# match_run_counter

==> src/rtl/bwt_align_pkg.sv <==
// Shared definitions for the multi-lane match run counter.
//   - lane_state_t : per-lane FSM state (IDLE / RUN / HIT), 2-bit encoding
//   - width/size localparams for lanes, run counter, miss counter, lane index
//   - sat_inc      : run counter increment that saturates at TAGT_NUM
//   - clamp_thresh : maps out-of-range thresholds onto TAGT_NUM
package bwt_align_pkg;

  localparam int NUM_CH   = 4;
  localparam int TAGT_NUM = 64;
  localparam int CNT_W    = 7;
  localparam int MISS_W   = 2;
  localparam int CH_W     = 2;

  typedef enum logic [1:0] {
    ST_IDLE = 2'd0,
    ST_RUN  = 2'd1,
    ST_HIT  = 2'd2
  } lane_state_t;

  function automatic logic [CNT_W-1:0] sat_inc(input logic [CNT_W-1:0] c);
    if (c >= CNT_W'(TAGT_NUM)) return CNT_W'(TAGT_NUM);
    return c + 1'b1;
  endfunction

  function automatic logic [CNT_W-1:0] clamp_thresh(input logic [CNT_W-1:0] t);
    if (t > CNT_W'(TAGT_NUM)) return CNT_W'(TAGT_NUM);
    return t;
  endfunction

endpackage

==> src/rtl/match_run_lane.sv <==
// One lane of the match run counter.
// Ports:
//   clk       : clock, all state on posedge
//   valid     : synchronous active-low clear of the lane
//   in_vld    : a base compare is presented this cycle
//   in_match  : this lane's compare result (used only when in_vld=1)
//   thresh    : hit threshold (values above TAGT_NUM act as TAGT_NUM)
//   max_miss  : mismatches tolerated per run
//   mode      : 0 = one-cycle hit then restart, 1 = hit sticks until clear
//   state     : registered FSM state (also the debug view of the lane)
//   cnt       : registered run length
module match_run_lane
  import bwt_align_pkg::*;
(
  input  logic              clk,
  input  logic              valid,
  input  logic              in_vld,
  input  logic              in_match,
  input  logic [CNT_W-1:0]  thresh,
  input  logic [MISS_W-1:0] max_miss,
  input  logic              mode,
  output lane_state_t       state,
  output logic [CNT_W-1:0]  cnt
);

  logic [MISS_W-1:0] miss;
  logic [CNT_W-1:0]  th_eff;
  logic [CNT_W-1:0]  cnt_nxt;

  assign th_eff  = clamp_thresh(thresh);
  assign cnt_nxt = sat_inc(cnt);

  always_ff @(posedge clk) begin
    if (!valid) begin
      state <= ST_IDLE;
      cnt   <= '0;
      miss  <= '0;
    end else begin
      case (state)
        ST_IDLE: begin
          if (in_vld) begin
            if (in_match) begin
              cnt   <= CNT_W'(1);
              miss  <= '0;
              state <= (th_eff <= CNT_W'(1)) ? ST_HIT : ST_RUN;
            end else begin
              cnt <= '0;
            end
          end
        end
        ST_RUN: begin
          if (in_vld) begin
            // A tolerated mismatch still advances the position count and
            // takes part in the threshold check, exactly like a match.
            if (in_match || (miss < max_miss)) begin
              cnt   <= cnt_nxt;
              state <= (cnt_nxt >= th_eff) ? ST_HIT : ST_RUN;
              if (!in_match) miss <= miss + 1'b1;
            end else begin
              state <= ST_IDLE;
              cnt   <= '0;
              miss  <= '0;
            end
          end
        end
        ST_HIT: begin
          // Mode 0 leaves HIT regardless of in_vld; any base presented in
          // the hit cycle is dropped. Mode 1 freezes everything.
          if (!mode) begin
            state <= ST_IDLE;
            cnt   <= '0;
            miss  <= '0;
          end
        end
        default: begin
          state <= ST_IDLE;
          cnt   <= '0;
          miss  <= '0;
        end
      endcase
    end
  end

endmodule

==> src/rtl/match_run_counter.sv <==
// Multi-lane match run counter: NUM_CH independent lanes sharing one base
// strobe, each counting aligned positions and flagging a hit at threshold.
// Ports:
//   clk       : clock
//   valid     : synchronous active-low clear of all lanes
//   in_vld    : a base compare is presented this cycle (all lanes)
//   in_match  : per-lane compare result
//   thresh    : hit threshold, 1..TAGT_NUM (larger values act as TAGT_NUM)
//   max_miss  : mismatches tolerated per run
//   mode      : 0 = pulse-and-restart on hit, 1 = sticky hit
//   en1       : lane is mid-run
//   en2       : lane hit
//   run_len   : packed per-lane counts, lane k at [k*CNT_W +: CNT_W]
//   any_hit   : OR of en2
//   hit_ch    : lowest lane index with en2 set, 0 when none
module match_run_counter
  import bwt_align_pkg::*;
(
  input  logic                    clk,
  input  logic                    valid,
  input  logic                    in_vld,
  input  logic [NUM_CH-1:0]       in_match,
  input  logic [CNT_W-1:0]        thresh,
  input  logic [MISS_W-1:0]       max_miss,
  input  logic                    mode,
  output logic [NUM_CH-1:0]       en1,
  output logic [NUM_CH-1:0]       en2,
  output logic [NUM_CH*CNT_W-1:0] run_len,
  output logic                    any_hit,
  output logic [CH_W-1:0]         hit_ch
);

  lane_state_t lane_state [NUM_CH];

  for (genvar k = 0; k < NUM_CH; k++) begin : g_lane
    match_run_lane u_lane (
      .clk      (clk),
      .valid    (valid),
      .in_vld   (in_vld),
      .in_match (in_match[k]),
      .thresh   (thresh),
      .max_miss (max_miss),
      .mode     (mode),
      .state    (lane_state[k]),
      .cnt      (run_len[k*CNT_W +: CNT_W])
    );

    // Pure decodes of the state flops, so en1/en2 change only at the edge.
    assign en1[k] = (lane_state[k] == ST_RUN);
    assign en2[k] = (lane_state[k] == ST_HIT);
  end

  assign any_hit = |en2;

  // Scan from the top down so the lowest set lane wins.
  always_comb begin
    hit_ch = '0;
    for (int k = NUM_CH - 1; k >= 0; k--) begin
      if (en2[k]) hit_ch = CH_W'(k);
    end
  end

endmodule

==> config.mk <==
export PLATFORM = sky130hd
export DESIGN_NAME = match_run_counter
export DESIGN_NICKNAME = d
export VERILOG_FILES = /design/src/rtl/bwt_align_pkg.sv /design/src/rtl/match_run_lane.sv /design/src/rtl/match_run_counter.sv
export SDC_FILE = /design/constraint.sdc
export NUM_CORES = 1
export LEC_CHECK = 0
export CAP_MARGIN = 25
export CORE_ASPECT_RATIO = 0.8
export CORE_UTILIZATION = 58
export DETAILED_ROUTE_END_ITERATION = 10
export GPL_ROUTABILITY_DRIVEN = 0
export PLACE_DENSITY_LB_ADDON = 0.12
export SYNTH_ARGS = -nofsm -noshare
export SYNTH_HDL_FRONTEND = slang
export SYNTH_SLANG_ARGS = --single-unit
==> constraint.sdc <==
create_clock -name clk -period 3.3 [get_ports clk]
set_clock_uncertainty 0.1 [all_clocks]
set_input_delay 0.495 -clock clk [delete_from_list [all_inputs] [get_ports clk]]
set_output_delay 0.495 -clock clk [all_outputs]
set_load 0.01 [all_outputs]
==> run summary <==
Initial antenna violation count = 0
Avg Inst Size Synth = 8.00 µm²
Sequential Area = 881 µm²
Core Region = 0.00556 mm²
WL met2 = 3970 µm
Slew @ Worst Pin = 0.589 ns
Top Layout Cells = clkdlybuf4s50_1, dfxtp_1, nor2_1
Post-synth ARST share = 0%
Fin crit share = 77.4%
Logic cell area = 0.00236 mm²
PortBufs = 55
Hold Fails Final Rpt = 0
Status = finished, final reports clean
CP Capture Type = output pin
Syn nets = 479
Adder Area Share = 13.6%
Clock Path Buffers = 2
FP Rows = 24
Largest net degree at the start of global routing = 31
Critical Path Source = g_lane[2].u_lane.state[1]
Die area = 0.00618 mm²
Final design area excluding fillers = 0.00412 mm²
YS warnings = 0
Total power = 1150 µW
Setup_tns = 0 ns
DP HPWL = 6560 µm
Area fraction in mux cells = 0.588%
#MultiIn Comb = 342
state kept, by name (all words and copies together) (netlist names):
signal               flops
g_lane.u_lane.state      8
g_lane.u_lane.cnt       28
g_lane.u_lane.miss       8
how the worst min path moves through the flow:
stage / from / end / depth (start not counted)
global placement: g_lane[2].u_lane.miss[1] / g_lane[2].u_lane.miss[1] / 2
global route: g_lane[1].u_lane.miss[1] / g_lane[1].u_lane.miss[1] / 2
floorplan: g_lane[1].u_lane.miss[1] / g_lane[1].u_lane.miss[1] / 2
finish: g_lane[2].u_lane.miss[1] / g_lane[2].u_lane.miss[1] / 2
CTS: g_lane[2].u_lane.miss[1] / g_lane[2].u_lane.miss[1] / 2
detailed placement: g_lane[2].u_lane.miss[1] / g_lane[2].u_lane.miss[1] / 2
worst reg2reg max path, cell delays in order, from the launching register on:
cell and delay, ns:
dfxtp_1 0.41, nand3_1 0.15, or3_1 0.32, a21oi_1 0.22
ha_1 0.28, a21oi_1 0.15, o21ai_0 0.08, a41oi_1 0.21
o21ai_0 0.13, a21oi_1 0.16
### Placed standard cells, match_run_counter

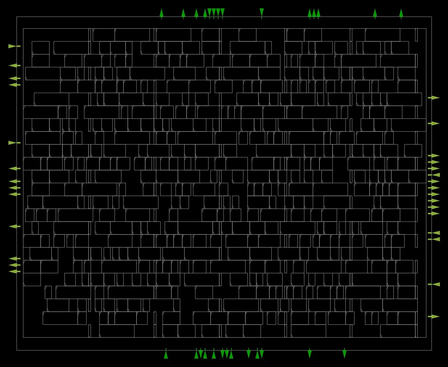
Tapcells: 78
Filler cells: 460
registers: 44
Util after Layout: 74.1%

### Wire density map, match_run_counter

The die is cut into 18 by 14 equal tiles; black is low, pale yellow is high, scaled to the fullest tile. Values are wire area over tile area, all layers added.
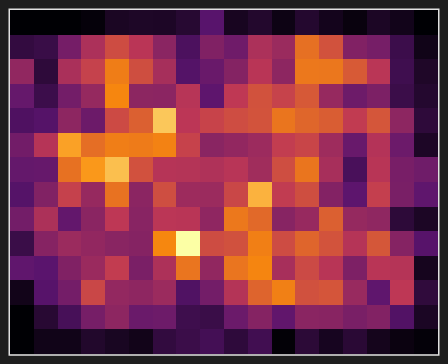
tiles over half the peak	28%
fullest tile	0.59
nearly empty tiles	3.6%
densest ninth of the die	centre
DR vias: 3341
gr usage total: 28.8%
WL per Instance: 15.4 µm


# multicycle_ctrl

[src/rtl/cpu_pkg.sv]
// Shared control-unit definitions: opcode constants, FSM states, instruction
// classes and the encodings of the datapath select/operation fields.
// The immediate generator imports the same opcode constants from here.
package cpu_pkg;

  localparam logic [6:0] OPC_OP_IMM = 7'b0010011;
  localparam logic [6:0] OPC_OP     = 7'b0110011;
  localparam logic [6:0] OPC_AUIPC  = 7'b0010111;
  localparam logic [6:0] OPC_JAL    = 7'b1101111;
  localparam logic [6:0] OPC_JALR   = 7'b1100111;
  localparam logic [6:0] OPC_BRANCH = 7'b1100011;
  localparam logic [6:0] OPC_LOAD   = 7'b0000011;
  localparam logic [6:0] OPC_STORE  = 7'b0100011;

  localparam logic [2:0] F3_ADD = 3'b000;
  localparam logic [2:0] F3_BEQ = 3'b000;
  localparam logic [2:0] F3_BLT = 3'b100;
  localparam logic [2:0] F3_LSW = 3'b010;

  typedef enum logic [2:0] {
    FETCH,
    DECODE,
    EXEC,
    MEM,
    WB,
    HALT
  } state_e;

  typedef enum logic [2:0] {
    CLS_ALU,
    CLS_AUIPC,
    CLS_JAL,
    CLS_JALR,
    CLS_BRANCH,
    CLS_LOAD,
    CLS_STORE,
    CLS_NONE
  } cls_e;

  typedef enum logic [1:0] {
    ALU_ADD = 2'd0,
    ALU_SUB = 2'd1,
    ALU_CMP = 2'd2
  } alu_op_e;

  typedef enum logic [1:0] {
    SRCA_RS1   = 2'd0,
    SRCA_PC    = 2'd1,
    SRCA_OLDPC = 2'd2
  } src_a_e;

  typedef enum logic [1:0] {
    SRCB_RS2  = 2'd0,
    SRCB_IMM  = 2'd1,
    SRCB_FOUR = 2'd2
  } src_b_e;

  typedef enum logic [1:0] {
    WBS_ALU = 2'd0,
    WBS_MEM = 2'd1,
    WBS_PC4 = 2'd2
  } wb_sel_e;

  // States in which the controller waits on a memory handshake.
  function automatic logic is_wait_state(input state_e s);
    return (s == FETCH) || (s == MEM);
  endfunction

endpackage

[src/rtl/ctrl_decode.sv]
// Combinational instruction classifier: maps the held instruction onto the
// class the FSM dispatches on, plus the few field flags the FSM needs.
module ctrl_decode
  import cpu_pkg::*;
(
  input  logic [31:0] instr,
  output cls_e        cls,
  output logic        is_sub,
  output logic        uses_imm,
  output logic        is_blt,
  output logic        rd_zero,
  output logic        illegal
);

  logic [6:0] opcode;
  logic [2:0] funct3;
  logic       f7_rest_zero;
  logic       unused_fields;

  assign opcode        = instr[6:0];
  assign funct3        = instr[14:12];
  assign f7_rest_zero  = ({instr[31], instr[29:25]} == 6'd0);
  assign rd_zero       = (instr[11:7] == 5'd0);
  assign is_blt        = (funct3 == F3_BLT);
  assign illegal       = (cls == CLS_NONE);
  assign unused_fields = ^instr[24:15];

  // Classify the opcode; anything outside the supported subset is CLS_NONE.
  always_comb begin
    cls      = CLS_NONE;
    is_sub   = 1'b0;
    uses_imm = 1'b0;
    case (opcode)
      OPC_OP_IMM: begin
        if (funct3 == F3_ADD) begin
          cls      = CLS_ALU;
          uses_imm = 1'b1;
        end
      end
      OPC_OP: begin
        if (funct3 == F3_ADD && f7_rest_zero) begin
          cls    = CLS_ALU;
          is_sub = instr[30];
        end
      end
      OPC_AUIPC: cls = CLS_AUIPC;
      OPC_JAL:   cls = CLS_JAL;
      OPC_JALR:  cls = CLS_JALR;
      OPC_BRANCH: begin
        if (funct3 == F3_BEQ || funct3 == F3_BLT) cls = CLS_BRANCH;
      end
      OPC_LOAD: begin
        if (funct3 == F3_LSW) cls = CLS_LOAD;
      end
      OPC_STORE: begin
        if (funct3 == F3_LSW) cls = CLS_STORE;
      end
      default: cls = CLS_NONE;
    endcase
  end

endmodule

[src/rtl/multicycle_ctrl.sv]
// Multicycle CPU control FSM: FETCH -> DECODE -> EXEC -> (MEM) -> (WB).
// Drives datapath enables and selects, watches memory handshakes with a
// timeout, and raises a sticky illegal flag on bad opcodes or timeouts.
// Optional retired-instruction counter: define MULTICYCLE_CTRL_PERF_EN.
module multicycle_ctrl
  import cpu_pkg::*;
#(
  parameter int MEM_TO = 16
`ifdef MULTICYCLE_CTRL_PERF_EN
  , parameter int CNT_W = 32
`endif
) (
  input  logic             clk,
  input  logic             rst,
  input  logic [31:0]      instr,
  input  logic             alu_zero,
  input  logic             alu_lt,
  input  logic             mem_ready,
  output logic             ir_we,
  output logic             pc_we,
  output logic             rf_we,
  output logic             mem_re,
  output logic             mem_we,
  output logic             mem_addr_sel,
  output logic [1:0]       alu_src_a,
  output logic [1:0]       alu_src_b,
  output logic [1:0]       alu_op,
  output logic [1:0]       wb_sel,
  output logic             pc_sel,
  output logic             illegal
`ifdef MULTICYCLE_CTRL_PERF_EN
  , output logic [CNT_W-1:0] instret
`endif
);

  localparam logic [7:0] TO_LAST = 8'(MEM_TO - 1);

  state_e     state;
  state_e     next_state;
  logic [7:0] to_cnt;
  logic       to_expired;
  logic       illegal_q;
  logic       set_illegal;
  logic       retire;
  logic       taken;

  cls_e       cls;
  logic       is_sub;
  logic       uses_imm;
  logic       is_blt;
  logic       rd_zero;
  logic       dec_illegal;

  ctrl_decode u_decode (
    .instr    (instr),
    .cls      (cls),
    .is_sub   (is_sub),
    .uses_imm (uses_imm),
    .is_blt   (is_blt),
    .rd_zero  (rd_zero),
    .illegal  (dec_illegal)
  );

  assign to_expired = is_wait_state(state) && !mem_ready && (to_cnt == TO_LAST);
  assign taken      = is_blt ? alu_lt : alu_zero;
  assign illegal    = !rst && (illegal_q || set_illegal);

  // Next-state and output decode; reset masks every enable in the same cycle.
  always_comb begin
    next_state   = state;
    set_illegal  = 1'b0;
    retire       = 1'b0;
    ir_we        = 1'b0;
    pc_we        = 1'b0;
    rf_we        = 1'b0;
    mem_re       = 1'b0;
    mem_we       = 1'b0;
    mem_addr_sel = 1'b0;
    alu_src_a    = SRCA_RS1;
    alu_src_b    = SRCB_RS2;
    alu_op       = ALU_ADD;
    wb_sel       = WBS_ALU;
    pc_sel       = 1'b0;
    unique case (state)
      FETCH: begin
        mem_re    = 1'b1;
        alu_src_a = SRCA_PC;
        alu_src_b = SRCB_FOUR;
        if (mem_ready) begin
          ir_we      = 1'b1;
          pc_we      = 1'b1;
          next_state = DECODE;
        end else if (to_expired) begin
          set_illegal = 1'b1;
          next_state  = HALT;
        end
      end
      DECODE: begin
        alu_src_a = SRCA_OLDPC;
        alu_src_b = SRCB_IMM;
        if (dec_illegal) begin
          set_illegal = 1'b1;
          next_state  = HALT;
        end else begin
          next_state = EXEC;
        end
      end
      EXEC: begin
        case (cls)
          CLS_ALU: begin
            alu_src_b  = uses_imm ? SRCB_IMM : SRCB_RS2;
            alu_op     = is_sub ? ALU_SUB : ALU_ADD;
            next_state = WB;
          end
          CLS_AUIPC: begin
            alu_src_a  = SRCA_OLDPC;
            alu_src_b  = SRCB_IMM;
            next_state = WB;
          end
          CLS_BRANCH: begin
            alu_op     = ALU_SUB;
            retire     = 1'b1;
            next_state = FETCH;
            if (taken) begin
              pc_we  = 1'b1;
              pc_sel = 1'b1;
            end
          end
          CLS_JAL: begin
            pc_we      = 1'b1;
            pc_sel     = 1'b1;
            next_state = WB;
          end
          CLS_JALR: begin
            alu_src_b  = SRCB_IMM;
            pc_we      = 1'b1;
            next_state = WB;
          end
          CLS_LOAD, CLS_STORE: begin
            alu_src_b  = SRCB_IMM;
            next_state = MEM;
          end
          default: begin
            set_illegal = 1'b1;
            next_state  = HALT;
          end
        endcase
      end
      MEM: begin
        alu_src_b    = SRCB_IMM;
        mem_addr_sel = 1'b1;
        mem_re       = (cls == CLS_LOAD);
        mem_we       = (cls == CLS_STORE);
        if (mem_ready) begin
          if (cls == CLS_LOAD) begin
            next_state = WB;
          end else begin
            retire     = 1'b1;
            next_state = FETCH;
          end
        end else if (to_expired) begin
          set_illegal = 1'b1;
          next_state  = HALT;
        end
      end
      WB: begin
        rf_we      = !rd_zero;
        retire     = 1'b1;
        next_state = FETCH;
        if (cls == CLS_LOAD) begin
          wb_sel = WBS_MEM;
        end else if (cls == CLS_JAL || cls == CLS_JALR) begin
          wb_sel = WBS_PC4;
        end
      end
      HALT: begin
        next_state = HALT;
      end
      default: begin
        next_state = FETCH;
      end
    endcase
    if (rst) begin
      ir_we  = 1'b0;
      pc_we  = 1'b0;
      rf_we  = 1'b0;
      mem_re = 1'b0;
      mem_we = 1'b0;
    end
  end

  // State register; reset returns to FETCH regardless of any pending handshake.
  always_ff @(posedge clk) begin
    if (rst) state <= FETCH;
    else     state <= next_state;
  end

  // Sticky illegal flag, cleared only by reset.
  always_ff @(posedge clk) begin
    if (rst)              illegal_q <= 1'b0;
    else if (set_illegal) illegal_q <= 1'b1;
  end

  // Memory-wait counter restarts whenever a wait state is entered.
  always_ff @(posedge clk) begin
    if (rst)                                           to_cnt <= 8'd0;
    else if (next_state != state || !is_wait_state(state)) to_cnt <= 8'd0;
    else                                               to_cnt <= to_cnt + 8'd1;
  end

`ifdef MULTICYCLE_CTRL_PERF_EN
  // Retired-instruction counter, wrapping naturally at its width.
  always_ff @(posedge clk) begin
    if (rst)         instret <= '0;
    else if (retire) instret <= instret + 1'b1;
  end
`endif

endmodule

[config.mk]
export PLATFORM = sky130hd
export DESIGN_NAME = multicycle_ctrl
export DESIGN_NICKNAME = d
export VERILOG_FILES = /design/src/rtl/cpu_pkg.sv /design/src/rtl/ctrl_decode.sv /design/src/rtl/multicycle_ctrl.sv
export SDC_FILE = /design/constraint.sdc
export NUM_CORES = 1
export LEC_CHECK = 0
export ABC_AREA = 1
export CELL_PAD_IN_SITES_DETAIL_PLACEMENT = 1
export CELL_PAD_IN_SITES_GLOBAL_PLACEMENT = 1
export CORE_ASPECT_RATIO = 2
export CORE_MARGIN = 2
export CORE_UTILIZATION = 37
export DETAILED_ROUTE_END_ITERATION = 10
export DONT_BUFFER_PORTS = 1
export HOLD_SLACK_MARGIN = 0.1
export PLACE_DENSITY_LB_ADDON = 0.08
export SYNTH_ARGS = -nofsm -noshare
export SYNTH_HDL_FRONTEND = slang
export SYNTH_HIERARCHICAL = 1
export SYNTH_SLANG_ARGS = --single-unit
export TNS_END_PERCENT = 100
[constraint.sdc]
create_clock -name clk -period 2.1 [get_ports clk]
set_input_delay 0.315 -clock clk [delete_from_list [all_inputs] [get_ports clk]]
set_output_delay 0.315 -clock clk [all_outputs]
set_load 0.005 [all_outputs]
### Placement by cell class, multicycle_ctrl

The bar under the picture is 10 µm long. Fill, decap, tap and diode cells in grey.
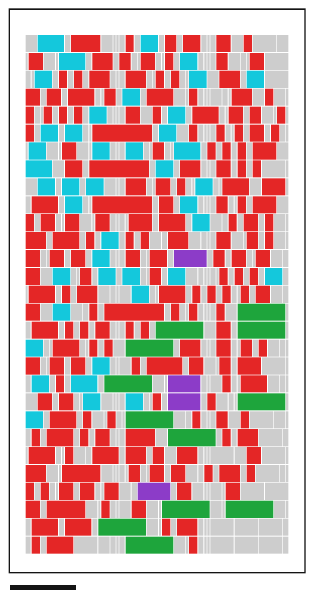
colour	class	cells
green	flip-flops	12
cyan	other buffers and delay cells	42
purple	clock drivers and dummy loads	4
red	all other logic	190

### Wire density map, multicycle_ctrl

The die is cut into 9 by 17 equal tiles; black is low, pale yellow is high, scaled to the fullest tile. Values are wire area over tile area, all layers added.
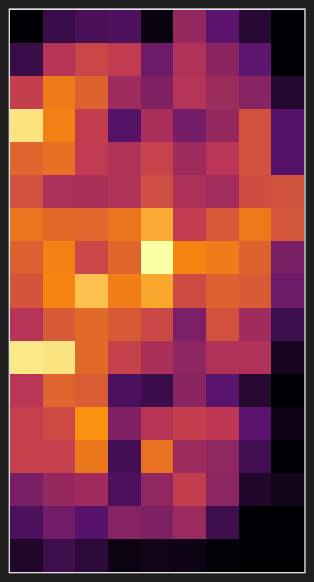
tiles over half the peak	42%
fullest tile	0.52
emptiest ninth of the die	south-east
nearly empty tiles	6.5%
densest ninth of the die	west

## final timing paths
kind	start	endpoint	slack [ns]	depth (start not counted)
worst max-delay path	instr[1]	alu_src_b[0]	-0.30	14
worst min-delay path	rst	state[1]	0.14	1
worst max register to register	to_cnt[0]	to_cnt[3]	0.42	10
worst min register to register	to_cnt[0]	to_cnt[0]	0.48	1
## registers in the layout, summed over array words and instances (netlist names)
register / count
state: 3
illegal_q: 1
to_cnt: 8
## kinds of logic after synthesis
group                      after synthesis  synth area share (%)
AOI/OAI and AO/OA                       21                  9.71
xor gates and xnor gates                 6                  4.30
buffers and inverters                   37                  12.6
and+or+nand+nor                        124                  48.4
other                                    1                 0.306
DFF                                     12                  19.6
adders and majority gates                5                  5.11
## power by group
part | total [µW] | internal, µW | switching [µW]
clock | 255 | 166 | 89.3
combinational | 293 | 112 | 181
sequential | 261 | 242 | 18.2
## per-layer routing
layer	vias up	wire [µm]	global-route usage [%]	part of all wire (%)
met5	-	0	0	0
met4	0	223	7.16	4.2
met3	21	162	3.19	3.0
met2	42	3370	48.5	63
met1	746	1580	19.1	30
li1	729	-	-	-
==> run summary <==
PortBufs = 0
Status = finished with violations
Final design area excluding fillers = 0.00193 mm²
Final net count = 291
Unrepaired setup endpoints after global routing = true
DRT Pass-1 Iters = 4
Avg Inst Size Synth = 5.94 µm²
Failing checks = negative setup slack
Setup WS post-layout = -0.297 ns
Total gr overflow = 0
YS warnings = 6
Setup violators final = 15
Unique cell types = 32
Synth top area share = 19.6%
Register share after synthesis = 19.6%

# if_stage

### Wire density map, if_stage

The die is cut into 14 by 14 equal tiles; black is low, pale yellow is high, scaled to the fullest tile. Values are wire area over tile area, all layers added.
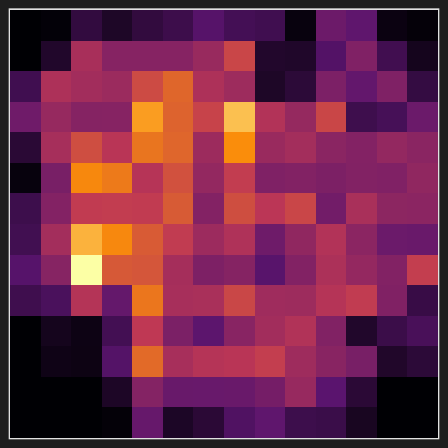
### Signal wires on met1, if_stage

Supply wires on this layer in grey.
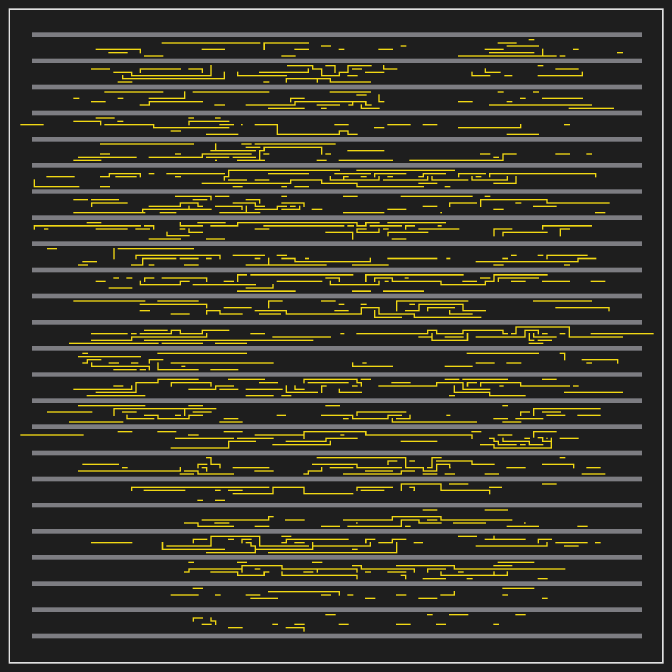
### Placed standard cells, if_stage

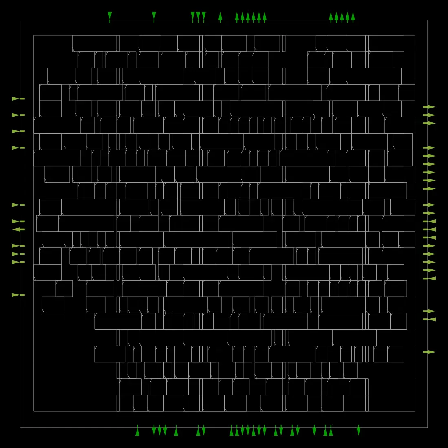
File: src/rtl/cpu_pkg.sv
// Shared CPU types: PC/instruction types, fetch FSM states, opcode constants.
package cpu_pkg;

   localparam int CPU_PC_W   = 8;
   localparam int CPU_INST_W = 16;

   typedef logic [CPU_PC_W-1:0]   pc_t;
   typedef logic [CPU_INST_W-1:0] inst_t;

   typedef enum logic [1:0] {
      IDLE,
      REQ,
      WAIT,
      DRAIN
   } if_state_e;

   localparam logic [2:0] OPC_JAL = 3'b011;

endpackage

File: src/rtl/if_pc_gen.sv
// PC register with next-PC mux (hold / +1 / redirect).
// Latency: new PC visible the cycle after inc_en or redirect_en.
// Backpressure: none; the caller decides when to advance.
module if_pc_gen
   import cpu_pkg::*;
#(
   parameter int              PC_W     = 8,
   parameter logic [PC_W-1:0] RESET_PC = '0
) (
   input  logic            clk,
   input  logic            rst,
   input  logic            inc_en,
   input  logic            redirect_en,
   input  logic [PC_W-1:0] redirect_pc,
   output logic [PC_W-1:0] pc
);

   always_ff @(posedge clk) begin
      if (rst) begin
         pc <= RESET_PC;
      end else if (redirect_en) begin
         pc <= redirect_pc;
      end else if (inc_en) begin
         // Wraps naturally mod 2^PC_W.
         pc <= pc + PC_W'(1);
      end
   end

endmodule

File: src/rtl/if_stage.sv
// Instruction fetch: owns the PC, fetches over req/gnt/rvalid, hands one instruction to ID.
// Latency: grant in cycle N, rvalid earliest N+1, if_valid the cycle after rvalid (>= 2 cycles/inst).
// Backpressure: no request while the output holds an unconsumed instruction. IF_PERF_CNT_EN adds perf counters.
module if_stage
   import cpu_pkg::*;
#(
   parameter int              PC_W     = 8,
   parameter logic [PC_W-1:0] RESET_PC = '0,
   parameter int              INST_W   = 16
) (
   input  logic              clk,
   input  logic              rst,
   output logic              im_req,
   output logic [PC_W-1:0]   im_addr,
   input  logic              im_gnt,
   input  logic              im_rvalid,
   input  logic [INST_W-1:0] im_rdata,
   input  logic              redirect_valid,
   input  logic [PC_W-1:0]   redirect_pc,
   input  logic              id_ready,
   output logic              if_valid,
   output logic [INST_W-1:0] if_inst,
   output logic [PC_W-1:0]   if_pc,
   output logic [PC_W-1:0]   if_pc_plus1
`ifdef IF_PERF_CNT_EN
   ,
   output logic [15:0]       perf_fetch_cnt,
   output logic [15:0]       perf_flush_cnt
`endif
);

   if_state_e         state_q, state_d;
   logic [PC_W-1:0]   pc;
   logic [INST_W-1:0] inst_q;
   logic              redir;
   logic              grant;
   logic              capture;
   logic              consume;

   assign redir   = redirect_valid && (state_q != IDLE);
   assign im_req  = (state_q == REQ) && (!if_valid || id_ready);
   assign im_addr = im_req ? pc : '0;
   assign grant   = im_req && im_gnt;
   assign capture = (state_q == WAIT) && im_rvalid && !redir;
   assign consume = if_valid && id_ready;

   if_pc_gen #(
      .PC_W     (PC_W),
      .RESET_PC (RESET_PC)
   ) u_pc_gen (
      .clk         (clk),
      .rst         (rst),
      .inc_en      (capture),
      .redirect_en (redir),
      .redirect_pc (redirect_pc),
      .pc          (pc)
   );

   always_ff @(posedge clk) begin
      if (rst) begin
         state_q <= IDLE;
      end else begin
         state_q <= state_d;
      end
   end

   // A redirect either drops data landing now, or leaves a response in flight to drain.
   always_comb begin
      state_d = state_q;
      case (state_q)
         IDLE:  state_d = REQ;
         REQ: begin
            if (redir)      state_d = grant ? DRAIN : REQ;
            else if (grant) state_d = WAIT;
         end
         WAIT: begin
            if (redir)          state_d = im_rvalid ? REQ : DRAIN;
            else if (im_rvalid) state_d = REQ;
         end
         DRAIN: begin
            if (!redir && im_rvalid) state_d = REQ;
         end
         default: state_d = IDLE;
      endcase
   end

   always_ff @(posedge clk) begin
      if (rst) begin
         if_valid <= 1'b0;
         inst_q   <= '0;
         if_pc    <= '0;
      end else if (redir) begin
         if_valid <= 1'b0;
      end else if (capture) begin
         if_valid <= 1'b1;
         inst_q   <= im_rdata;
         if_pc    <= pc;
      end else if (consume) begin
         if_valid <= 1'b0;
      end
   end

   assign if_inst     = if_valid ? inst_q : '0;
   assign if_pc_plus1 = if_pc + PC_W'(1);

`ifdef IF_PERF_CNT_EN
   logic flush_evt;

   // A redirect in DRAIN drops nothing new; the in-flight fetch was already counted.
   assign flush_evt = redir && (if_valid || (state_q == WAIT) || grant);

   always_ff @(posedge clk) begin
      if (rst) begin
         perf_fetch_cnt <= '0;
         perf_flush_cnt <= '0;
      end else begin
         if (consume && (perf_fetch_cnt != 16'hFFFF)) perf_fetch_cnt <= perf_fetch_cnt + 16'd1;
         if (flush_evt && (perf_flush_cnt != 16'hFFFF)) perf_flush_cnt <= perf_flush_cnt + 16'd1;
      end
   end
`endif

endmodule

File: config.mk
export PLATFORM = sky130hd
export DESIGN_NAME = if_stage
export DESIGN_NICKNAME = d
export VERILOG_FILES = /design/src/rtl/cpu_pkg.sv /design/src/rtl/if_pc_gen.sv /design/src/rtl/if_stage.sv
export SDC_FILE = /design/constraint.sdc
export NUM_CORES = 1
export LEC_CHECK = 0
export CORE_MARGIN = 2
export CORE_UTILIZATION = 43
export CTS_CLUSTER_DIAMETER = 80
export DETAILED_ROUTE_END_ITERATION = 10
export HOLD_SLACK_MARGIN = 0.03
export PLACE_DENSITY = 0.8
export RECOVER_POWER = 100
export SYNTH_ARGS = -nofsm -noshare
export SYNTH_HDL_FRONTEND = slang
export SYNTH_SLANG_ARGS = --single-unit
File: constraint.sdc
create_clock -name clk -period 1.7 [get_ports clk]
set_input_delay 0.34 -clock clk [delete_from_list [all_inputs] [get_ports clk]]
set_output_delay 0.34 -clock clk [all_outputs]
set_load 0.03 [all_outputs]
==> run summary <==
Gr usage total = 19.6%
Flip-flops with a built-in enable = 0
Non-clock buffering overhead = 29.2%
# diodes = 0
Sw frac = 33.9%
Status = finished with violations
Setup violators final = 4
Largest net degree at the start of global routing = 18
Int Power = 1800 µW
Setup WS post-layout = -0.122 ns
CTS tree = built
Failing checks = negative setup slack
Total power = 2720 µW
Area delta synth->final = 63.0%
Cts hold-fix bufs = 0
## Picture notes: 'Wire density map' of if_stage
emptiest ninth of the die	south-west
tiles over half the peak	18%
fullest tile	0.50

## Picture notes: 'Signal wires on met1' of if_stage
main direction	horizontal
share of all routed wire	41%
wire length on this layer	1960 µm
met1 usage: 21.9%
DRT Wirelength: 4770 µm
DR vias: 1812

## Picture notes: 'Placed standard cells' of if_stage
FP Rows: 23
registers: 35
Util after Layout: 72.0%

-- routing by layer --
metal | GRT usage, % | part of all wire (%)
met2 | 37.3 | 53
met5 | 0 | 0
met1 | 21.9 | 41
met3 | 4.93 | 5.0
met4 | 4.25 | 1.2
-- stage by stage --
step / hold slack [ns] / utilization [%] / area, µm²
global placement: 0.438 / 64.7 / 2570
finish: 0.452 / 72.0 / 2860
floorplan: 0.432 / - / 1780
CTS: 0.453 / 70.5 / 2800
detailed placement: 0.442 / 64.7 / 2570
global route: 0.486 / 72.0 / 2860
-- worst min-delay path by stage --
| stage | endpoint | slack (ns) | cells after the start |
|---|---|---|---|
| after floorplan | inst_q[0] | 0.43 | 2 |
| after global placement | inst_q[2] | 0.44 | 2 |
| after detailed placement | inst_q[15] | 0.44 | 2 |
| after CTS | inst_q[15] | 0.45 | 2 |
| after global routing | inst_q[13] | 0.49 | 2 |
| final | inst_q[8] | 0.45 | 2 |
-- power groups by stage --
stage / combinational, µW / sequential, µW / clock (µW)
finish: 926 / 1030 / 764
global route: 1010 / 1040 / 803
CTS: 887 / 1020 / 780
detailed placement: 829 / 1040 / 0
global placement: 811 / 1040 / 0
floorplan: 509 / 1020 / 0

# yutorina_ex_stage

### Metal layers overlaid, yutorina_ex_stage

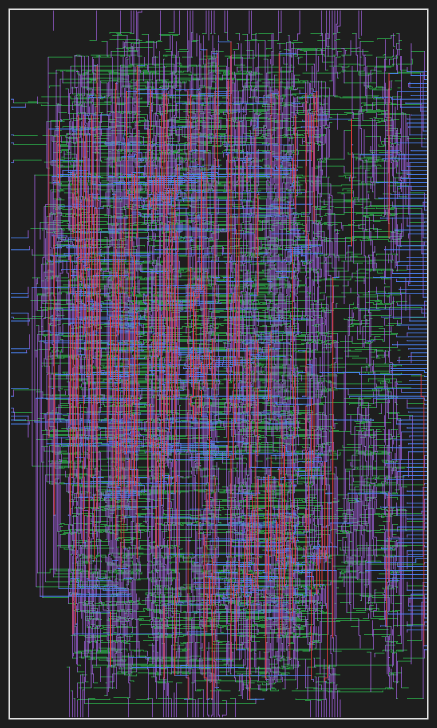
<file path="config.mk">
export PLATFORM = sky130hd
export DESIGN_NAME = yutorina_ex_stage
export DESIGN_NICKNAME = d
export VERILOG_FILES = /design/src/rtl/yutorina_ex_stage.sv
export SDC_FILE = /design/constraint.sdc
export NUM_CORES = 1
export LEC_CHECK = 0
export CAP_MARGIN = 20
export CORE_ASPECT_RATIO = 1.75
export CORE_MARGIN = 5
export CORE_UTILIZATION = 40
export CTS_CLUSTER_DIAMETER = 200
export DETAILED_ROUTE_END_ITERATION = 10
export GPL_ROUTABILITY_DRIVEN = 0
export SLEW_MARGIN = 15
export SYNTH_ARGS = -nofsm -noshare
export SYNTH_HDL_FRONTEND = slang
export SYNTH_SLANG_ARGS = --single-unit
</file>
<file path="constraint.sdc">
create_clock -name clk -period 2.5 [get_ports clk]
set_input_delay 0.25 -clock clk [delete_from_list [all_inputs] [get_ports clk]]
set_output_delay 0.25 -clock clk [all_outputs]
set_load 0.05 [all_outputs]
</file>
<file path="src/rtl/yutorina_ex_stage.sv">
// yutorina_ex_stage: execute stage of the yutorina pipeline.
// Takes the decoded id_* bundle, runs the ALU and registers the ex_* bundle
// for MEM. ex_fwd_addr/ex_fwd_out feed the result back to decode.
// Optional feature macro: YUTORINA_MULDIV_EN enables the iterative MUL/DIVU unit
// (33-cycle latency, busy_ stall request). Without it MUL/DIVU are undefined ops.
// md_state exposes the mul/div FSM state (always IDLE when the unit is absent).
// Handshake: id_en_ (active-low) qualifies the id_* bundle for one cycle; it is
// taken on the rising edge when stall and flush are low and busy_ is high.
// ex_en_ (active-low) marks a fresh result; it stays asserted while stall holds.
module yutorina_ex_stage (
    input  logic        clk,
    input  logic        rst,
    input  logic        stall,
    input  logic        flush,
    input  logic        id_en_,
    input  logic [3:0]  id_alu_op,
    input  logic [31:0] id_alu_lhs,
    input  logic [31:0] id_alu_rhs,
    input  logic [4:0]  id_w_addr,
    input  logic [31:0] id_w_data,
    input  logic        id_gpr_we_,
    input  logic [2:0]  id_exp_code,
    input  logic [1:0]  id_mem_op,
    input  logic [1:0]  id_ctrl_op,
    output logic        ex_en_,
    output logic [31:0] ex_alu_out,
    output logic [4:0]  ex_w_addr,
    output logic [31:0] ex_w_data,
    output logic        ex_gpr_we_,
    output logic [1:0]  ex_mem_op,
    output logic [1:0]  ex_ctrl_op,
    output logic [2:0]  ex_exp_code,
    output logic [4:0]  ex_fwd_addr,
    output logic [31:0] ex_fwd_out,
    output logic        busy_,
    output logic [1:0]  md_state
);

    localparam logic       ENABLE_  = 1'b0;
    localparam logic       DISABLE_ = 1'b1;
    localparam logic [4:0] GPR_ZERO = 5'd0;

    localparam logic [3:0] OP_NOP  = 4'd0;
    localparam logic [3:0] OP_ADD  = 4'd1;
    localparam logic [3:0] OP_SUB  = 4'd2;
    localparam logic [3:0] OP_AND  = 4'd3;
    localparam logic [3:0] OP_OR   = 4'd4;
    localparam logic [3:0] OP_XOR  = 4'd5;
    localparam logic [3:0] OP_SHL  = 4'd6;
    localparam logic [3:0] OP_SHR  = 4'd7;
    localparam logic [3:0] OP_SAR  = 4'd8;
    localparam logic [3:0] OP_SLT  = 4'd9;
    localparam logic [3:0] OP_SLTU = 4'd10;
    localparam logic [3:0] OP_MUL  = 4'd11;
    localparam logic [3:0] OP_DIVU = 4'd12;

    localparam logic [1:0] MEM_NONE       = 2'd0;
    localparam logic [1:0] CTRL_NONE      = 2'd0;
    localparam logic [2:0] EXP_NONE       = 3'd0;
    localparam logic [2:0] EXP_UNDEF_INSN = 3'd2;

    logic [31:0] alu_out;
    logic [2:0]  alu_exp;
    logic        alu_we_;

`ifdef YUTORINA_MULDIV_EN
    typedef enum logic [1:0] {
        MD_IDLE = 2'd0,
        MD_BUSY = 2'd1,
        MD_DONE = 2'd2
    } md_state_t;

    md_state_t   state_q, state_d;
    logic        is_md;
    logic        md_start;
    logic [4:0]  md_cnt;
    logic [31:0] md_a;      // multiplicand (MUL) or dividend/quotient (DIVU)
    logic [31:0] md_b;      // multiplier (MUL) or divisor (DIVU)
    logic [31:0] md_acc;    // product (MUL) or partial remainder (DIVU)
    logic        md_div;
    logic [4:0]  md_w_addr;
    logic        md_we_;
    logic [2:0]  md_exp;
    logic [32:0] div_shift;
    logic        div_ge;
    logic [31:0] div_rem_next;
    logic [31:0] md_result;
`endif

    // ALU: single-cycle result, exception and write-enable for the id_* bundle
    always_comb begin
        alu_out = '0;
        alu_exp = id_exp_code;
        alu_we_ = id_gpr_we_;
`ifdef YUTORINA_MULDIV_EN
        is_md   = 1'b0;
`endif
        case (id_alu_op)
            // NOP passes lhs through so it can serve as a move
            OP_NOP:  alu_out = id_alu_lhs;
            OP_ADD:  alu_out = id_alu_lhs + id_alu_rhs;
            OP_SUB:  alu_out = id_alu_lhs - id_alu_rhs;
            OP_AND:  alu_out = id_alu_lhs & id_alu_rhs;
            OP_OR:   alu_out = id_alu_lhs | id_alu_rhs;
            OP_XOR:  alu_out = id_alu_lhs ^ id_alu_rhs;
            OP_SHL:  alu_out = id_alu_lhs << id_alu_rhs[4:0];
            OP_SHR:  alu_out = id_alu_lhs >> id_alu_rhs[4:0];
            OP_SAR:  alu_out = $unsigned($signed(id_alu_lhs) >>> id_alu_rhs[4:0]);
            OP_SLT:  alu_out = {31'b0, ($signed(id_alu_lhs) < $signed(id_alu_rhs))};
            OP_SLTU: alu_out = {31'b0, (id_alu_lhs < id_alu_rhs)};
            OP_MUL, OP_DIVU: begin
`ifdef YUTORINA_MULDIV_EN
                is_md   = 1'b1;
`else
                alu_exp = EXP_UNDEF_INSN;
                alu_we_ = DISABLE_;
`endif
            end
            default: alu_exp = EXP_UNDEF_INSN;
        endcase
    end

`ifdef YUTORINA_MULDIV_EN
    assign md_start     = (state_q == MD_IDLE) && (id_en_ == ENABLE_) && is_md && !stall && !flush;
    assign div_shift    = {md_acc, md_a[31]};
    assign div_ge       = (div_shift >= {1'b0, md_b});
    // true remainder is below the divisor, so the low 32 bits are exact
    assign div_rem_next = div_shift[31:0] - md_b;
    assign md_result    = md_div ? md_a : md_acc;
    assign md_state     = state_q;

    // Mul/div FSM state register
    always_ff @(posedge clk or negedge rst) begin
        if (!rst) state_q <= MD_IDLE;
        else      state_q <= state_d;
    end

    // Mul/div FSM next state: flush aborts from any state, DONE waits out stall
    always_comb begin
        state_d = state_q;
        if (flush) begin
            state_d = MD_IDLE;
        end else begin
            case (state_q)
                MD_IDLE: if (md_start) state_d = MD_BUSY;
                MD_BUSY: if (md_cnt == 5'd0) state_d = MD_DONE;
                MD_DONE: if (!stall) state_d = MD_IDLE;
                default: state_d = MD_IDLE;
            endcase
        end
    end

    // Mul/div datapath: operand latch, one shift-add or restoring step per BUSY cycle
    always_ff @(posedge clk or negedge rst) begin
        if (!rst) begin
            md_cnt    <= '0;
            md_a      <= '0;
            md_b      <= '0;
            md_acc    <= '0;
            md_div    <= 1'b0;
            md_w_addr <= GPR_ZERO;
            md_we_    <= DISABLE_;
            md_exp    <= EXP_NONE;
            busy_     <= DISABLE_;
        end else begin
            if (md_start) begin
                md_cnt    <= 5'd31;
                md_a      <= id_alu_lhs;
                md_b      <= id_alu_rhs;
                md_acc    <= '0;
                md_div    <= (id_alu_op == OP_DIVU);
                md_w_addr <= id_w_addr;
                md_we_    <= id_gpr_we_;
                md_exp    <= id_exp_code;
                busy_     <= ENABLE_;
            end else if (state_q == MD_BUSY) begin
                md_cnt <= md_cnt - 5'd1;
                if (md_div) begin
                    md_acc <= div_ge ? div_rem_next : div_shift[31:0];
                    md_a   <= {md_a[30:0], div_ge};
                end else begin
                    if (md_b[0]) md_acc <= md_acc + md_a;
                    md_a <= md_a << 1;
                    md_b <= md_b >> 1;
                end
            end
            if (flush || ((state_q == MD_DONE) && !stall)) busy_ <= DISABLE_;
        end
    end
`else
    assign busy_    = DISABLE_;
    assign md_state = 2'd0;
`endif

    // ex_* pipeline register: flush > stall > mul/div completion > new instruction
    always_ff @(posedge clk or negedge rst) begin
        if (!rst) begin
            ex_en_      <= DISABLE_;
            ex_alu_out  <= '0;
            ex_w_addr   <= GPR_ZERO;
            ex_w_data   <= '0;
            ex_gpr_we_  <= DISABLE_;
            ex_mem_op   <= MEM_NONE;
            ex_ctrl_op  <= CTRL_NONE;
            ex_exp_code <= EXP_NONE;
        end else if (flush) begin
            ex_en_     <= DISABLE_;
            ex_gpr_we_ <= DISABLE_;
            ex_mem_op  <= MEM_NONE;
        end else if (!stall) begin
`ifdef YUTORINA_MULDIV_EN
            if (state_q == MD_DONE) begin
                // mul/div results carry no store data and no memory/control op
                ex_en_      <= ENABLE_;
                ex_alu_out  <= md_result;
                ex_w_addr   <= md_w_addr;
                ex_w_data   <= '0;
                ex_gpr_we_  <= md_we_;
                ex_mem_op   <= MEM_NONE;
                ex_ctrl_op  <= CTRL_NONE;
                ex_exp_code <= md_exp;
            end else if ((state_q == MD_BUSY) || md_start) begin
                ex_en_ <= DISABLE_;
            end else
`endif
            if (id_en_ == ENABLE_) begin
                ex_en_      <= ENABLE_;
                ex_alu_out  <= alu_out;
                ex_w_addr   <= id_w_addr;
                ex_w_data   <= id_w_data;
                ex_gpr_we_  <= alu_we_;
                ex_mem_op   <= id_mem_op;
                ex_ctrl_op  <= id_ctrl_op;
                ex_exp_code <= alu_exp;
            end else begin
                ex_en_ <= DISABLE_;
            end
        end
    end

    // Forwarding: only valid, GPR-writing, non-memory results go back to decode
    always_comb begin
        ex_fwd_addr = GPR_ZERO;
        ex_fwd_out  = '0;
        if ((ex_en_ == ENABLE_) && (ex_gpr_we_ == ENABLE_) && (ex_mem_op == MEM_NONE)) begin
            ex_fwd_addr = ex_w_addr;
        end
        if (ex_fwd_addr != GPR_ZERO) ex_fwd_out = ex_alu_out;
    end

endmodule

</file>
==> run summary <==
Status = finished with violations
Failing checks = negative setup slack
Die Width = 143 µm
Synth top area share = 15.3%
Max VDD drop = 0.591 mV
DRT Wirelength = 65500 µm
Comb power frac = 63.1%
Setup WS post-layout = -0.0151 ns
Area delta synth->final = 67.8%
Remaining antenna violation count = 0
Cell Pwr Density = 379 mW/mm²
Largest cells by area = dfrtp_1, ha_1, nand2_1
Num CTS Buffers = 9
Final design area excluding fillers = 0.0208 mm²
Top layer in use = met4
Setup violators final = 8
Registers = 78
About 'Metal layers overlaid' of yutorina_ex_stage:
colour	layer	wire length
blue	met3	5810 µm
green	met1	21.7 mm
red	met4	6940 µm
purple	met2	31.0 mm
DR vias: 17100
gr usage total: 36.0%

[sequential cells by signal, summed over array words and instances (netlist names)]
signal       flops
ex_alu_out      32
ex_mem_op        2
ex_en_           1
ex_w_addr        5
ex_ctrl_op       2
ex_exp_code      3
ex_w_data       32
ex_gpr_we_       1
[layout by cell type (no fill, tap or decap), types with 20 or more instances in the layout]
cell             synthesis  routed
o21ai_0                 87      67
mux2i_1                 57      51
nor3_1                  38      31
o211ai_1                29      29
o21ai_1                 28      36
buf_6                    6      61
a21oi_2                  2      22
ha_1                   100      57
a211oi_1                27      20
dfrtp_1                 76      76
nor2_1                 159     149
buf_4                    7     527
and2_2                   0      21
nand3_1                 32      29
a21oi_1                136     111
inv_2                    9      42
nand2_1                279     278
ha_4                     0      36
mux4_2                  31      31
clkdlybuf4s50_1          0     136
inv_1                   84      44
[cell usage after synthesis, drive strengths merged (20+ instances only)]
cell    count
buf        55
nor2      163
dfrtp      76
nand3      32
mux4       31
mux2       20
and2       41
a211oi     27
ha        100
o211ai     31
inv        94
o21ai     116
a21oi     138
a22oi      21
clkbuf     79
nor3       39
nand2     279
mux2i      57

# aes_job_arbiter

### Metal layers overlaid, aes_job_arbiter

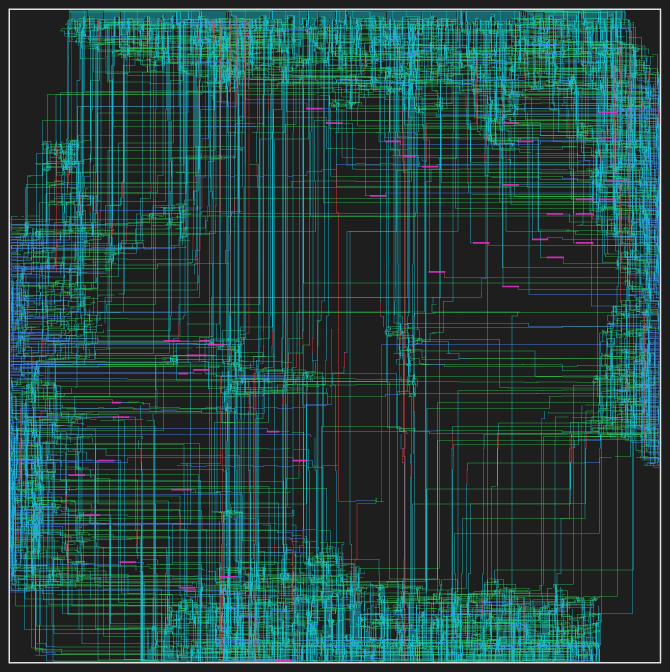
### Signal wires on met1, aes_job_arbiter

Supply wires on this layer in grey.
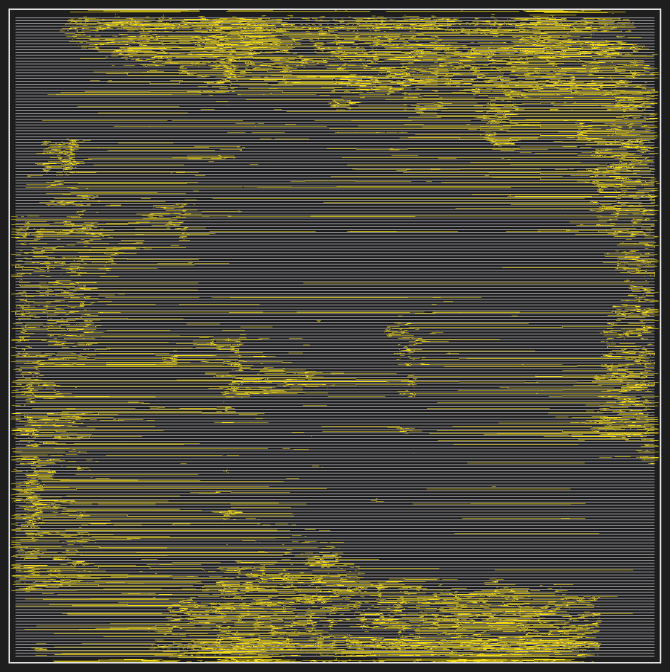
### Placement by cell class, aes_job_arbiter

The bar under the picture is 200 µm long. Fill, decap, tap and diode cells in grey.
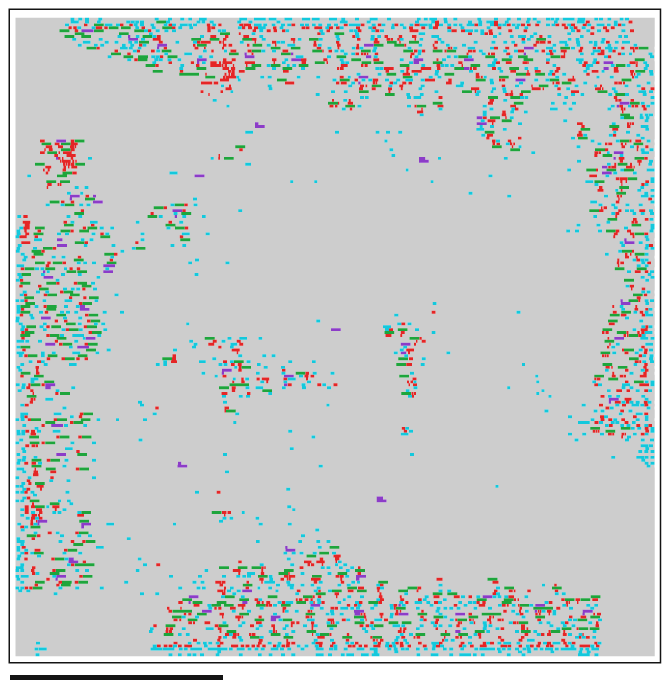
--- src/rtl/aes_job_arbiter.sv ---
// Round-robin arbiter sharing one AES-128 core among NUM_REQ requesters.
// Grants one job, pulses core_start, waits for done or timeout, returns result.
module aes_job_arbiter #(
  parameter int NUM_REQ = 4,
  parameter int TIMEOUT = 64
) (
  input  logic                     clk,
  input  logic                     rst,
  input  logic [NUM_REQ-1:0]       req_valid,
  output logic [NUM_REQ-1:0]       req_ready,
  input  logic [NUM_REQ*128-1:0]   req_block,
  input  logic [NUM_REQ*128-1:0]   req_key,
  output logic [NUM_REQ-1:0]       rsp_valid,
  input  logic [NUM_REQ-1:0]       rsp_ready,
  output logic [127:0]             rsp_data,
  output logic                     rsp_err,
  output logic                     busy,
  output logic                     core_start,
  output logic [127:0]             core_block,
  output logic [127:0]             core_key,
  input  logic                     core_done,
  input  logic [127:0]             core_result
);

  localparam int IW = $clog2(NUM_REQ);
  localparam int TW = $clog2(TIMEOUT);

  typedef enum logic [1:0] {
    IDLE,
    ISSUE,
    WAIT,
    RESP
  } state_t;

  state_t          state_q;
  state_t          state_d;
  logic [IW-1:0]   gnt;
  logic [IW-1:0]   rr_ptr;
  logic [IW-1:0]   pick;
  logic            found;
  logic            armed;
  logic            take;
  logic            timeout_hit;
  logic [TW-1:0]   timer;
  logic [127:0]    blk_q;
  logic [127:0]    key_q;
  logic [127:0]    data_q;
  logic            err_q;
  logic [127:0]    blk_arr [NUM_REQ];
  logic [127:0]    key_arr [NUM_REQ];

  function automatic logic [IW-1:0] ridx(
    input logic [IW-1:0] base,
    input int            k
  );
    return IW'((int'(base) + k) % NUM_REQ);
  endfunction

  for (genvar g = 0; g < NUM_REQ; g++) begin : g_slice
    assign blk_arr[g] = req_block[g*128 +: 128];
    assign key_arr[g] = req_key[g*128 +: 128];
  end

  // First pending requester at or after rr_ptr, wrapping.
  always_comb begin
    found = 1'b0;
    pick  = '0;
    for (int k = 0; k < NUM_REQ; k++) begin
      if (!found && req_valid[ridx(rr_ptr, k)]) begin
        found = 1'b1;
        pick  = ridx(rr_ptr, k);
      end
    end
  end

  // armed holds grants off until the first edge after reset release.
  assign take        = (state_q == IDLE) && armed && found;
  assign timeout_hit = (timer == TW'(TIMEOUT - 1));

  always_ff @(posedge clk or posedge rst) begin
    if (rst) state_q <= IDLE;
    else     state_q <= state_d;
  end

  always_comb begin
    state_d = state_q;
    unique case (state_q)
      IDLE:    if (take) state_d = ISSUE;
      ISSUE:   state_d = WAIT;
      WAIT:    if (core_done || timeout_hit) state_d = RESP;
      RESP:    if (rsp_ready[gnt]) state_d = IDLE;
      default: state_d = IDLE;
    endcase
  end

  always_ff @(posedge clk or posedge rst) begin
    if (rst) begin
      armed  <= 1'b0;
      gnt    <= '0;
      rr_ptr <= '0;
      timer  <= '0;
      blk_q  <= '0;
      key_q  <= '0;
      data_q <= '0;
      err_q  <= 1'b0;
    end else begin
      armed <= 1'b1;
      unique case (state_q)
        IDLE: begin
          if (take) begin
            gnt   <= pick;
            blk_q <= blk_arr[pick];
            key_q <= key_arr[pick];
          end
        end
        ISSUE: timer <= '0;
        WAIT: begin
          // done wins over a simultaneous timeout
          if (core_done) begin
            data_q <= core_result;
            err_q  <= 1'b0;
          end else if (timeout_hit) begin
            data_q <= '0;
            err_q  <= 1'b1;
          end else begin
            timer <= timer + 1'b1;
          end
        end
        RESP: begin
          if (rsp_ready[gnt]) begin
            rr_ptr <= ridx(gnt, 1);
            err_q  <= 1'b0;
          end
        end
        default: ;
      endcase
    end
  end

  always_comb begin
    req_ready = '0;
    if (take) req_ready[pick] = 1'b1;
  end

  always_comb begin
    rsp_valid = '0;
    if (state_q == RESP) rsp_valid[gnt] = 1'b1;
  end

  assign rsp_data   = data_q;
  assign rsp_err    = err_q;
  assign busy       = (state_q != IDLE);
  assign core_start = (state_q == ISSUE);
  assign core_block = blk_q;
  assign core_key   = key_q;

  a_req_onehot: assert property (
    @(posedge clk) disable iff (rst) $onehot0(req_ready));
  a_rsp_onehot: assert property (
    @(posedge clk) disable iff (rst) $onehot0(rsp_valid));
  a_no_overlap: assert property (
    @(posedge clk) disable iff (rst) !(|req_ready && |rsp_valid));

endmodule

--- config.mk ---
export PLATFORM = sky130hd
export DESIGN_NAME = aes_job_arbiter
export DESIGN_NICKNAME = d
export VERILOG_FILES = /design/src/rtl/aes_job_arbiter.sv
export SDC_FILE = /design/constraint.sdc
export NUM_CORES = 1
export LEC_CHECK = 0
export CAP_MARGIN = 20
export CORE_AREA = 5 5 604 606
export DETAILED_ROUTE_END_ITERATION = 7
export DIE_AREA = 0 0 609 611
export PLACE_DENSITY = 0.33
export SYNTH_ARGS = -nofsm -noshare
export SYNTH_HDL_FRONTEND = slang
export SYNTH_SLANG_ARGS = --single-unit
--- constraint.sdc ---
create_clock -name clk -period 46.2 [get_ports clk]
set_clock_uncertainty 0.15 [all_clocks]
set_input_delay 13.86 -clock clk [delete_from_list [all_inputs] [get_ports clk]]
set_output_delay 13.86 -clock clk [all_outputs]
set_load 0.01 [all_outputs]
==> run summary <==
CTS resizes = 0
Mapped cell area = 0.0217 mm²
Layout cell share with drive strength beyond 1 = 5.43%
Logic cell area = 0.0106 mm²
Remaining antenna violation count = 0
Final Non-Filler Cells = 8491
Avg Inst Size Synth = 10.1 µm²
Crit path depth = 7
Clkbuf count = 88
Largest net degree at the start of global routing = 164
Critical Path Source = req_valid[2]
Sequential Area = 0.00996 mm²
Clock Path Buffers = 3
CP top delay family = buffers and inverters
Cell Pwr Density = 55.8 mW/mm²
Final Hold Slack = 0.352 ns
Register clock-pin slew on the reported worst setup and hold paths = 0.05 ns
Via density = 3.21
Max VDD drop = 0.0311 mV
Max-cap violation count = 0
P_leak = 0.0159 µW
Status = finished, final reports clean
About 'Metal layers overlaid' of aes_job_arbiter:
colour	layer	wire length
magenta	met5	551 µm
green	met1	108 mm
red	met4	8850 µm
cyan	met2	145 mm
blue	met3	22.8 mm
DRT Wirelength: 285000 µm
WL per Instance: 33.6 µm
gr usage total: 14.5%

About 'Signal wires on met1' of aes_job_arbiter:
share of all routed wire	38%
wire length on this layer	108 mm
met1 usage: 16.4%
DR vias: 27300

About 'Placement by cell class' of aes_job_arbiter:
colour	class	cells
cyan	other buffers and delay cells	1630
green	flip-flops	398
purple	clock drivers and dummy loads	112
red	all other logic	1522
final design area excluding fillers: 0.0449 mm²
register share of the cell area: 22.2%
Core Region: 0.358 mm²
FP Rows: 220

## where the power goes
part / internal [µW] / switching [µW] / leakage, µW
clock network: 276 / 214 / 0.000989
registers: 498 / 121 / 0.00435
logic: 595 / 801 / 0.0106
total: 1370 / 1140 / 0.0159
## worst min-delay path by stage
stage / startpoint / end / cells after the start
after CTS: rsp_data[68] / rsp_data[68] / 1
after floorplan: timer[2] / timer[2] / 1
final: rsp_data[68] / rsp_data[68] / 1
after detailed placement: rsp_data[26] / rsp_data[26] / 1
after global routing: rsp_data[68] / rsp_data[68] / 1
after global placement: rsp_data[104] / rsp_data[104] / 1
## logic make-up (layout without fill, tap and decap cells)
| family | after synthesis | in the layout |
|---|---|---|
| AND/OR/NAND/NOR | 297 | 297 |
| adder cells (fa/ha/maj) | 10 | 10 |
| AND-OR/OR-AND | 939 | 939 |
| multiplexers | 259 | 259 |
| flip-flops | 398 | 398 |
| buffers and inverters | 247 | 1758 |
| other | 1 | 57 |
## per-layer routing
layer  vias to the layer above  GRT usage [%]
met5                         -              0
met4                        82           3.06
met3                       504           4.87
met2                      1551           26.4
met1                     13600           16.4
li1                      11500              -

# alu_op_sequencer

## src/rtl/alu_pkg.sv

```systemverilog
// Shared constants for the ALU front-end: opcode map, sequencer state encoding
// and the default datapath width.
package alu_pkg;

    localparam int ALU_WIDTH = 4;

    localparam logic [2:0] OP_ADD = 3'd0;
    localparam logic [2:0] OP_SUB = 3'd1;
    localparam logic [2:0] OP_NOT = 3'd2;
    localparam logic [2:0] OP_AND = 3'd3;
    localparam logic [2:0] OP_OR  = 3'd4;
    localparam logic [2:0] OP_XOR = 3'd5;
    localparam logic [2:0] OP_LT  = 3'd6;
    localparam logic [2:0] OP_EQ  = 3'd7;

    localparam logic [2:0] OP_SEL_MIN = OP_ADD;
    localparam logic [2:0] OP_SEL_MAX = OP_EQ;

    localparam logic [1:0] IDLE = 2'd0;
    localparam logic [1:0] EXEC = 2'd1;
    localparam logic [1:0] DONE = 2'd2;

endpackage

```

## src/rtl/button_debounce.sv

```systemverilog
// Two-flop synchronizer plus stability counter for one raw push button;
// emits a one-cycle press pulse on the accepted 0->1 transition only.
module button_debounce #(
    parameter int DEBOUNCE_CYCLES = 4
) (
    input  logic clk,
    input  logic rst,
    input  logic raw,
    output logic level,
    output logic press
);

    localparam logic [15:0] CNT_LAST = 16'(DEBOUNCE_CYCLES - 1);

    logic        sync_p0;
    logic        sync_p1;
    logic [15:0] cnt;

    always_ff @(posedge clk or posedge rst) begin
        if (rst) begin
            sync_p0 <= 1'b0;
            sync_p1 <= 1'b0;
            cnt     <= '0;
            level   <= 1'b0;
            press   <= 1'b0;
        end else begin
            sync_p0 <= raw;
            sync_p1 <= sync_p0;
            press   <= 1'b0;
            // Any sample agreeing with the accepted level restarts the run of differing samples.
            if (sync_p1 == level) begin
                cnt <= '0;
            end else if (cnt == CNT_LAST) begin
                cnt   <= '0;
                level <= sync_p1;
                press <= sync_p1;
            end else begin
                cnt <= cnt + 16'd1;
            end
        end
    end

endmodule

```

## src/rtl/alu_op_sequencer.sv

```systemverilog
// Board front-end for the combinational ALU: debounced saturating opcode
// selection plus a three-state latch/settle/capture sequencer.
module alu_op_sequencer
    import alu_pkg::*;
#(
    parameter int DEBOUNCE_CYCLES = 4,
    parameter int WIDTH           = ALU_WIDTH
) (
    input  logic                    clk,
    input  logic                    rst,
    input  logic                    btn_up,
    input  logic                    btn_down,
    input  logic                    start,
    input  logic signed [WIDTH-1:0] a,
    input  logic signed [WIDTH-1:0] b,
    output logic [2:0]              op_led,
    output logic                    busy,
    output logic                    done,
    output logic signed [WIDTH-1:0] result,
    output logic                    carry,
    output logic                    zero,
    output logic                    overflow,
    output logic [2:0]              alu_ctrl,
    output logic signed [WIDTH-1:0] alu_a,
    output logic signed [WIDTH-1:0] alu_b,
    input  logic signed [WIDTH-1:0] alu_result,
    input  logic                    alu_carry,
    input  logic                    alu_zero,
    input  logic                    alu_overflow
);

    logic       up_press;
    logic       down_press;
    logic       up_level_unused;
    logic       down_level_unused;
    logic [2:0] op_sel;
    logic [1:0] state;

    // Simultaneous up/down cancel; the ends of the range hold rather than wrap.
    function automatic logic [2:0] sat_step(input logic [2:0] cur,
                                            input logic       up,
                                            input logic       down);
        logic [2:0] nxt;
        nxt = cur;
        if (up && !down && cur != OP_SEL_MAX) nxt = cur + 3'd1;
        if (down && !up && cur != OP_SEL_MIN) nxt = cur - 3'd1;
        return nxt;
    endfunction

    button_debounce #(.DEBOUNCE_CYCLES(DEBOUNCE_CYCLES)) u_up_db (
        .clk   (clk),
        .rst   (rst),
        .raw   (btn_up),
        .level (up_level_unused),
        .press (up_press)
    );

    button_debounce #(.DEBOUNCE_CYCLES(DEBOUNCE_CYCLES)) u_down_db (
        .clk   (clk),
        .rst   (rst),
        .raw   (btn_down),
        .level (down_level_unused),
        .press (down_press)
    );

    always_ff @(posedge clk or posedge rst) begin
        if (rst) op_sel <= '0;
        else     op_sel <= sat_step(op_sel, up_press, down_press);
    end

    assign op_led = op_sel;

    always_ff @(posedge clk or posedge rst) begin
        if (rst) begin
            state    <= IDLE;
            busy     <= 1'b0;
            done     <= 1'b0;
            alu_a    <= '0;
            alu_b    <= '0;
            alu_ctrl <= '0;
            result   <= '0;
            carry    <= 1'b0;
            zero     <= 1'b0;
            overflow <= 1'b0;
        end else begin
            case (state)
                IDLE: begin
                    if (start) begin
                        alu_a    <= a;
                        alu_b    <= b;
                        alu_ctrl <= op_sel;
                        busy     <= 1'b1;
                        state    <= EXEC;
                    end
                end
                // ALU inputs have had a full cycle to settle; capture its outputs.
                EXEC: begin
                    result   <= alu_result;
                    carry    <= alu_carry;
                    zero     <= alu_zero;
                    overflow <= alu_overflow;
                    done     <= 1'b1;
                    state    <= DONE;
                end
                DONE: begin
                    done  <= 1'b0;
                    busy  <= 1'b0;
                    state <= IDLE;
                end
                default: begin
                    done  <= 1'b0;
                    busy  <= 1'b0;
                    state <= IDLE;
                end
            endcase
        end
    end

endmodule
```

## config.mk

```make
export PLATFORM = sky130hd
export DESIGN_NAME = alu_op_sequencer
export DESIGN_NICKNAME = d
export VERILOG_FILES = /design/src/rtl/alu_pkg.sv /design/src/rtl/button_debounce.sv /design/src/rtl/alu_op_sequencer.sv
export SDC_FILE = /design/constraint.sdc
export NUM_CORES = 1
export LEC_CHECK = 0
export CORE_MARGIN = 2
export CORE_UTILIZATION = 35
export DETAILED_ROUTE_END_ITERATION = 16
export PLACE_DENSITY = 0.53
export SETUP_SLACK_MARGIN = 0.5
export SYNTH_ARGS = -nofsm -noshare
export SYNTH_HDL_FRONTEND = slang
export SYNTH_SLANG_ARGS = --single-unit
```

## constraint.sdc

```tcl
create_clock -name clk -period 2.9 [get_ports clk]
set_input_delay 0.58 -clock clk [delete_from_list [all_inputs] [get_ports clk]]
set_output_delay 0.58 -clock clk [all_outputs]
set_load 0.01 [all_outputs]
```

==> run summary <==
Met3 wire length = 339 µm
Grt peak-use layer = met2
Unrepaired setup endpoints after global routing = false
Inst Count DP = 396
Max-cap violation count = 0
Worst reg2reg path depth = 7
YS warnings = 0
WL per Instance = 12.9 µm
# diodes = 0
Mapped cell area = 0.00295 mm²
Final Critical Period = 2.05 ns
Post-synth top cells = dfrtp_1, nor2_1, xnor2_1, mux2_2, nand3_1
Syn nets = 275
M1 wire length = 2530 µm
Status = finished, final reports clean
Critical path type = register to register
H-Tree Depth = 3
Slew @ Worst Pin = 0.694 ns
Grt met2 use = 21.0%
Die Width = 95.8 µm
DP Area = 0.00349 mm²
DRT Wirelength = 5330 µm
PortBufs = 42
Compound Share, Synth = 2.59%
## flip-flops by register name (all words and copies together) (netlist names), 2 cells and up
register	cells
alu_b	4
state	2
alu_a	4
alu_ctrl	3
u_down_db.cnt	16
u_up_db.cnt	16
result	4
op_led	3
## layout by cell type (no fill, tap or decap), drive strengths merged, types with 3 or more instances in the layout
cell / netlist / routed
dfrtp: 65 / 65
clkdlybuf4s50: 0 / 42
nor2: 41 / 41
xnor2: 22 / 22
mux2: 20 / 20
nand3: 12 / 12
nand2: 11 / 11
nor4: 11 / 11
nor3: 9 / 9
clkbuf: 0 / 9
inv: 9 / 9
nand4: 9 / 9
xor2: 8 / 8
nor3b: 5 / 5
clkinv: 0 / 5
o21ai: 4 / 4
and3: 3 / 3
## worst reg2reg max path, stage by stage, from the launching register on
cell      delay (ns)
dfrtp_1         0.43
nand2b_1        0.22
a21o_1          0.19
fa_1            0.42
nor3b_1         0.36
a22oi_1         0.15
nor2_1          0.10
a211oi_1        0.05
## final cells by class
class	count	share of cell area, %
clock inverter	7	1.30
sequential	65	44.4
multi-input combinational	173	34.2
timing repair buffer	44	12.2
inverter	9	0.922
clock buffer	9	3.38
tap	105	3.59
### Placed standard cells, alu_op_sequencer

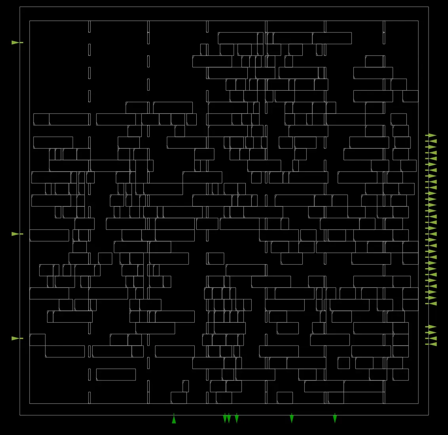
Util after Layout: 44.8%
Core Region: 0.00818 mm²
Tapcells: 105
Final Non-Filler Cells: 412
register share of the cell area: 44.4%

### Signal wires on met1, alu_op_sequencer

Supply wires on this layer in grey.
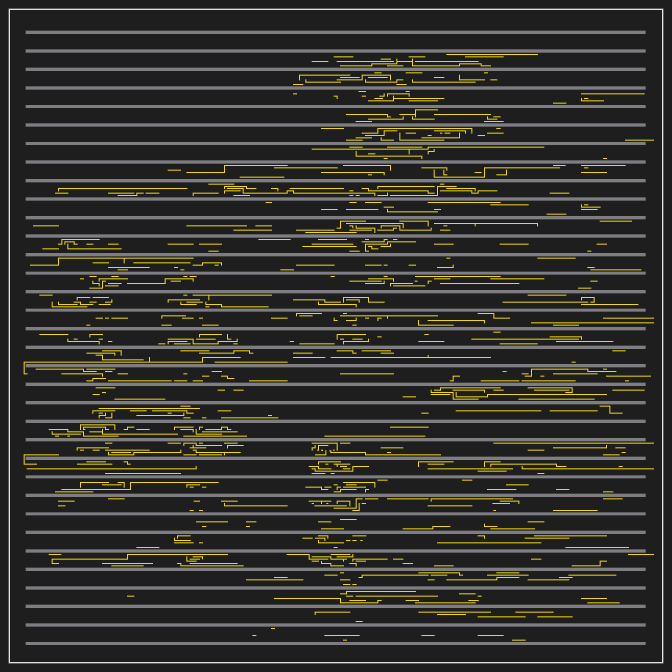
longest straight run	26.2 µm
main direction	horizontal
nets with wire on the layer	279
share of all routed wire	47%
wire length on this layer	2530 µm


# fetch_unit

### config.mk
export PLATFORM = sky130hd
export DESIGN_NAME = fetch_unit
export DESIGN_NICKNAME = d
export VERILOG_FILES = /design/src/rtl/fetch_unit_pkg.sv /design/src/rtl/fetch_skid_reg.sv /design/src/rtl/fetch_unit.sv
export SDC_FILE = /design/constraint.sdc
export NUM_CORES = 1
export LEC_CHECK = 0
export ABC_CLOCK_PERIOD_IN_PS = 2700
export CORE_ASPECT_RATIO = 0.75
export CORE_MARGIN = 2
export CORE_UTILIZATION = 51
export DETAILED_ROUTE_END_ITERATION = 10
export PLACE_DENSITY = 0.81
export SLEW_MARGIN = 40
export SYNTH_ARGS = -nofsm -noshare
export SYNTH_HDL_FRONTEND = slang
export SYNTH_SLANG_ARGS = --single-unit
### constraint.sdc
create_clock -name clk -period 2.7 [get_ports clk]
set_input_delay 0.54 -clock clk [delete_from_list [all_inputs] [get_ports clk]]
set_output_delay 0.54 -clock clk [all_outputs]
set_load 0.05 [all_outputs]
### src/rtl/fetch_unit_pkg.sv
// ============================================================================
// Module      : fetch_unit_pkg
// Description : Shared constants, fetch FSM encodings and helpers for the IF stage.
// Revision    : 1.0 - initial release
// ============================================================================
`default_nettype none

package fetch_unit_pkg;

    localparam logic [31:0] c_rv_nop = 32'h0000_0013;

    localparam logic [1:0] c_st_idle    = 2'd0;
    localparam logic [1:0] c_st_req     = 2'd1;
    localparam logic [1:0] c_st_discard = 2'd2;
    localparam logic [1:0] c_st_hold    = 2'd3;

    function automatic logic [31:0] word_align(input logic [31:0] addr);
        return addr & ~32'd3;
    endfunction

endpackage

`default_nettype wire

### src/rtl/fetch_skid_reg.sv
// ============================================================================
// Module      : fetch_skid_reg
// Description : One-entry instruction holding register used while ID is stalled.
// Revision    : 1.0 - initial release
// ============================================================================
`default_nettype none

module fetch_skid_reg
    import fetch_unit_pkg::*;
(
    input  logic        clk,
    input  logic        rst,
    input  logic        i_load,
    input  logic        i_unload,
    input  logic        i_clear,
    input  logic [31:0] i_data,
    output logic [31:0] o_data,
    output logic        o_full
);

    logic [31:0] r_data;
    logic        r_full;

    // Clear beats load so a redirect can never resurrect a dropped instruction.
    always_ff @(posedge clk) begin
        if (rst) begin
            r_data <= c_rv_nop;
            r_full <= 1'b0;
        end else if (i_clear) begin
            r_full <= 1'b0;
        end else if (i_load) begin
            r_data <= i_data;
            r_full <= 1'b1;
        end else if (i_unload) begin
            r_full <= 1'b0;
        end
    end

    assign o_data = r_data;
    assign o_full = r_full;

endmodule

`default_nettype wire

### src/rtl/fetch_unit.sv
// ============================================================================
// Module      : fetch_unit
// Description : IF stage with IF/ID register, single outstanding imem request.
// Revision    : 1.0 - initial release
// ============================================================================
`default_nettype none

module fetch_unit
    import fetch_unit_pkg::*;
#(
    parameter logic [31:0] RESET_PC = 32'h0000_0000,
    parameter int unsigned CNT_W    = 16
) (
    input  logic             clk,
    input  logic             rst,
    input  logic             PCWrite,
    input  logic             IFIDWrite,
    input  logic             IFIDFlush,
    input  logic             PCSrc,
    input  logic [31:0]      BranchTarget,
    output logic             IMemReq,
    output logic [31:0]      IMemAddr,
    input  logic [31:0]      IMemRdata,
    input  logic             IMemValid,
    output logic [31:0]      IFIDInstr,
    output logic [31:0]      IFIDPC,
    output logic             IFIDValid,
    output logic [CNT_W-1:0] StallCycles,
    output logic [CNT_W-1:0] FlushCount
);

    logic [1:0]       r_state;
    logic [1:0]       w_next_state;
    logic [31:0]      r_pc;
    logic [31:0]      r_disc_addr;
    logic [31:0]      r_ifid_instr;
    logic [31:0]      r_ifid_pc;
    logic             r_ifid_valid;
    logic [CNT_W-1:0] r_stall_cnt;
    logic [CNT_W-1:0] r_flush_cnt;

    logic        w_in_req;
    logic        w_in_disc;
    logic        w_in_hold;
    logic        w_fetch_hit;
    logic        w_take_fetch;
    logic        w_to_skid;
    logic        w_take_skid;
    logic        w_deliver;
    logic        w_advance;
    logic        w_skid_clear;
    logic        w_enter_discard;
    logic [31:0] w_deliver_instr;
    logic [31:0] w_skid_data;
    logic        w_skid_full;

    assign w_in_req        = (r_state == c_st_req);
    assign w_in_disc       = (r_state == c_st_discard);
    assign w_in_hold       = (r_state == c_st_hold);
    assign w_fetch_hit     = w_in_req & IMemValid & ~PCSrc;
    assign w_take_fetch    = w_fetch_hit & IFIDWrite;
    assign w_to_skid       = w_fetch_hit & ~IFIDWrite;
    assign w_take_skid     = w_in_hold & w_skid_full & IFIDWrite & ~PCSrc;
    assign w_deliver       = w_take_fetch | w_take_skid;
    assign w_deliver_instr = w_take_skid ? w_skid_data : IMemRdata;
    assign w_advance       = w_deliver & PCWrite;
    assign w_skid_clear    = w_in_hold & PCSrc;
    // Redirect with the old response still in flight: keep the bus stable until it lands.
    assign w_enter_discard = w_in_req & PCSrc & ~IMemValid;

    fetch_skid_reg u_skid (
        .clk      (clk),
        .rst      (rst),
        .i_load   (w_to_skid),
        .i_unload (w_take_skid),
        .i_clear  (w_skid_clear),
        .i_data   (IMemRdata),
        .o_data   (w_skid_data),
        .o_full   (w_skid_full)
    );

    always_ff @(posedge clk) begin
        if (rst) begin
            r_state <= c_st_idle;
        end else begin
            r_state <= w_next_state;
        end
    end

    always_comb begin
        w_next_state = r_state;
        case (r_state)
            c_st_idle: w_next_state = c_st_req;
            c_st_req: begin
                if (w_to_skid) begin
                    w_next_state = c_st_hold;
                end else if (w_enter_discard) begin
                    w_next_state = c_st_discard;
                end
            end
            c_st_discard: begin
                if (IMemValid) begin
                    w_next_state = c_st_req;
                end
            end
            c_st_hold: begin
                if (PCSrc || IFIDWrite) begin
                    w_next_state = c_st_req;
                end
            end
            default: w_next_state = c_st_idle;
        endcase
    end

    always_comb begin
        IMemReq  = w_in_req | w_in_disc;
        IMemAddr = w_in_disc ? r_disc_addr : r_pc;
    end

    always_ff @(posedge clk) begin
        if (rst) begin
            r_pc        <= RESET_PC;
            r_disc_addr <= RESET_PC;
        end else begin
            if (PCSrc) begin
                r_pc <= word_align(BranchTarget);
            end else if (w_advance) begin
                r_pc <= r_pc + 32'd4;
            end
            if (w_enter_discard) begin
                r_disc_addr <= r_pc;
            end
        end
    end

    // Any IF/ID write cycle without a delivered instruction becomes a bubble.
    always_ff @(posedge clk) begin
        if (rst || IFIDFlush) begin
            r_ifid_instr <= c_rv_nop;
            r_ifid_pc    <= 32'd0;
            r_ifid_valid <= 1'b0;
        end else if (IFIDWrite) begin
            if (w_deliver) begin
                r_ifid_instr <= w_deliver_instr;
                r_ifid_pc    <= r_pc;
                r_ifid_valid <= 1'b1;
            end else begin
                r_ifid_instr <= c_rv_nop;
                r_ifid_pc    <= 32'd0;
                r_ifid_valid <= 1'b0;
            end
        end
    end

    always_ff @(posedge clk) begin
        if (rst) begin
            r_stall_cnt <= '0;
            r_flush_cnt <= '0;
        end else begin
            if (!IFIDWrite && (r_stall_cnt != '1)) begin
                r_stall_cnt <= r_stall_cnt + CNT_W'(1);
            end
            if (PCSrc && (r_flush_cnt != '1)) begin
                r_flush_cnt <= r_flush_cnt + CNT_W'(1);
            end
        end
    end

    assign IFIDInstr   = r_ifid_instr;
    assign IFIDPC      = r_ifid_pc;
    assign IFIDValid   = r_ifid_valid;
    assign StallCycles = r_stall_cnt;
    assign FlushCount  = r_flush_cnt;

endmodule

`default_nettype wire
### Placement by cell class, fetch_unit

The bar under the picture is 50 µm long. Fill, decap, tap and diode cells in grey.
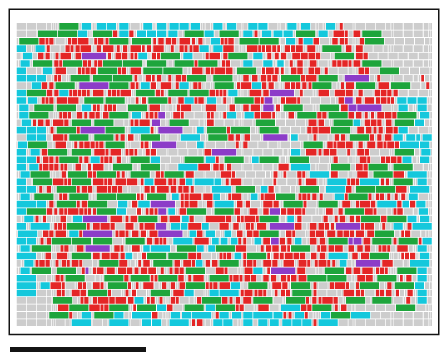
colour	class	cells
green	flip-flops	190
purple	clock drivers and dummy loads	32
cyan	other buffers and delay cells	232
red	all other logic	816
FP Rows: 41
Util after Layout: 71.2%
Core Region: 0.0170 mm²
register share of the cell area: 31.4%
final design area excluding fillers: 0.0121 mm²

### Metal layers overlaid, fetch_unit

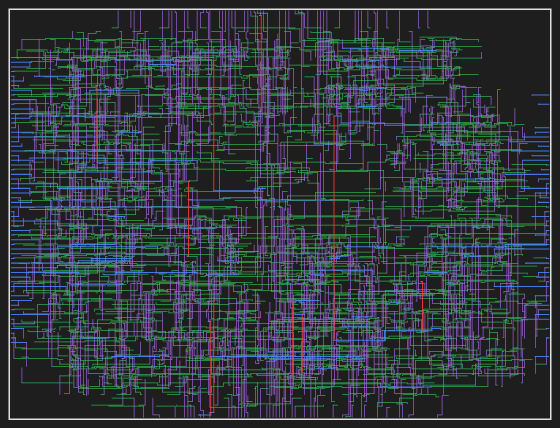
colour	layer	wire length
purple	met2	11400 µm
blue	met3	1920 µm
green	met1	11800 µm
red	met4	342 µm
DRT Wirelength: 25400 µm
WL per Instance: 16.9 µm
gr usage total: 26.7%
DR vias: 8548

==> run summary <==
Mapped cell area = 0.00898 mm²
Worst R2R End = r_pc[31]
Max-cap violation count = 0
Most common reg cell = dfxtp_1
DP Area = 0.0115 mm²
Pins Over Slew Limit = 0
Setup violators final = 0
Comb pwr = 853 µW
Unrepaired setup endpoints after global routing = false
Clkbuf count = 18
# diodes = 0
Setup_tns = 0 ns
Slowest cell on crit path = mux2_2
Max incr delay on CP = 0.42 ns
Status = finished, final reports clean
FP Util = 52.7%
Filler cells = 1338
I/O pins = 201
Count leader, synth = dfxtp_1
Non-clock buffering overhead = 21.5%
Worst path cell trace = inv_1, ha_1, buf_4, mux2_2, buf_12
Synth area leader = dfxtp_1
Worst EP arrival = 1.93 ns
Clock root cell = clkbuf_16
Initial antenna violation count = 0
Worst R2R Setup Slack = 0.32 ns
Total power = 6400 µW
Clk sinks = 190
Sequential Area = 0.00380 mm²
DP HPWL = 17000 µm
stage by stage:
step,hold WS (ns),cells,setup WS [ns]
floorplan,0.433,1097,0.187
global placement,0.438,1474,0.0803
detailed placement,0.443,1474,0.0378
CTS,0.452,1506,0.0724
global route,0.465,1506,0.180
finish,0.450,1506,0.229
repair_timing:
item	4_1_cts	5_1_grt
setup endpoints to repair	0	1
hold buffers	0	0
resized	0	1
kinds of logic (layout without fill, tap and decap cells):
| family | count (synthesis) | count (layout) | synth area share (%) |
|---|---|---|---|
| AND/OR/NAND/NOR | 485 | 485 | 27.2 |
| AND-OR/OR-AND | 226 | 226 | 14.9 |
| flip-flops | 190 | 190 | 42.4 |
| buffers and inverters | 106 | 279 | 4.81 |
| multiplexers | 74 | 74 | 9.25 |
| adder cells (fa/ha/maj) | 6 | 6 | 0.836 |
| XOR/XNOR | 6 | 6 | 0.585 |
| other | 1 | 4 | 0.0418 |
worst max-delay path, delay by kind of cell, from the launching register on:
kind / cells / cell delay, ns
adder cells (fa/ha/maj): 1 / 0.17
buffers and inverters: 3 / 0.57
multiplexers: 1 / 0.42
flip-flops: 1 / 0.34

# adder_arb_flat

### Metal layers overlaid, adder_arb_flat

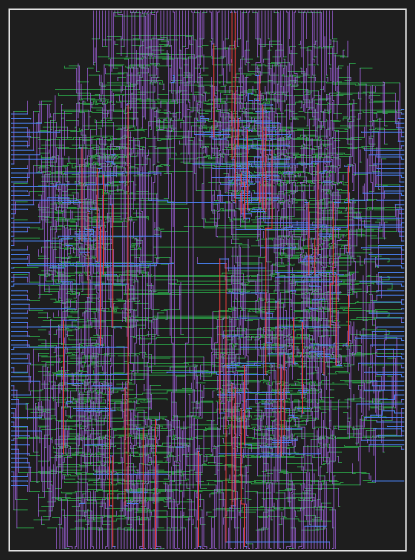
### Signal wires on met1, adder_arb_flat

Supply wires on this layer in grey.
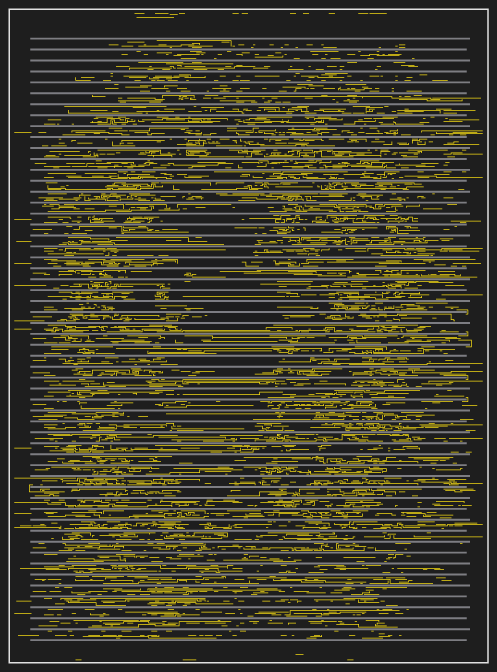
<file path="config.mk">
export PLATFORM = sky130hd
export DESIGN_NAME = adder_arb_flat
export DESIGN_NICKNAME = d
export VERILOG_FILES = /design/src/rtl/adder_arb_pkg.sv /design/src/rtl/adder_arb_if.sv /design/src/rtl/adder.sv /design/src/rtl/adder_arb.sv /design/src/flat_wrapper.sv
export SDC_FILE = /design/constraint.sdc
export NUM_CORES = 1
export LEC_CHECK = 0
export CAP_MARGIN = 20
export CORE_ASPECT_RATIO = 1.4
export CORE_MARGIN = 5
export CORE_UTILIZATION = 48
export DETAILED_ROUTE_END_ITERATION = 12
export GPL_TIMING_DRIVEN = 0
export PLACE_DENSITY = 0.95
export RECOVER_POWER = 50
export SYNTH_ARGS = -nofsm -noshare
export SYNTH_HDL_FRONTEND = slang
export SYNTH_SLANG_ARGS = --single-unit
</file>
<file path="constraint.sdc">
create_clock -name clk -period 7.1 [get_ports clk]
set_input_delay 1.42 -clock clk [delete_from_list [all_inputs] [get_ports clk]]
set_output_delay 1.42 -clock clk [all_outputs]
set_load 0.01 [all_outputs]
</file>
<file path="src/rtl/adder_arb_pkg.sv">
// Shared types and defaults for the two-requester arbitrated adder.
// Optional signed-overflow output is enabled with ADDER_ARB_OVF_EN.
package adder_arb_pkg;

   localparam int DATA_W_DEF = 64;

   typedef enum logic {
      EMPTY = 1'b0,
      FULL  = 1'b1
   } state_t;

   typedef logic req_id_t;

   // Both valid: the requester not granted last wins. One valid: it wins regardless.
   function automatic req_id_t rr_pick(input logic v0, input logic v1, input req_id_t last);
      req_id_t pick;
      if (v0 && v1) begin
         pick = ~last;
      end else begin
         pick = v1;
      end
      return pick;
   endfunction

endpackage

</file>
<file path="src/rtl/adder_arb_if.sv">
// Request/response bundle for adder_arb; rsp_ovf exists only with ADDER_ARB_OVF_EN.
// Handshake: a transfer happens on a rising clk edge where valid && ready; the
// producer holds valid and payload until that edge, ready never waits on a transfer.
interface adder_arb_if
   import adder_arb_pkg::*;
#(
   parameter int DATA_W = DATA_W_DEF
);

   logic              req0_valid;
   logic [DATA_W-1:0] req0_a;
   logic [DATA_W-1:0] req0_b;
   logic              req0_ready;

   logic              req1_valid;
   logic [DATA_W-1:0] req1_a;
   logic [DATA_W-1:0] req1_b;
   logic              req1_ready;

   logic              rsp_valid;
   logic              rsp_ready;
   logic [DATA_W-1:0] rsp_data;
   req_id_t           rsp_id;
   logic              rsp_carry;
`ifdef ADDER_ARB_OVF_EN
   logic              rsp_ovf;
`endif

   state_t            state;

   modport master (
`ifdef ADDER_ARB_OVF_EN
      input  rsp_ovf,
`endif
      output req0_valid, req0_a, req0_b,
      input  req0_ready,
      output req1_valid, req1_a, req1_b,
      input  req1_ready,
      input  rsp_valid, rsp_data, rsp_id, rsp_carry,
      output rsp_ready,
      input  state
   );

   modport slave (
`ifdef ADDER_ARB_OVF_EN
      output rsp_ovf,
`endif
      input  req0_valid, req0_a, req0_b,
      output req0_ready,
      input  req1_valid, req1_a, req1_b,
      output req1_ready,
      output rsp_valid, rsp_data, rsp_id, rsp_carry,
      input  rsp_ready,
      output state
   );

endinterface

</file>
<file path="src/rtl/adder.sv">
// Plain combinational adder, width W, result modulo 2^W.
module adder #(
   parameter int W = 64
) (
   input  logic [W-1:0] a,
   input  logic [W-1:0] b,
   output logic [W-1:0] out
);

   assign out = a + b;

endmodule

</file>
<file path="src/rtl/adder_arb.sv">
// Two requesters share one adder through a round-robin arbiter; one-entry result register.
// Defining ADDER_ARB_OVF_EN adds the registered signed-overflow flag rsp_ovf.
module adder_arb
   import adder_arb_pkg::*;
#(
   parameter int DATA_W = DATA_W_DEF
) (
   input  logic        clk,
   input  logic        rst_n,
   adder_arb_if.slave  bus
);

   state_t            state;
   req_id_t           last_grant;
   req_id_t           grant;
   req_id_t           rsp_id_q;
   logic [DATA_W-1:0] op_a;
   logic [DATA_W-1:0] op_b;
   logic [DATA_W-1:0] rsp_data_q;
   logic [DATA_W:0]   sum_ext;
   logic              rsp_carry_q;
   logic              can_accept;
   logic              ready0;
   logic              ready1;
   logic              accept;

   // Ready is gated by rst_n so nothing is accepted while reset is held.
   always_comb begin
      grant      = rr_pick(bus.req0_valid, bus.req1_valid, last_grant);
      can_accept = rst_n && ((state == EMPTY) || bus.rsp_ready);
      ready0     = can_accept && bus.req0_valid && (grant == 1'b0);
      ready1     = can_accept && bus.req1_valid && (grant == 1'b1);
      accept     = ready0 || ready1;
      op_a       = (grant == 1'b1) ? bus.req1_a : bus.req0_a;
      op_b       = (grant == 1'b1) ? bus.req1_b : bus.req0_b;
   end

   // Zero-extend by one bit so the shared adder's top bit is the carry-out.
   adder #(
      .W (DATA_W + 1)
   ) u_adder (
      .a   ({1'b0, op_a}),
      .b   ({1'b0, op_b}),
      .out (sum_ext)
   );

`ifdef ADDER_ARB_OVF_EN
   logic ovf_next;
   logic rsp_ovf_q;

   assign ovf_next = (op_a[DATA_W-1] == op_b[DATA_W-1]) &&
                     (sum_ext[DATA_W-1] != op_a[DATA_W-1]);
   assign bus.rsp_ovf = rsp_ovf_q;
`endif

   always_ff @(posedge clk or negedge rst_n) begin
      if (!rst_n) begin
         state       <= EMPTY;
         last_grant  <= 1'b1;
         rsp_data_q  <= '0;
         rsp_id_q    <= 1'b0;
         rsp_carry_q <= 1'b0;
`ifdef ADDER_ARB_OVF_EN
         rsp_ovf_q   <= 1'b0;
`endif
      end else begin
         if (accept) begin
            rsp_data_q  <= sum_ext[DATA_W-1:0];
            rsp_carry_q <= sum_ext[DATA_W];
            rsp_id_q    <= grant;
            last_grant  <= grant;
`ifdef ADDER_ARB_OVF_EN
            rsp_ovf_q   <= ovf_next;
`endif
         end
         case (state)
            EMPTY: begin
               if (accept) begin
                  state <= FULL;
               end
            end
            FULL: begin
               // Drain with simultaneous refill keeps the entry FULL.
               if (!accept && bus.rsp_ready) begin
                  state <= EMPTY;
               end
            end
         endcase
      end
   end

   assign bus.req0_ready = ready0;
   assign bus.req1_ready = ready1;
   assign bus.rsp_valid  = (state == FULL);
   assign bus.rsp_data   = rsp_data_q;
   assign bus.rsp_id     = rsp_id_q;
   assign bus.rsp_carry  = rsp_carry_q;
   assign bus.state      = state;

endmodule
</file>
<file path="src/flat_wrapper.sv">
// flat-port wrapper written by rule: the top's interface ports become plain ports
module adder_arb_flat import adder_arb_pkg::*;
#(
   parameter int DATA_W = DATA_W_DEF
)
  (clk, rst_n, bus_req0_valid, bus_req0_a, bus_req0_b, bus_req0_ready, bus_req1_valid, bus_req1_a, bus_req1_b, bus_req1_ready, bus_rsp_valid, bus_rsp_data, bus_rsp_id, bus_rsp_carry, bus_rsp_ready, bus_state);
  adder_arb_if #(.DATA_W(DATA_W)) bus_i ();
  input  logic clk;
  input  logic rst_n;
  input wire logic [$bits(bus_i.req0_valid)-1:0] bus_req0_valid;
  input wire logic [$bits(bus_i.req0_a)-1:0] bus_req0_a;
  input wire logic [$bits(bus_i.req0_b)-1:0] bus_req0_b;
  output wire logic [$bits(bus_i.req0_ready)-1:0] bus_req0_ready;
  input wire logic [$bits(bus_i.req1_valid)-1:0] bus_req1_valid;
  input wire logic [$bits(bus_i.req1_a)-1:0] bus_req1_a;
  input wire logic [$bits(bus_i.req1_b)-1:0] bus_req1_b;
  output wire logic [$bits(bus_i.req1_ready)-1:0] bus_req1_ready;
  output wire logic [$bits(bus_i.rsp_valid)-1:0] bus_rsp_valid;
  output wire logic [$bits(bus_i.rsp_data)-1:0] bus_rsp_data;
  output wire logic [$bits(bus_i.rsp_id)-1:0] bus_rsp_id;
  output wire logic [$bits(bus_i.rsp_carry)-1:0] bus_rsp_carry;
  input wire logic [$bits(bus_i.rsp_ready)-1:0] bus_rsp_ready;
  output wire logic [$bits(bus_i.state)-1:0] bus_state;
  assign bus_i.req0_valid = bus_req0_valid;
  assign bus_i.req0_a = bus_req0_a;
  assign bus_i.req0_b = bus_req0_b;
  assign bus_req0_ready = bus_i.req0_ready;
  assign bus_i.req1_valid = bus_req1_valid;
  assign bus_i.req1_a = bus_req1_a;
  assign bus_i.req1_b = bus_req1_b;
  assign bus_req1_ready = bus_i.req1_ready;
  assign bus_rsp_valid = bus_i.rsp_valid;
  assign bus_rsp_data = bus_i.rsp_data;
  assign bus_rsp_id = bus_i.rsp_id;
  assign bus_rsp_carry = bus_i.rsp_carry;
  assign bus_i.rsp_ready = bus_rsp_ready;
  assign bus_state = bus_i.state;
  adder_arb #(.DATA_W(DATA_W)) u_core (.clk(clk), .rst_n(rst_n), .bus(bus_i));
endmodule
</file>
==> run summary <==
Status = finished, final reports clean
CP endpoint = u_core.bus.rsp_data[58]
Gate Count Post-Synth = 959
Die area = 0.0192 mm²
Num CTS Buffers = 9
Crit path depth = 16
Setup Buffers After CTS = 0
Yosys synthesis chip area = 0.00794 mm²
Flip-flops with a built-in enable = 0
Die height = 162 µm
Total gr overflow = 0
Max incr delay on CP = 0.71 ns
Global-route wire length before repair = 47100 µm
Slew @ Worst Pin = 1.38 ns
Simple-Gate Fraction of Synth Area = 14.9%
Core Region = 0.0162 mm²
# diodes = 0
DP HPWL = 25100 µm
#FFs+latches synth = 68
CTS resizes = 0
Largest cells by area = dfrtp_1, mux2_2, ha_1
Clock root cell = clkbuf_16
Post-synth top cells = mux2_2, nand2_1, a21oi_1, o21ai_0, dfrtp_1
Area fraction in mux cells = 18.4%
CTS tree = built
Die Width = 119 µm
Total power = 2730 µW
Hold Fails Final Rpt = 0
## Picture notes: 'Metal layers overlaid' of adder_arb_flat
colour	layer	wire length
red	met4	1440 µm
blue	met3	2320 µm
green	met1	10600 µm
purple	met2	16400 µm

## Picture notes: 'Signal wires on met1' of adder_arb_flat
main direction	horizontal
longest straight run	51.1 µm
nets with wire on the layer	1472

power by group:
group	total [µW]	switching [µW]	internal, µW
combinational	1680	879	797
sequential	615	81.3	534
clock	444	179	266
total	2730	1140	1600
layer usage:
layer  wire, µm  global-route usage (%)  up-vias
li1           -                       -     4228
met4       1440                    15.2        0
met1      10600                    30.8     4160
met2      16400                    58.5      511
met5          0                       0        -
met3       2320                    5.71       99
registers in the layout (all words and copies together), names as in the netlist:
register              count
u_core.bus.rsp_carry      1
u_core.last_grant         1
u_core.bus.rsp_id         1
u_core.bus.rsp_valid      1
u_core.bus.rsp_data      64
worst reg2reg max path: stages (launching register included):
cell and delay (ns):
dfstp_2 0.37, a21boi_1 0.45, clkbuf_2 0.48, clkbuf_1 0.71
mux2_2 0.42, ha_1 0.24, fa_1 0.42, a21oi_1 0.27
o211ai_1 0.21, a21oi_1 0.29, o311ai_4 0.13, a31oi_2 0.37
o21a_1 0.31, o31a_1 0.30, o21a_1 0.23, o211ai_1 0.14

# vga_timing_ctrl

$ cat config.mk
export PLATFORM = sky130hd
export DESIGN_NAME = vga_timing_ctrl
export DESIGN_NICKNAME = d
export VERILOG_FILES = /design/src/rtl/vga_timing_ctrl.sv
export SDC_FILE = /design/constraint.sdc
export NUM_CORES = 1
export LEC_CHECK = 0
export CAP_MARGIN = 0
export CORE_MARGIN = 4
export CORE_UTILIZATION = 60
export DETAILED_ROUTE_END_ITERATION = 7
export GPL_ROUTABILITY_DRIVEN = 1
export PLACE_DENSITY = 0.93
export SYNTH_ARGS = -nofsm -noshare
export SYNTH_HDL_FRONTEND = slang
export SYNTH_SLANG_ARGS = --single-unit
$ cat constraint.sdc
create_clock -name clock100 -period 7.6 [get_ports clock100]
set_clock_uncertainty 0.2 [all_clocks]
set_input_delay 1.14 -clock clock100 [delete_from_list [all_inputs] [get_ports clock100]]
set_output_delay 1.14 -clock clock100 [all_outputs]
set_load 0.03 [all_outputs]
$ cat src/rtl/vga_timing_ctrl.sv
// vga_timing_ctrl: single-clock VGA timing generator with pixel strobe and frame-paced game_step.
// Decode outputs are registered from the next counter values so they line up with h_cnt/v_cnt.
module vga_timing_ctrl #(
    parameter int DIV      = 4,
    parameter int H_ACTIVE = 640,
    parameter int H_FP     = 16,
    parameter int H_SYNC   = 96,
    parameter int H_BP     = 48,
    parameter int V_ACTIVE = 480,
    parameter int V_FP     = 10,
    parameter int V_SYNC   = 2,
    parameter int V_BP     = 33
) (
    input  logic       clock100,
    input  logic       resetn,
    input  logic       in_EN,
    input  logic [3:0] speed,
    output logic       pix_en,
    output logic       hsync,
    output logic       vsync,
    output logic       video_on,
    output logic [9:0] pix_x,
    output logic [9:0] pix_y,
    output logic       frame_start,
    output logic       game_step
);
    localparam int PW = (DIV > 1) ? $clog2(DIV) : 1;
    localparam logic [PW-1:0] P_LAST   = PW'(DIV - 1);
    localparam logic [9:0]    H_LAST   = 10'(H_ACTIVE + H_FP + H_SYNC + H_BP - 1);
    localparam logic [9:0]    V_LAST   = 10'(V_ACTIVE + V_FP + V_SYNC + V_BP - 1);
    localparam logic [9:0]    H_VIS    = 10'(H_ACTIVE);
    localparam logic [9:0]    V_VIS    = 10'(V_ACTIVE);
    localparam logic [9:0]    HS_START = 10'(H_ACTIVE + H_FP);
    localparam logic [9:0]    HS_END   = 10'(H_ACTIVE + H_FP + H_SYNC);
    localparam logic [9:0]    VS_START = 10'(V_ACTIVE + V_FP);
    localparam logic [9:0]    VS_END   = 10'(V_ACTIVE + V_FP + V_SYNC);

    logic [PW-1:0] presc;
    logic [9:0]    h_cnt, v_cnt, h_nxt, v_nxt;
    logic [3:0]    frame_cnt;
    logic          h_wrap, v_wrap, vis_nxt;

    assign h_wrap      = h_cnt == H_LAST;
    assign v_wrap      = v_cnt == V_LAST;
    assign pix_en      = in_EN && presc == P_LAST;
    assign frame_start = pix_en && h_wrap && v_wrap;
    // period - 1 = 15 - speed, which is the bitwise complement of a 4-bit speed
    assign game_step   = frame_start && frame_cnt >= ~speed;

    always_comb begin
        h_nxt   = pix_en ? (h_wrap ? 10'd0 : h_cnt + 10'd1) : h_cnt;
        v_nxt   = (pix_en && h_wrap) ? (v_wrap ? 10'd0 : v_cnt + 10'd1) : v_cnt;
        vis_nxt = h_nxt < H_VIS && v_nxt < V_VIS;
    end

    always_ff @(posedge clock100 or negedge resetn) begin
        if (!resetn) begin
            presc     <= '0;
            h_cnt     <= '0;
            v_cnt     <= '0;
            frame_cnt <= '0;
            hsync     <= 1'b1;
            vsync     <= 1'b1;
            video_on  <= 1'b0;
            pix_x     <= '0;
            pix_y     <= '0;
        end else if (in_EN) begin
            presc     <= (presc == P_LAST) ? '0 : presc + PW'(1);
            h_cnt     <= h_nxt;
            v_cnt     <= v_nxt;
            frame_cnt <= frame_start ? (game_step ? 4'd0 : frame_cnt + 4'd1) : frame_cnt;
            hsync     <= !(h_nxt >= HS_START && h_nxt < HS_END);
            vsync     <= !(v_nxt >= VS_START && v_nxt < VS_END);
            video_on  <= vis_nxt;
            pix_x     <= vis_nxt ? h_nxt : 10'd0;
            pix_y     <= vis_nxt ? v_nxt : 10'd0;
        end
    end
endmodule

### Signal wires on met1, vga_timing_ctrl

Supply wires on this layer in grey.
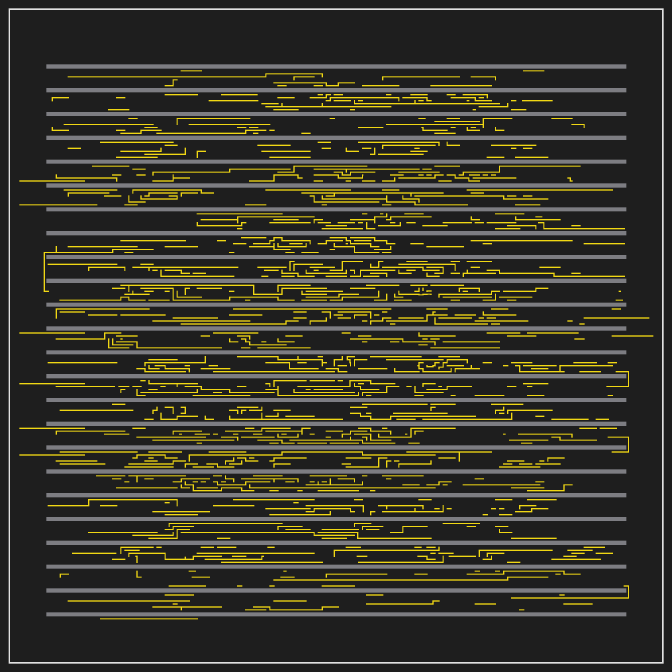
wire length on this layer	2710 µm
longest straight run	26.7 µm
share of all routed wire	44%

==> run summary <==
Clock latency (worst-skew pair) = 0.31 ns
Gate Count Post-Synth = 282
Fmax achieved = 186 MHz
Final net count = 327
Int Power = 446 µW
Slew @ Worst Pin = 1.05 ns
Tool warning count = 27
Initial antenna violation count = 0
Status = finished, final reports clean
Post-synth ARST share = 100%
Yosys synthesis chip area = 0.00265 mm²
Crit path required time = 6.26 ns
Sw frac = 30.0%
Setup WS post-layout = 2.21 ns
Register share after synthesis = 46.4%
Hold path cells = 1
Hold path start = pix_x[2]
Num CTS Buffers = 5
DP Area = 0.00298 mm²
CP startpoint kind = primary input
CP Capture Type = output pin
Die Width = 74.4 µm
Flip-flops with a built-in enable = 0
### Wire density map, vga_timing_ctrl

The die is cut into 15 by 15 equal tiles; black is low, pale yellow is high, scaled to the fullest tile. Values are wire area over tile area, all layers added.
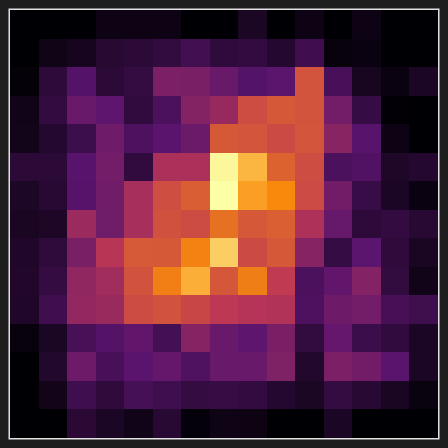
emptiest ninth of the die	north-west
fullest tile	0.74
mean over tiles	0.18
nearly empty tiles	12%
tiles over half the peak	17%
densest ninth of the die	centre
gr usage total: 25.3%
DRT Wirelength: 6150 µm
DR vias: 2256
WL per Instance: 17.0 µm

## routing by layer
layer	share of wire, %	routed length [µm]	up-vias
met3	7.9	484	17
li1	-	-	1080
met1	44	2710	1037
met5	0	0	-
met2	46	2810	122
met4	2.4	148	0
## final cells by class
type                            instances  area (µm²)
Clock buffer                            6        82.6
Inverter                               26        97.6
Clock inverter                          2        37.5
Multi-Input combinational cell        196        1270
Sequential cell                        49        1230
Timing Repair Buffer                   33         323
Fill cell                             317        1040
Tap cell                               50        62.6
## cells by family (layout without fill, tap and decap cells)
logic type | Yosys count | after routing | synth area share [%]
flops | 49 | 49 | 46.4
compound gates | 67 | 67 | 18.1
mux | 4 | 4 | 1.65
fa+ha+maj | 9 | 9 | 4.25
xor+xnor | 9 | 9 | 2.98
simple gates | 107 | 107 | 21.1
buf+inv | 37 | 67 | 5.57
## cells in the final DEF (no fill, tap or decap), drive strengths merged, types with 6 or more instances in the layout
cell,Yosys,final
dfrtp,47,47
clkdlybuf4s50,0,31
nand2,29,29
inv,25,25
nand3,18,18
nor2,13,13
a21oi,12,12
o21ai,12,12
nor3,10,10
o2bb2ai,9,9
ha,9,9
nand4,8,8
o22ai,6,6
clkbuf,6,6

# key_conditioner

### Wire density map, key_conditioner

The die is cut into 39 by 35 equal tiles; black is low, pale yellow is high, scaled to the fullest tile. Values are wire area over tile area, all layers added.
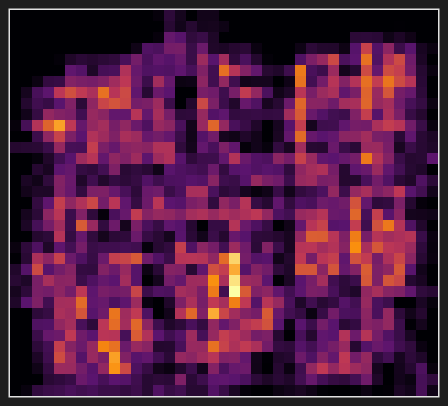
### Metal layers overlaid, key_conditioner

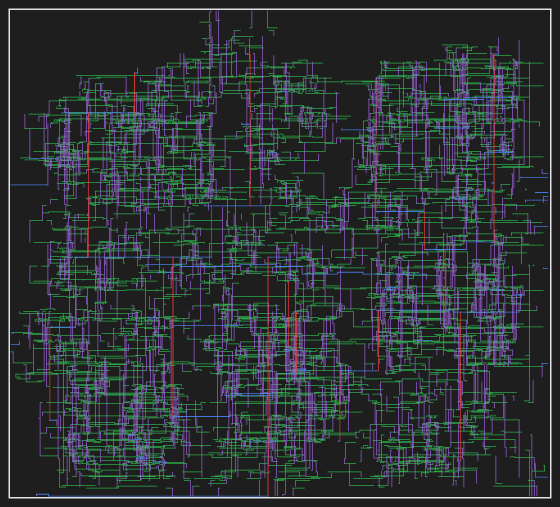
`config.mk`:
```
export PLATFORM = sky130hd
export DESIGN_NAME = key_conditioner
export DESIGN_NICKNAME = d
export VERILOG_FILES = /design/src/rtl/key_conditioner.sv
export SDC_FILE = /design/constraint.sdc
export NUM_CORES = 1
export LEC_CHECK = 0
export CAP_MARGIN = 20
export CORE_ASPECT_RATIO = 0.9
export CORE_MARGIN = 2
export CORE_UTILIZATION = 40
export DETAILED_ROUTE_END_ITERATION = 7
export PLACE_DENSITY_LB_ADDON = 0.1
export SYNTH_ARGS = -nofsm -noshare
export SYNTH_HDL_FRONTEND = slang
export SYNTH_SLANG_ARGS = --single-unit
```
`constraint.sdc`:
```
create_clock -name i_clk -period 4.15 [get_ports i_clk]
set_clock_uncertainty 0.1 [all_clocks]
set_input_delay 0.6225 -clock i_clk [delete_from_list [all_inputs] [get_ports i_clk]]
set_output_delay 0.6225 -clock i_clk [all_outputs]
set_load 0.1 [all_outputs]
```
`src/rtl/key_conditioner.sv`:
```
// key_conditioner: per-key conditioning for push-buttons and mode switches.
// Each channel synchronises its raw pin and debounces it. It then produces a
// clean level, press/release pulses, a one-shot long-press pulse and a toggle.
//
// Ports:
//   i_clk      system clock (rising edge)
//   i_rst_n    asynchronous active-low reset
//   i_key      raw asynchronous key pins            [N_KEYS]
//   o_level    debounced pressed level (1=pressed)  [N_KEYS]
//   o_press    one-cycle pulse on accepted press    [N_KEYS]
//   o_release  one-cycle pulse on accepted release  [N_KEYS]
//   o_long     one-cycle pulse after a long hold    [N_KEYS]
//   o_toggle   flips on every press                 [N_KEYS]

// One key channel: sync, debounce, pulse generation, long-press FSM, toggle.
module key_chan #(
  parameter int DEBOUNCE_CYCLES   = 65536,
  parameter int LONG_PRESS_CYCLES = 50000000,
  parameter int ACTIVE_LOW        = 1
) (
  input  logic i_clk,
  input  logic i_rst_n,
  input  logic i_key,
  output logic o_level,
  output logic o_press,
  output logic o_release,
  output logic o_long,
  output logic o_toggle
);
  localparam int DB_W   = $clog2(DEBOUNCE_CYCLES);
  localparam int HOLD_W = $clog2(LONG_PRESS_CYCLES);
  // Pin value when the key is not pressed; also the synchroniser reset value.
  localparam logic IDLE_PIN = (ACTIVE_LOW != 0);
  localparam logic [DB_W-1:0]   DB_LAST   = DB_W'(DEBOUNCE_CYCLES - 1);
  localparam logic [HOLD_W-1:0] HOLD_LAST = HOLD_W'(LONG_PRESS_CYCLES - 1);

  typedef enum logic [1:0] {RELEASED, PRESSED, LONG_DONE} state_e;

  logic              sync1_q, sync2_q;
  logic [DB_W-1:0]   db_cnt_q, db_cnt_d;
  logic [HOLD_W-1:0] hold_q, hold_d;
  state_e            state_q, state_d;
  logic level_q, level_d, press_q, press_d, release_q, release_d;
  logic long_q, long_d, toggle_q, toggle_d;
  logic s, accept;

  always_comb begin
    s      = sync2_q ^ IDLE_PIN;  // 1 = pressed
    // Accept the new level once it has differed for DEBOUNCE_CYCLES cycles.
    accept = (s != level_q) && (db_cnt_q == DB_LAST);

    db_cnt_d  = ((s == level_q) || accept) ? '0 : db_cnt_q + 1'b1;
    level_d   = accept ? s : level_q;
    press_d   = accept & s;
    release_d = accept & ~s;
    toggle_d  = toggle_q ^ press_d;

    state_d = state_q;
    hold_d  = hold_q;
    long_d  = 1'b0;
    case (state_q)
      RELEASED: begin
        if (press_d) begin
          state_d = PRESSED;
          hold_d  = '0;
        end
      end
      PRESSED: begin
        // A release on the same edge wins over the long-press pulse.
        if (release_d) begin
          state_d = RELEASED;
          hold_d  = '0;
        end else if (hold_q == HOLD_LAST) begin
          long_d  = 1'b1;
          state_d = LONG_DONE;
        end else begin
          hold_d = hold_q + 1'b1;
        end
      end
      LONG_DONE: begin
        // Hold counter stays saturated until release.
        if (release_d) begin
          state_d = RELEASED;
          hold_d  = '0;
        end
      end
      default: begin
        state_d = RELEASED;
        hold_d  = '0;
      end
    endcase
  end

  always_ff @(posedge i_clk or negedge i_rst_n) begin
    if (!i_rst_n) begin
      sync1_q   <= IDLE_PIN;
      sync2_q   <= IDLE_PIN;
      db_cnt_q  <= '0;
      hold_q    <= '0;
      state_q   <= RELEASED;
      level_q   <= 1'b0;
      press_q   <= 1'b0;
      release_q <= 1'b0;
      long_q    <= 1'b0;
      toggle_q  <= 1'b0;
    end else begin
      sync1_q   <= i_key;
      sync2_q   <= sync1_q;
      db_cnt_q  <= db_cnt_d;
      hold_q    <= hold_d;
      state_q   <= state_d;
      level_q   <= level_d;
      press_q   <= press_d;
      release_q <= release_d;
      long_q    <= long_d;
      toggle_q  <= toggle_d;
    end
  end

  assign o_level   = level_q;
  assign o_press   = press_q;
  assign o_release = release_q;
  assign o_long    = long_q;
  assign o_toggle  = toggle_q;
endmodule

module key_conditioner #(
  parameter int N_KEYS            = 5,
  parameter int DEBOUNCE_CYCLES   = 65536,
  parameter int LONG_PRESS_CYCLES = 50000000,
  parameter int ACTIVE_LOW        = 1
) (
  input  logic              i_clk,
  input  logic              i_rst_n,
  input  logic [N_KEYS-1:0] i_key,
  output logic [N_KEYS-1:0] o_level,
  output logic [N_KEYS-1:0] o_press,
  output logic [N_KEYS-1:0] o_release,
  output logic [N_KEYS-1:0] o_long,
  output logic [N_KEYS-1:0] o_toggle
);
  // Channels are independent; each instance takes one bit of every vector.
  key_chan #(
    .DEBOUNCE_CYCLES  (DEBOUNCE_CYCLES),
    .LONG_PRESS_CYCLES(LONG_PRESS_CYCLES),
    .ACTIVE_LOW       (ACTIVE_LOW)
  ) u_chan [N_KEYS-1:0] (
    .i_clk    (i_clk),
    .i_rst_n  (i_rst_n),
    .i_key    (i_key),
    .o_level  (o_level),
    .o_press  (o_press),
    .o_release(o_release),
    .o_long   (o_long),
    .o_toggle (o_toggle)
  );
endmodule

```
==> run summary <==
Global Route met3 Usage = 2.44%
Gate Count Post-Synth = 1427
DP HPWL = 18200 µm
Area delta synth->final = 12.3%
P_leak = 0.00611 µW
CP Max Fanout = 10
Sequential Area = 0.00639 mm²
Largest cells by area = dfrtp_1, o21ai_0, nor2_1
# diodes = 0
CTS tree = built
Hold path endpoint = u_chan[4].sync2_q
Flip-flops with a built-in enable = 0
Clock latency (worst-skew pair) = 0.56 ns
Clock Path Buffers = 3
Worst reg2reg path depth = 7
Cts hold-fix bufs = 1
Grt peak-use layer = met2
Worst R2R Setup Slack = 1.25 ns
Hold path cells = 0
Status = finished, final reports clean
## Picture notes: 'Wire density map' of key_conditioner
tiles over half the peak	8.5%
densest ninth of the die	east
mean over tiles	0.13
nearly empty tiles	15%
fullest tile	0.55
WL per Instance: 15.0 µm
DRT Wirelength: 28100 µm
gr usage total: 16.9%

## Picture notes: 'Metal layers overlaid' of key_conditioner
colour	layer	wire length
purple	met2	12300 µm
red	met4	667 µm
blue	met3	718 µm
green	met1	14400 µm

-- where the power goes --
group          total [µW]  switching (µW)  internal, µW
clock network        2660            1070          1590
registers            2520            17.5          2510
logic                 101            74.3          26.9
-- stage by stage --
| step | total power, µW | instances | worst slack [ns] | utilization [%] |
|---|---|---|---|---|
| after floorplan | 2600 | 1427 | 1.82 | - |
| after global placement | 2670 | 1812 | 1.26 | 42.2 |
| after detailed placement | 2680 | 1816 | 1.30 | 42.4 |
| after CTS | 5380 | 1871 | 1.10 | 45.5 |
| after global routing | 5500 | 1871 | 0.934 | 45.5 |
| final | 5290 | 1871 | 1.15 | 45.5 |
-- state kept, by name, indices dropped and copies added (netlist names) --
register and flops:
u_chan.hold_q 130, u_chan.db_cnt_q 80, u_chan.state_q 10, u_chan.o_level 5, u_chan.o_long 5, u_chan.o_press 5, u_chan.o_release 5, u_chan.o_toggle 5
u_chan.sync1_q 5, u_chan.sync2_q 5
-- layout make-up --
class | count | share of cell area (%)
flip-flops and latches | 255 | 44.0
clock inverters | 19 | 1.53
clock buffers | 35 | 5.36
inverters | 23 | 0.595
well taps | 416 | 3.59
repair buffers | 49 | 3.26
multi-input cells | 1074 | 41.6

# ser_memcpy_multi

### Signal wires on met1, ser_memcpy_multi

Supply wires on this layer in grey.
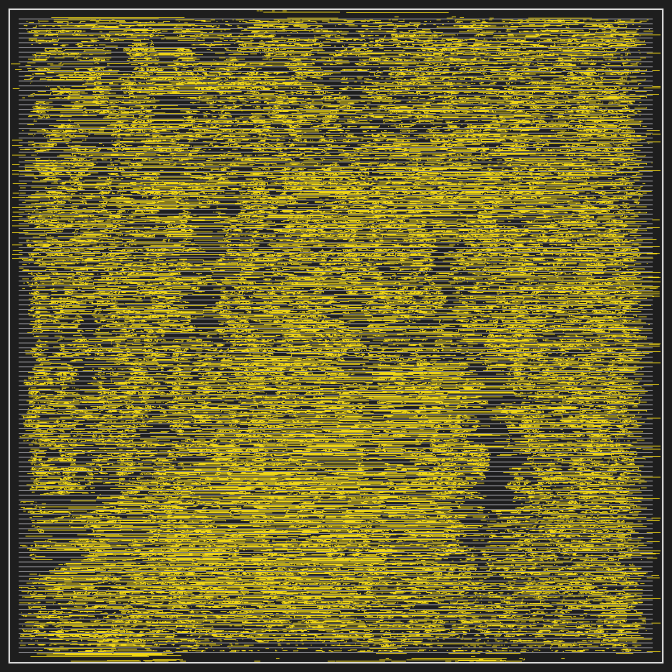
### Metal layers overlaid, ser_memcpy_multi

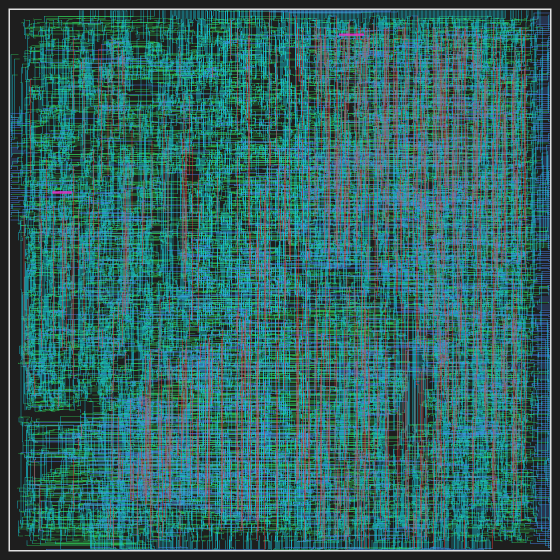
### Placement by cell class, ser_memcpy_multi

The bar under the picture is 100 µm long. Fill, decap, tap and diode cells in grey.
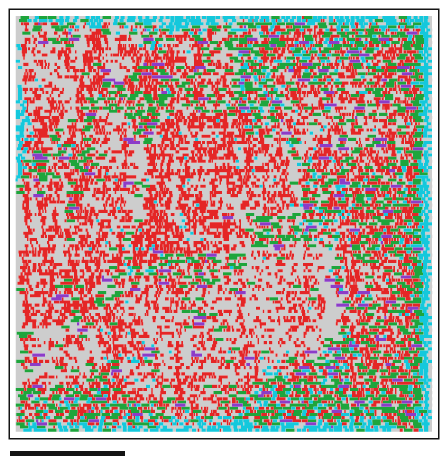
===== config.mk =====
export PLATFORM = sky130hd
export DESIGN_NAME = ser_memcpy_multi
export DESIGN_NICKNAME = d
export VERILOG_FILES = /design/src/rtl/ser_pkg.sv /design/src/rtl/ser_lane_collect.sv /design/src/rtl/ser_memcpy_multi.sv
export SDC_FILE = /design/constraint.sdc
export NUM_CORES = 2
export LEC_CHECK = 0
export CAP_MARGIN = 20
export CORE_MARGIN = 5
export CORE_UTILIZATION = 49
export DETAILED_ROUTE_END_ITERATION = 16
export PLACE_DENSITY = 0.79
export RECOVER_POWER = 25
export SLEW_MARGIN = 15
export SYNTH_ARGS = -nofsm -noshare
export SYNTH_HDL_FRONTEND = slang
export SYNTH_SLANG_ARGS = --single-unit

===== constraint.sdc =====
create_clock -name clk -period 19 [get_ports clk]
set_input_delay 5.7 -clock clk [delete_from_list [all_inputs] [get_ports clk]]
set_output_delay 5.7 -clock clk [all_outputs]
set_load 0.01 [all_outputs]

===== src/rtl/ser_pkg.sv =====
// Shared serializer definitions: memcpy engine states and sizing constants.
package ser_pkg;

  // Bytes in an indirect (string) payload pointer, little-endian.
  localparam int unsigned PTR_BYTES = 8;
  // Widest DRAM port any serializer engine is built for.
  localparam int unsigned MAX_LANES = 16;

  typedef enum logic [2:0] {
    StIdle,
    StPtrRd,
    StPtrWait,
    StRd,
    StRdWait,
    StWr,
    StWrWait,
    StDone
  } ser_memcpy_state_t;

endpackage


===== src/rtl/ser_lane_collect.sv =====
// Per-burst completion tracker: sticky per-lane valid mask plus read-data capture.
// all_done fires in the cycle the last enabled lane completes; the mask clears on that edge.
module ser_lane_collect
  import ser_pkg::*;
#(
  parameter int unsigned LANES = 8
) (
  input  logic               clk,
  input  logic               reset,
  input  logic [LANES-1:0]   lane_en,
  input  logic [LANES-1:0]   valid,
  input  logic [LANES*8-1:0] data_in,
  output logic               all_done,
  output logic [LANES*8-1:0] data
);

  logic [LANES-1:0]   mask_q, mask_d, hit;
  logic [LANES*8-1:0] data_q, data_d;

  // Merge this cycle's completions; data output already includes bytes arriving now.
  always_comb begin
    hit      = valid & lane_en;
    mask_d   = mask_q | hit;
    all_done = (lane_en != '0) && ((mask_d & lane_en) == lane_en);
    data_d   = data_q;
    for (int i = 0; i < LANES; i++) begin
      if (hit[i]) begin
        data_d[i*8 +: 8] = data_in[i*8 +: 8];
      end
    end
    data = data_d;
    if (all_done) begin
      mask_d = '0;
    end
  end

  // Mask and capture registers.
  always_ff @(posedge clk) begin
    if (reset) begin
      mask_q <= '0;
      data_q <= '0;
    end else begin
      mask_q <= mask_d;
      data_q <= data_d;
    end
  end

endmodule


===== src/rtl/ser_memcpy_multi.sv =====
// Multi-lane DRAM copy engine: copies len bytes (directly or via an 8-byte LE pointer)
// into a downward-growing buffer ending at write_point, in bursts of up to LANES bytes.
module ser_memcpy_multi
  import ser_pkg::*;
#(
  parameter int unsigned LANES  = 8,
  parameter int unsigned ADDR_W = 64,
  parameter int unsigned LEN_W  = 32
) (
  input  logic                    clk,
  input  logic                    reset,
  input  logic                    en,
  input  logic                    indirect,
  input  logic [ADDR_W-1:0]       src_addr,
  input  logic [LEN_W-1:0]        len,
  input  logic [ADDR_W-1:0]       write_point,
  output logic                    ready,
  output logic                    done,
  output logic [ADDR_W-1:0]       new_write_point,
  output logic [LANES-1:0]        dram_en,
  output logic                    dram_rdwr,
  output logic [LANES*ADDR_W-1:0] dram_addr,
  output logic [LANES*8-1:0]      dram_data_out,
  input  logic [LANES*8-1:0]      dram_data_in,
  input  logic [LANES-1:0]        dram_valid
);

  localparam int unsigned PtrLanes = (LANES < PTR_BYTES) ? LANES : PTR_BYTES;
  localparam int unsigned PtrW     = PTR_BYTES * 8;

  ser_memcpy_state_t state_q, state_d;

  logic [ADDR_W-1:0]       src_q, src_d, dst_q, dst_d, nwp_q, nwp_d;
  logic [LEN_W-1:0]        len_q, len_d, off_q, off_d;
  logic [PtrW-1:0]         ptr_q, ptr_d;
  logic [3:0]              ptr_cnt_q, ptr_cnt_d;
  logic [LANES-1:0]        dram_en_q, dram_en_d;
  logic                    dram_rdwr_q, dram_rdwr_d;
  logic [LANES*ADDR_W-1:0] dram_addr_q, dram_addr_d;
  logic [LANES*8-1:0]      dram_data_q, dram_data_d;

  logic [LEN_W-1:0]   remaining, chunk;
  logic [3:0]         ptr_left, ptr_chunk;
  logic [LANES-1:0]   data_mask, ptr_mask;
  logic [5:0]         bsel;
  logic               lanes_done;
  logic [LANES*8-1:0] lane_data;

  ser_lane_collect #(
    .LANES(LANES)
  ) u_collect (
    .clk     (clk),
    .reset   (reset),
    .lane_en (dram_en_q),
    .valid   (dram_valid),
    .data_in (dram_data_in),
    .all_done(lanes_done),
    .data    (lane_data)
  );

  // Burst sizing for payload and pointer beats.
  always_comb begin
    remaining = len_q - off_q;
    chunk     = (remaining < LEN_W'(LANES)) ? remaining : LEN_W'(LANES);
    ptr_left  = 4'(PTR_BYTES) - ptr_cnt_q;
    ptr_chunk = (ptr_left < 4'(PtrLanes)) ? ptr_left : 4'(PtrLanes);
    for (int i = 0; i < LANES; i++) begin
      data_mask[i] = (LEN_W'(i) < chunk);
      ptr_mask[i]  = (4'(i) < ptr_chunk);
    end
  end

  // Next-state and DRAM request generation.
  always_comb begin
    state_d     = state_q;
    src_d       = src_q;
    dst_d       = dst_q;
    nwp_d       = nwp_q;
    len_d       = len_q;
    off_d       = off_q;
    ptr_d       = ptr_q;
    ptr_cnt_d   = ptr_cnt_q;
    dram_en_d   = dram_en_q;
    dram_rdwr_d = dram_rdwr_q;
    dram_addr_d = dram_addr_q;
    dram_data_d = dram_data_q;
    bsel        = '0;

    unique case (state_q)
      StIdle: begin
        if (en) begin
          src_d     = src_addr;
          dst_d     = write_point - ADDR_W'(len) + ADDR_W'(1);
          nwp_d     = write_point - ADDR_W'(len);
          len_d     = len;
          off_d     = '0;
          ptr_cnt_d = '0;
          if (len == '0) begin
            state_d = StDone;
          end else if (indirect) begin
            state_d = StPtrRd;
          end else begin
            state_d = StRd;
          end
        end
      end
      StPtrRd: begin
        dram_en_d   = ptr_mask;
        dram_rdwr_d = 1'b0;
        for (int i = 0; i < LANES; i++) begin
          dram_addr_d[i*ADDR_W +: ADDR_W] = src_q + ADDR_W'(ptr_cnt_q) + ADDR_W'(i);
        end
        state_d = StPtrWait;
      end
      StPtrWait: begin
        if (lanes_done) begin
          dram_en_d = '0;
          for (int i = 0; i < PtrLanes; i++) begin
            if (ptr_mask[i]) begin
              bsel = 6'((int'(ptr_cnt_q) + i) * 8);
              ptr_d[bsel +: 8] = lane_data[i*8 +: 8];
            end
          end
          ptr_cnt_d = ptr_cnt_q + ptr_chunk;
          if (ptr_cnt_d == 4'(PTR_BYTES)) begin
            src_d   = ADDR_W'(ptr_d);
            state_d = StRd;
          end else begin
            state_d = StPtrRd;
          end
        end
      end
      StRd: begin
        dram_en_d   = data_mask;
        dram_rdwr_d = 1'b0;
        for (int i = 0; i < LANES; i++) begin
          dram_addr_d[i*ADDR_W +: ADDR_W] = src_q + ADDR_W'(off_q) + ADDR_W'(i);
        end
        state_d = StRdWait;
      end
      StRdWait: begin
        if (lanes_done) begin
          dram_en_d = '0;
          state_d   = StWr;
        end
      end
      StWr: begin
        dram_en_d   = data_mask;
        dram_rdwr_d = 1'b1;
        for (int i = 0; i < LANES; i++) begin
          dram_addr_d[i*ADDR_W +: ADDR_W] = dst_q + ADDR_W'(off_q) + ADDR_W'(i);
        end
        dram_data_d = lane_data;
        state_d     = StWrWait;
      end
      StWrWait: begin
        if (lanes_done) begin
          dram_en_d = '0;
          off_d     = off_q + chunk;
          state_d   = (off_d == len_q) ? StDone : StRd;
        end
      end
      StDone: begin
        if (!en) begin
          state_d = StIdle;
        end
      end
      default: state_d = StIdle;
    endcase
  end

  // State and datapath registers; reset aborts any transfer immediately.
  always_ff @(posedge clk) begin
    if (reset) begin
      state_q     <= StIdle;
      src_q       <= '0;
      dst_q       <= '0;
      nwp_q       <= '0;
      len_q       <= '0;
      off_q       <= '0;
      ptr_q       <= '0;
      ptr_cnt_q   <= '0;
      dram_en_q   <= '0;
      dram_rdwr_q <= 1'b0;
      dram_addr_q <= '0;
      dram_data_q <= '0;
    end else begin
      state_q     <= state_d;
      src_q       <= src_d;
      dst_q       <= dst_d;
      nwp_q       <= nwp_d;
      len_q       <= len_d;
      off_q       <= off_d;
      ptr_q       <= ptr_d;
      ptr_cnt_q   <= ptr_cnt_d;
      dram_en_q   <= dram_en_d;
      dram_rdwr_q <= dram_rdwr_d;
      dram_addr_q <= dram_addr_d;
      dram_data_q <= dram_data_d;
    end
  end

  assign ready           = (state_q == StIdle);
  assign done            = (state_q == StDone);
  assign new_write_point = nwp_q;
  assign dram_en         = dram_en_q;
  assign dram_rdwr       = dram_rdwr_q;
  assign dram_addr       = dram_addr_q;
  assign dram_data_out   = dram_data_q;

endmodule


==> run summary <==
Status = finished with violations
Failing checks = max-capacitance violations, max-slew violations
Main logic family = simple AND/OR/NAND/NOR gates
Crit path depth = 6
Worst R2R End = state_q[2]
CP top delay family = buffers and inverters
FP Util = 49.1%
Simple-Gate Fraction of Synth Area = 26.3%
Synth area leader = dfxtp_1
Max-cap violation count = 4
Clk sinks = 974
Final Critical Period = 14.88 ns
Detailed Route Iter0 Violations = 10500
Total gr overflow = 0
Avg Inst Size Synth = 7.23 µm²
Sequential Area = 0.0195 mm²
Area fraction in mux cells = 3.82%
DR vias = 73700
#FFs+latches synth = 974
Initial antenna violation count = 14
Pins Over Slew Limit = 306
I/O pins = 887
About 'Signal wires on met1' of ser_memcpy_multi:
main direction	horizontal
wire length on this layer	121 mm
nets with wire on the layer	9233

About 'Metal layers overlaid' of ser_memcpy_multi:
colour	layer	wire length
magenta	met5	27.6 µm
red	met4	30.9 mm
cyan	met2	140 mm
blue	met3	40.1 mm
green	met1	121 mm

About 'Placement by cell class' of ser_memcpy_multi:
colour	class	cells
cyan	other buffers and delay cells	1051
red	all other logic	7315
purple	clock drivers and dummy loads	192
green	flip-flops	974
Util after Layout: 59.9%
final design area excluding fillers: 0.0785 mm²
FP Rows: 133
register share of the cell area: 24.8%

==> final cells by class <==
| cell class | instances | share of cell area [%] |
|---|---|---|
| multi-input combinational | 7152 | 53.8 |
| sequential | 974 | 24.8 |
| timing repair buffer | 1051 | 12.8 |
| clock buffer | 145 | 3.82 |
| tap | 1755 | 2.80 |
| clock inverter | 47 | 1.03 |
| inverter | 163 | 0.781 |
| antenna | 12 | 0.0383 |
==> sequential cells by signal, summed over array words and instances, names as in the netlist <==
name and flops:
len_q 32, dram_en 8, u_collect.mask_q 8, ptr_cnt_q 4, dst_q 64, state_q 3
ptr_q 64, off_q 32, u_collect.data_q 64, new_write_point 64, src_q 64, dram_rdwr 1
dram_data_out 64, dram_addr 502
==> power by group through the flow <==
| stage | Combinational (µW) | Sequential, µW | Clock [µW] |
|---|---|---|---|
| final | 4850 | 2930 | 2300 |
| after global routing | 5050 | 2940 | 2380 |
| after CTS | 4670 | 2900 | 2290 |
| after detailed placement | 4640 | 2940 | 0 |
| after global placement | 4600 | 2930 | 0 |
| after floorplan | 2600 | 2810 | 0 |
==> routing by layer <==
layer  GRT usage, %  routed length (µm)
met5              0                  27
met4           33.9               30900
met3           12.2               40100
met2           67.7              140000
met1           55.2              121000


==> layout pictures side by side <==
Wire density map.
picture 1
The die is cut into 19 by 19 equal tiles; black is low, pale yellow is high, scaled to the fullest tile. Values are wire area over tile area, all layers added.
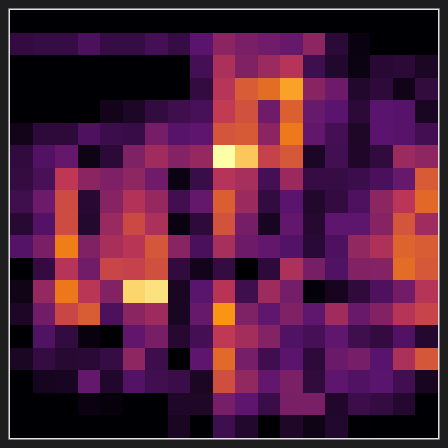
picture 2
The die is cut into 14 by 24 equal tiles; black is low, pale yellow is high, scaled to the fullest tile. Values are wire area over tile area, all layers added.
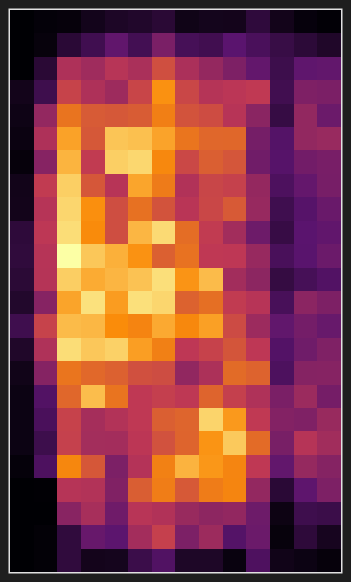
picture 3
The die is cut into 31 by 24 equal tiles; black is low, pale yellow is high, scaled to the fullest tile. Values are wire area over tile area, all layers added.
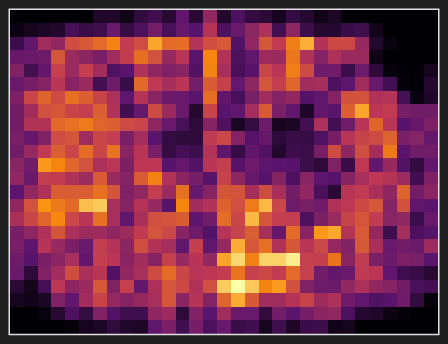
picture 4
The die is cut into 24 by 32 equal tiles; black is low, pale yellow is high, scaled to the fullest tile. Values are wire area over tile area, all layers added.
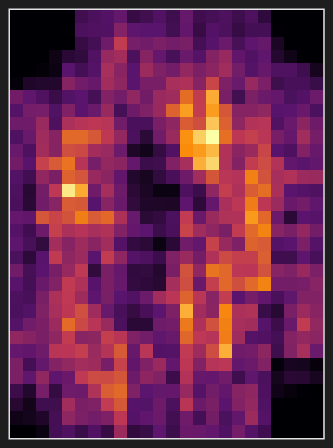
picture 5
The die is cut into 30 by 31 equal tiles; black is low, pale yellow is high, scaled to the fullest tile. Values are wire area over tile area, all layers added.
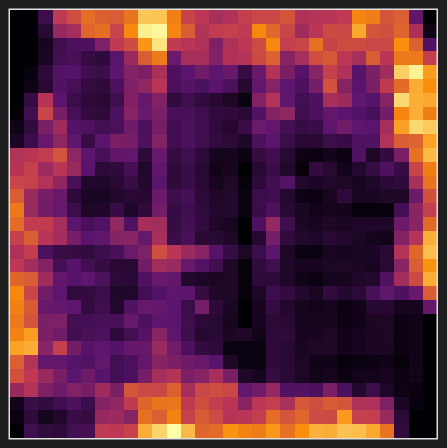
picture 6
The die is cut into 37 by 37 equal tiles; black is low, pale yellow is high, scaled to the fullest tile. Values are wire area over tile area, all layers added.
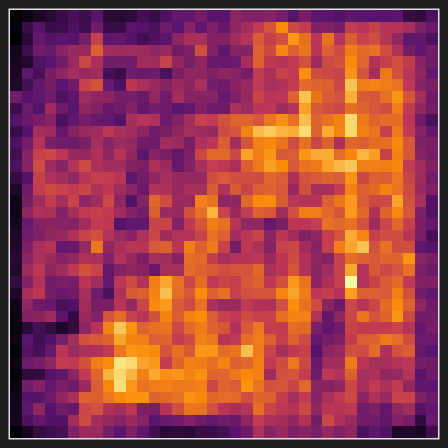
Picture 2 comes from yutorina_ex_stage.
Picture 3 comes from fetch_unit.
Picture 6 comes from ser_memcpy_multi.
Picture 1 comes from alu_op_sequencer.
Picture 5 comes from aes_job_arbiter.
Picture 4 comes from adder_arb_flat.

Key to picture 1:
tiles over half the peak	12%
densest ninth of the die	west
nearly empty tiles	19%


## Gallery

Metal layers overlaid.
image #1
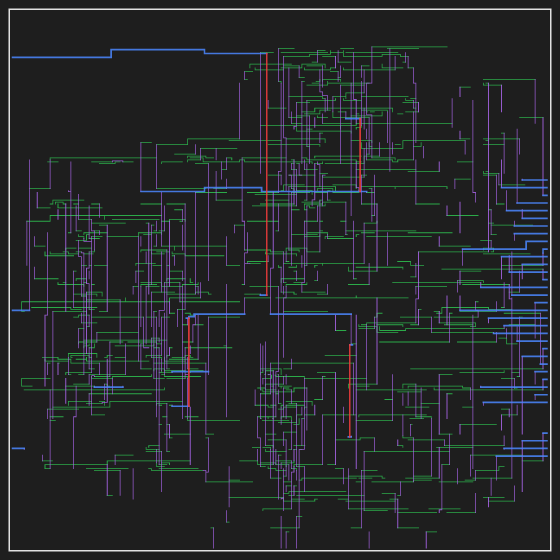
image #2
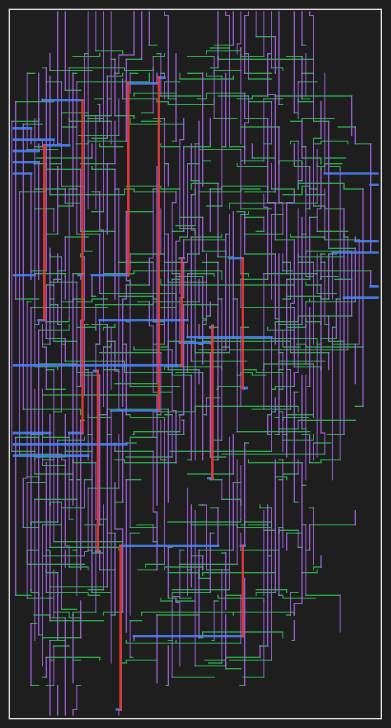
image #3
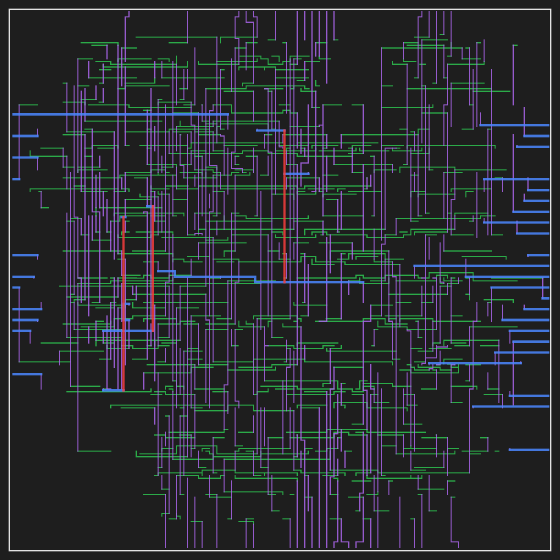
image #4
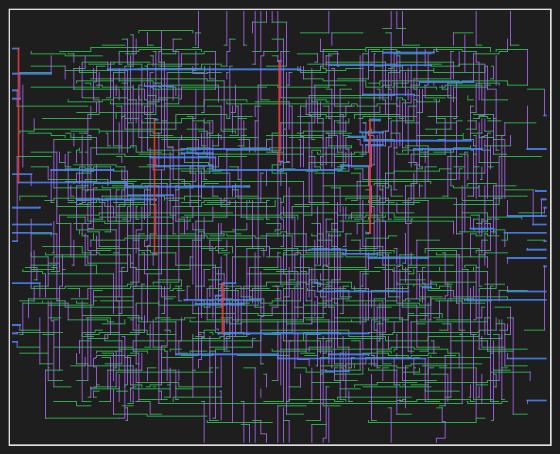
- image #2 = multicycle_ctrl
- image #3 = if_stage
- image #4 = match_run_counter
- image #1 = alu_op_sequencer
The one with the most wire is image #4.

Power and IR drop assume default switching activity.
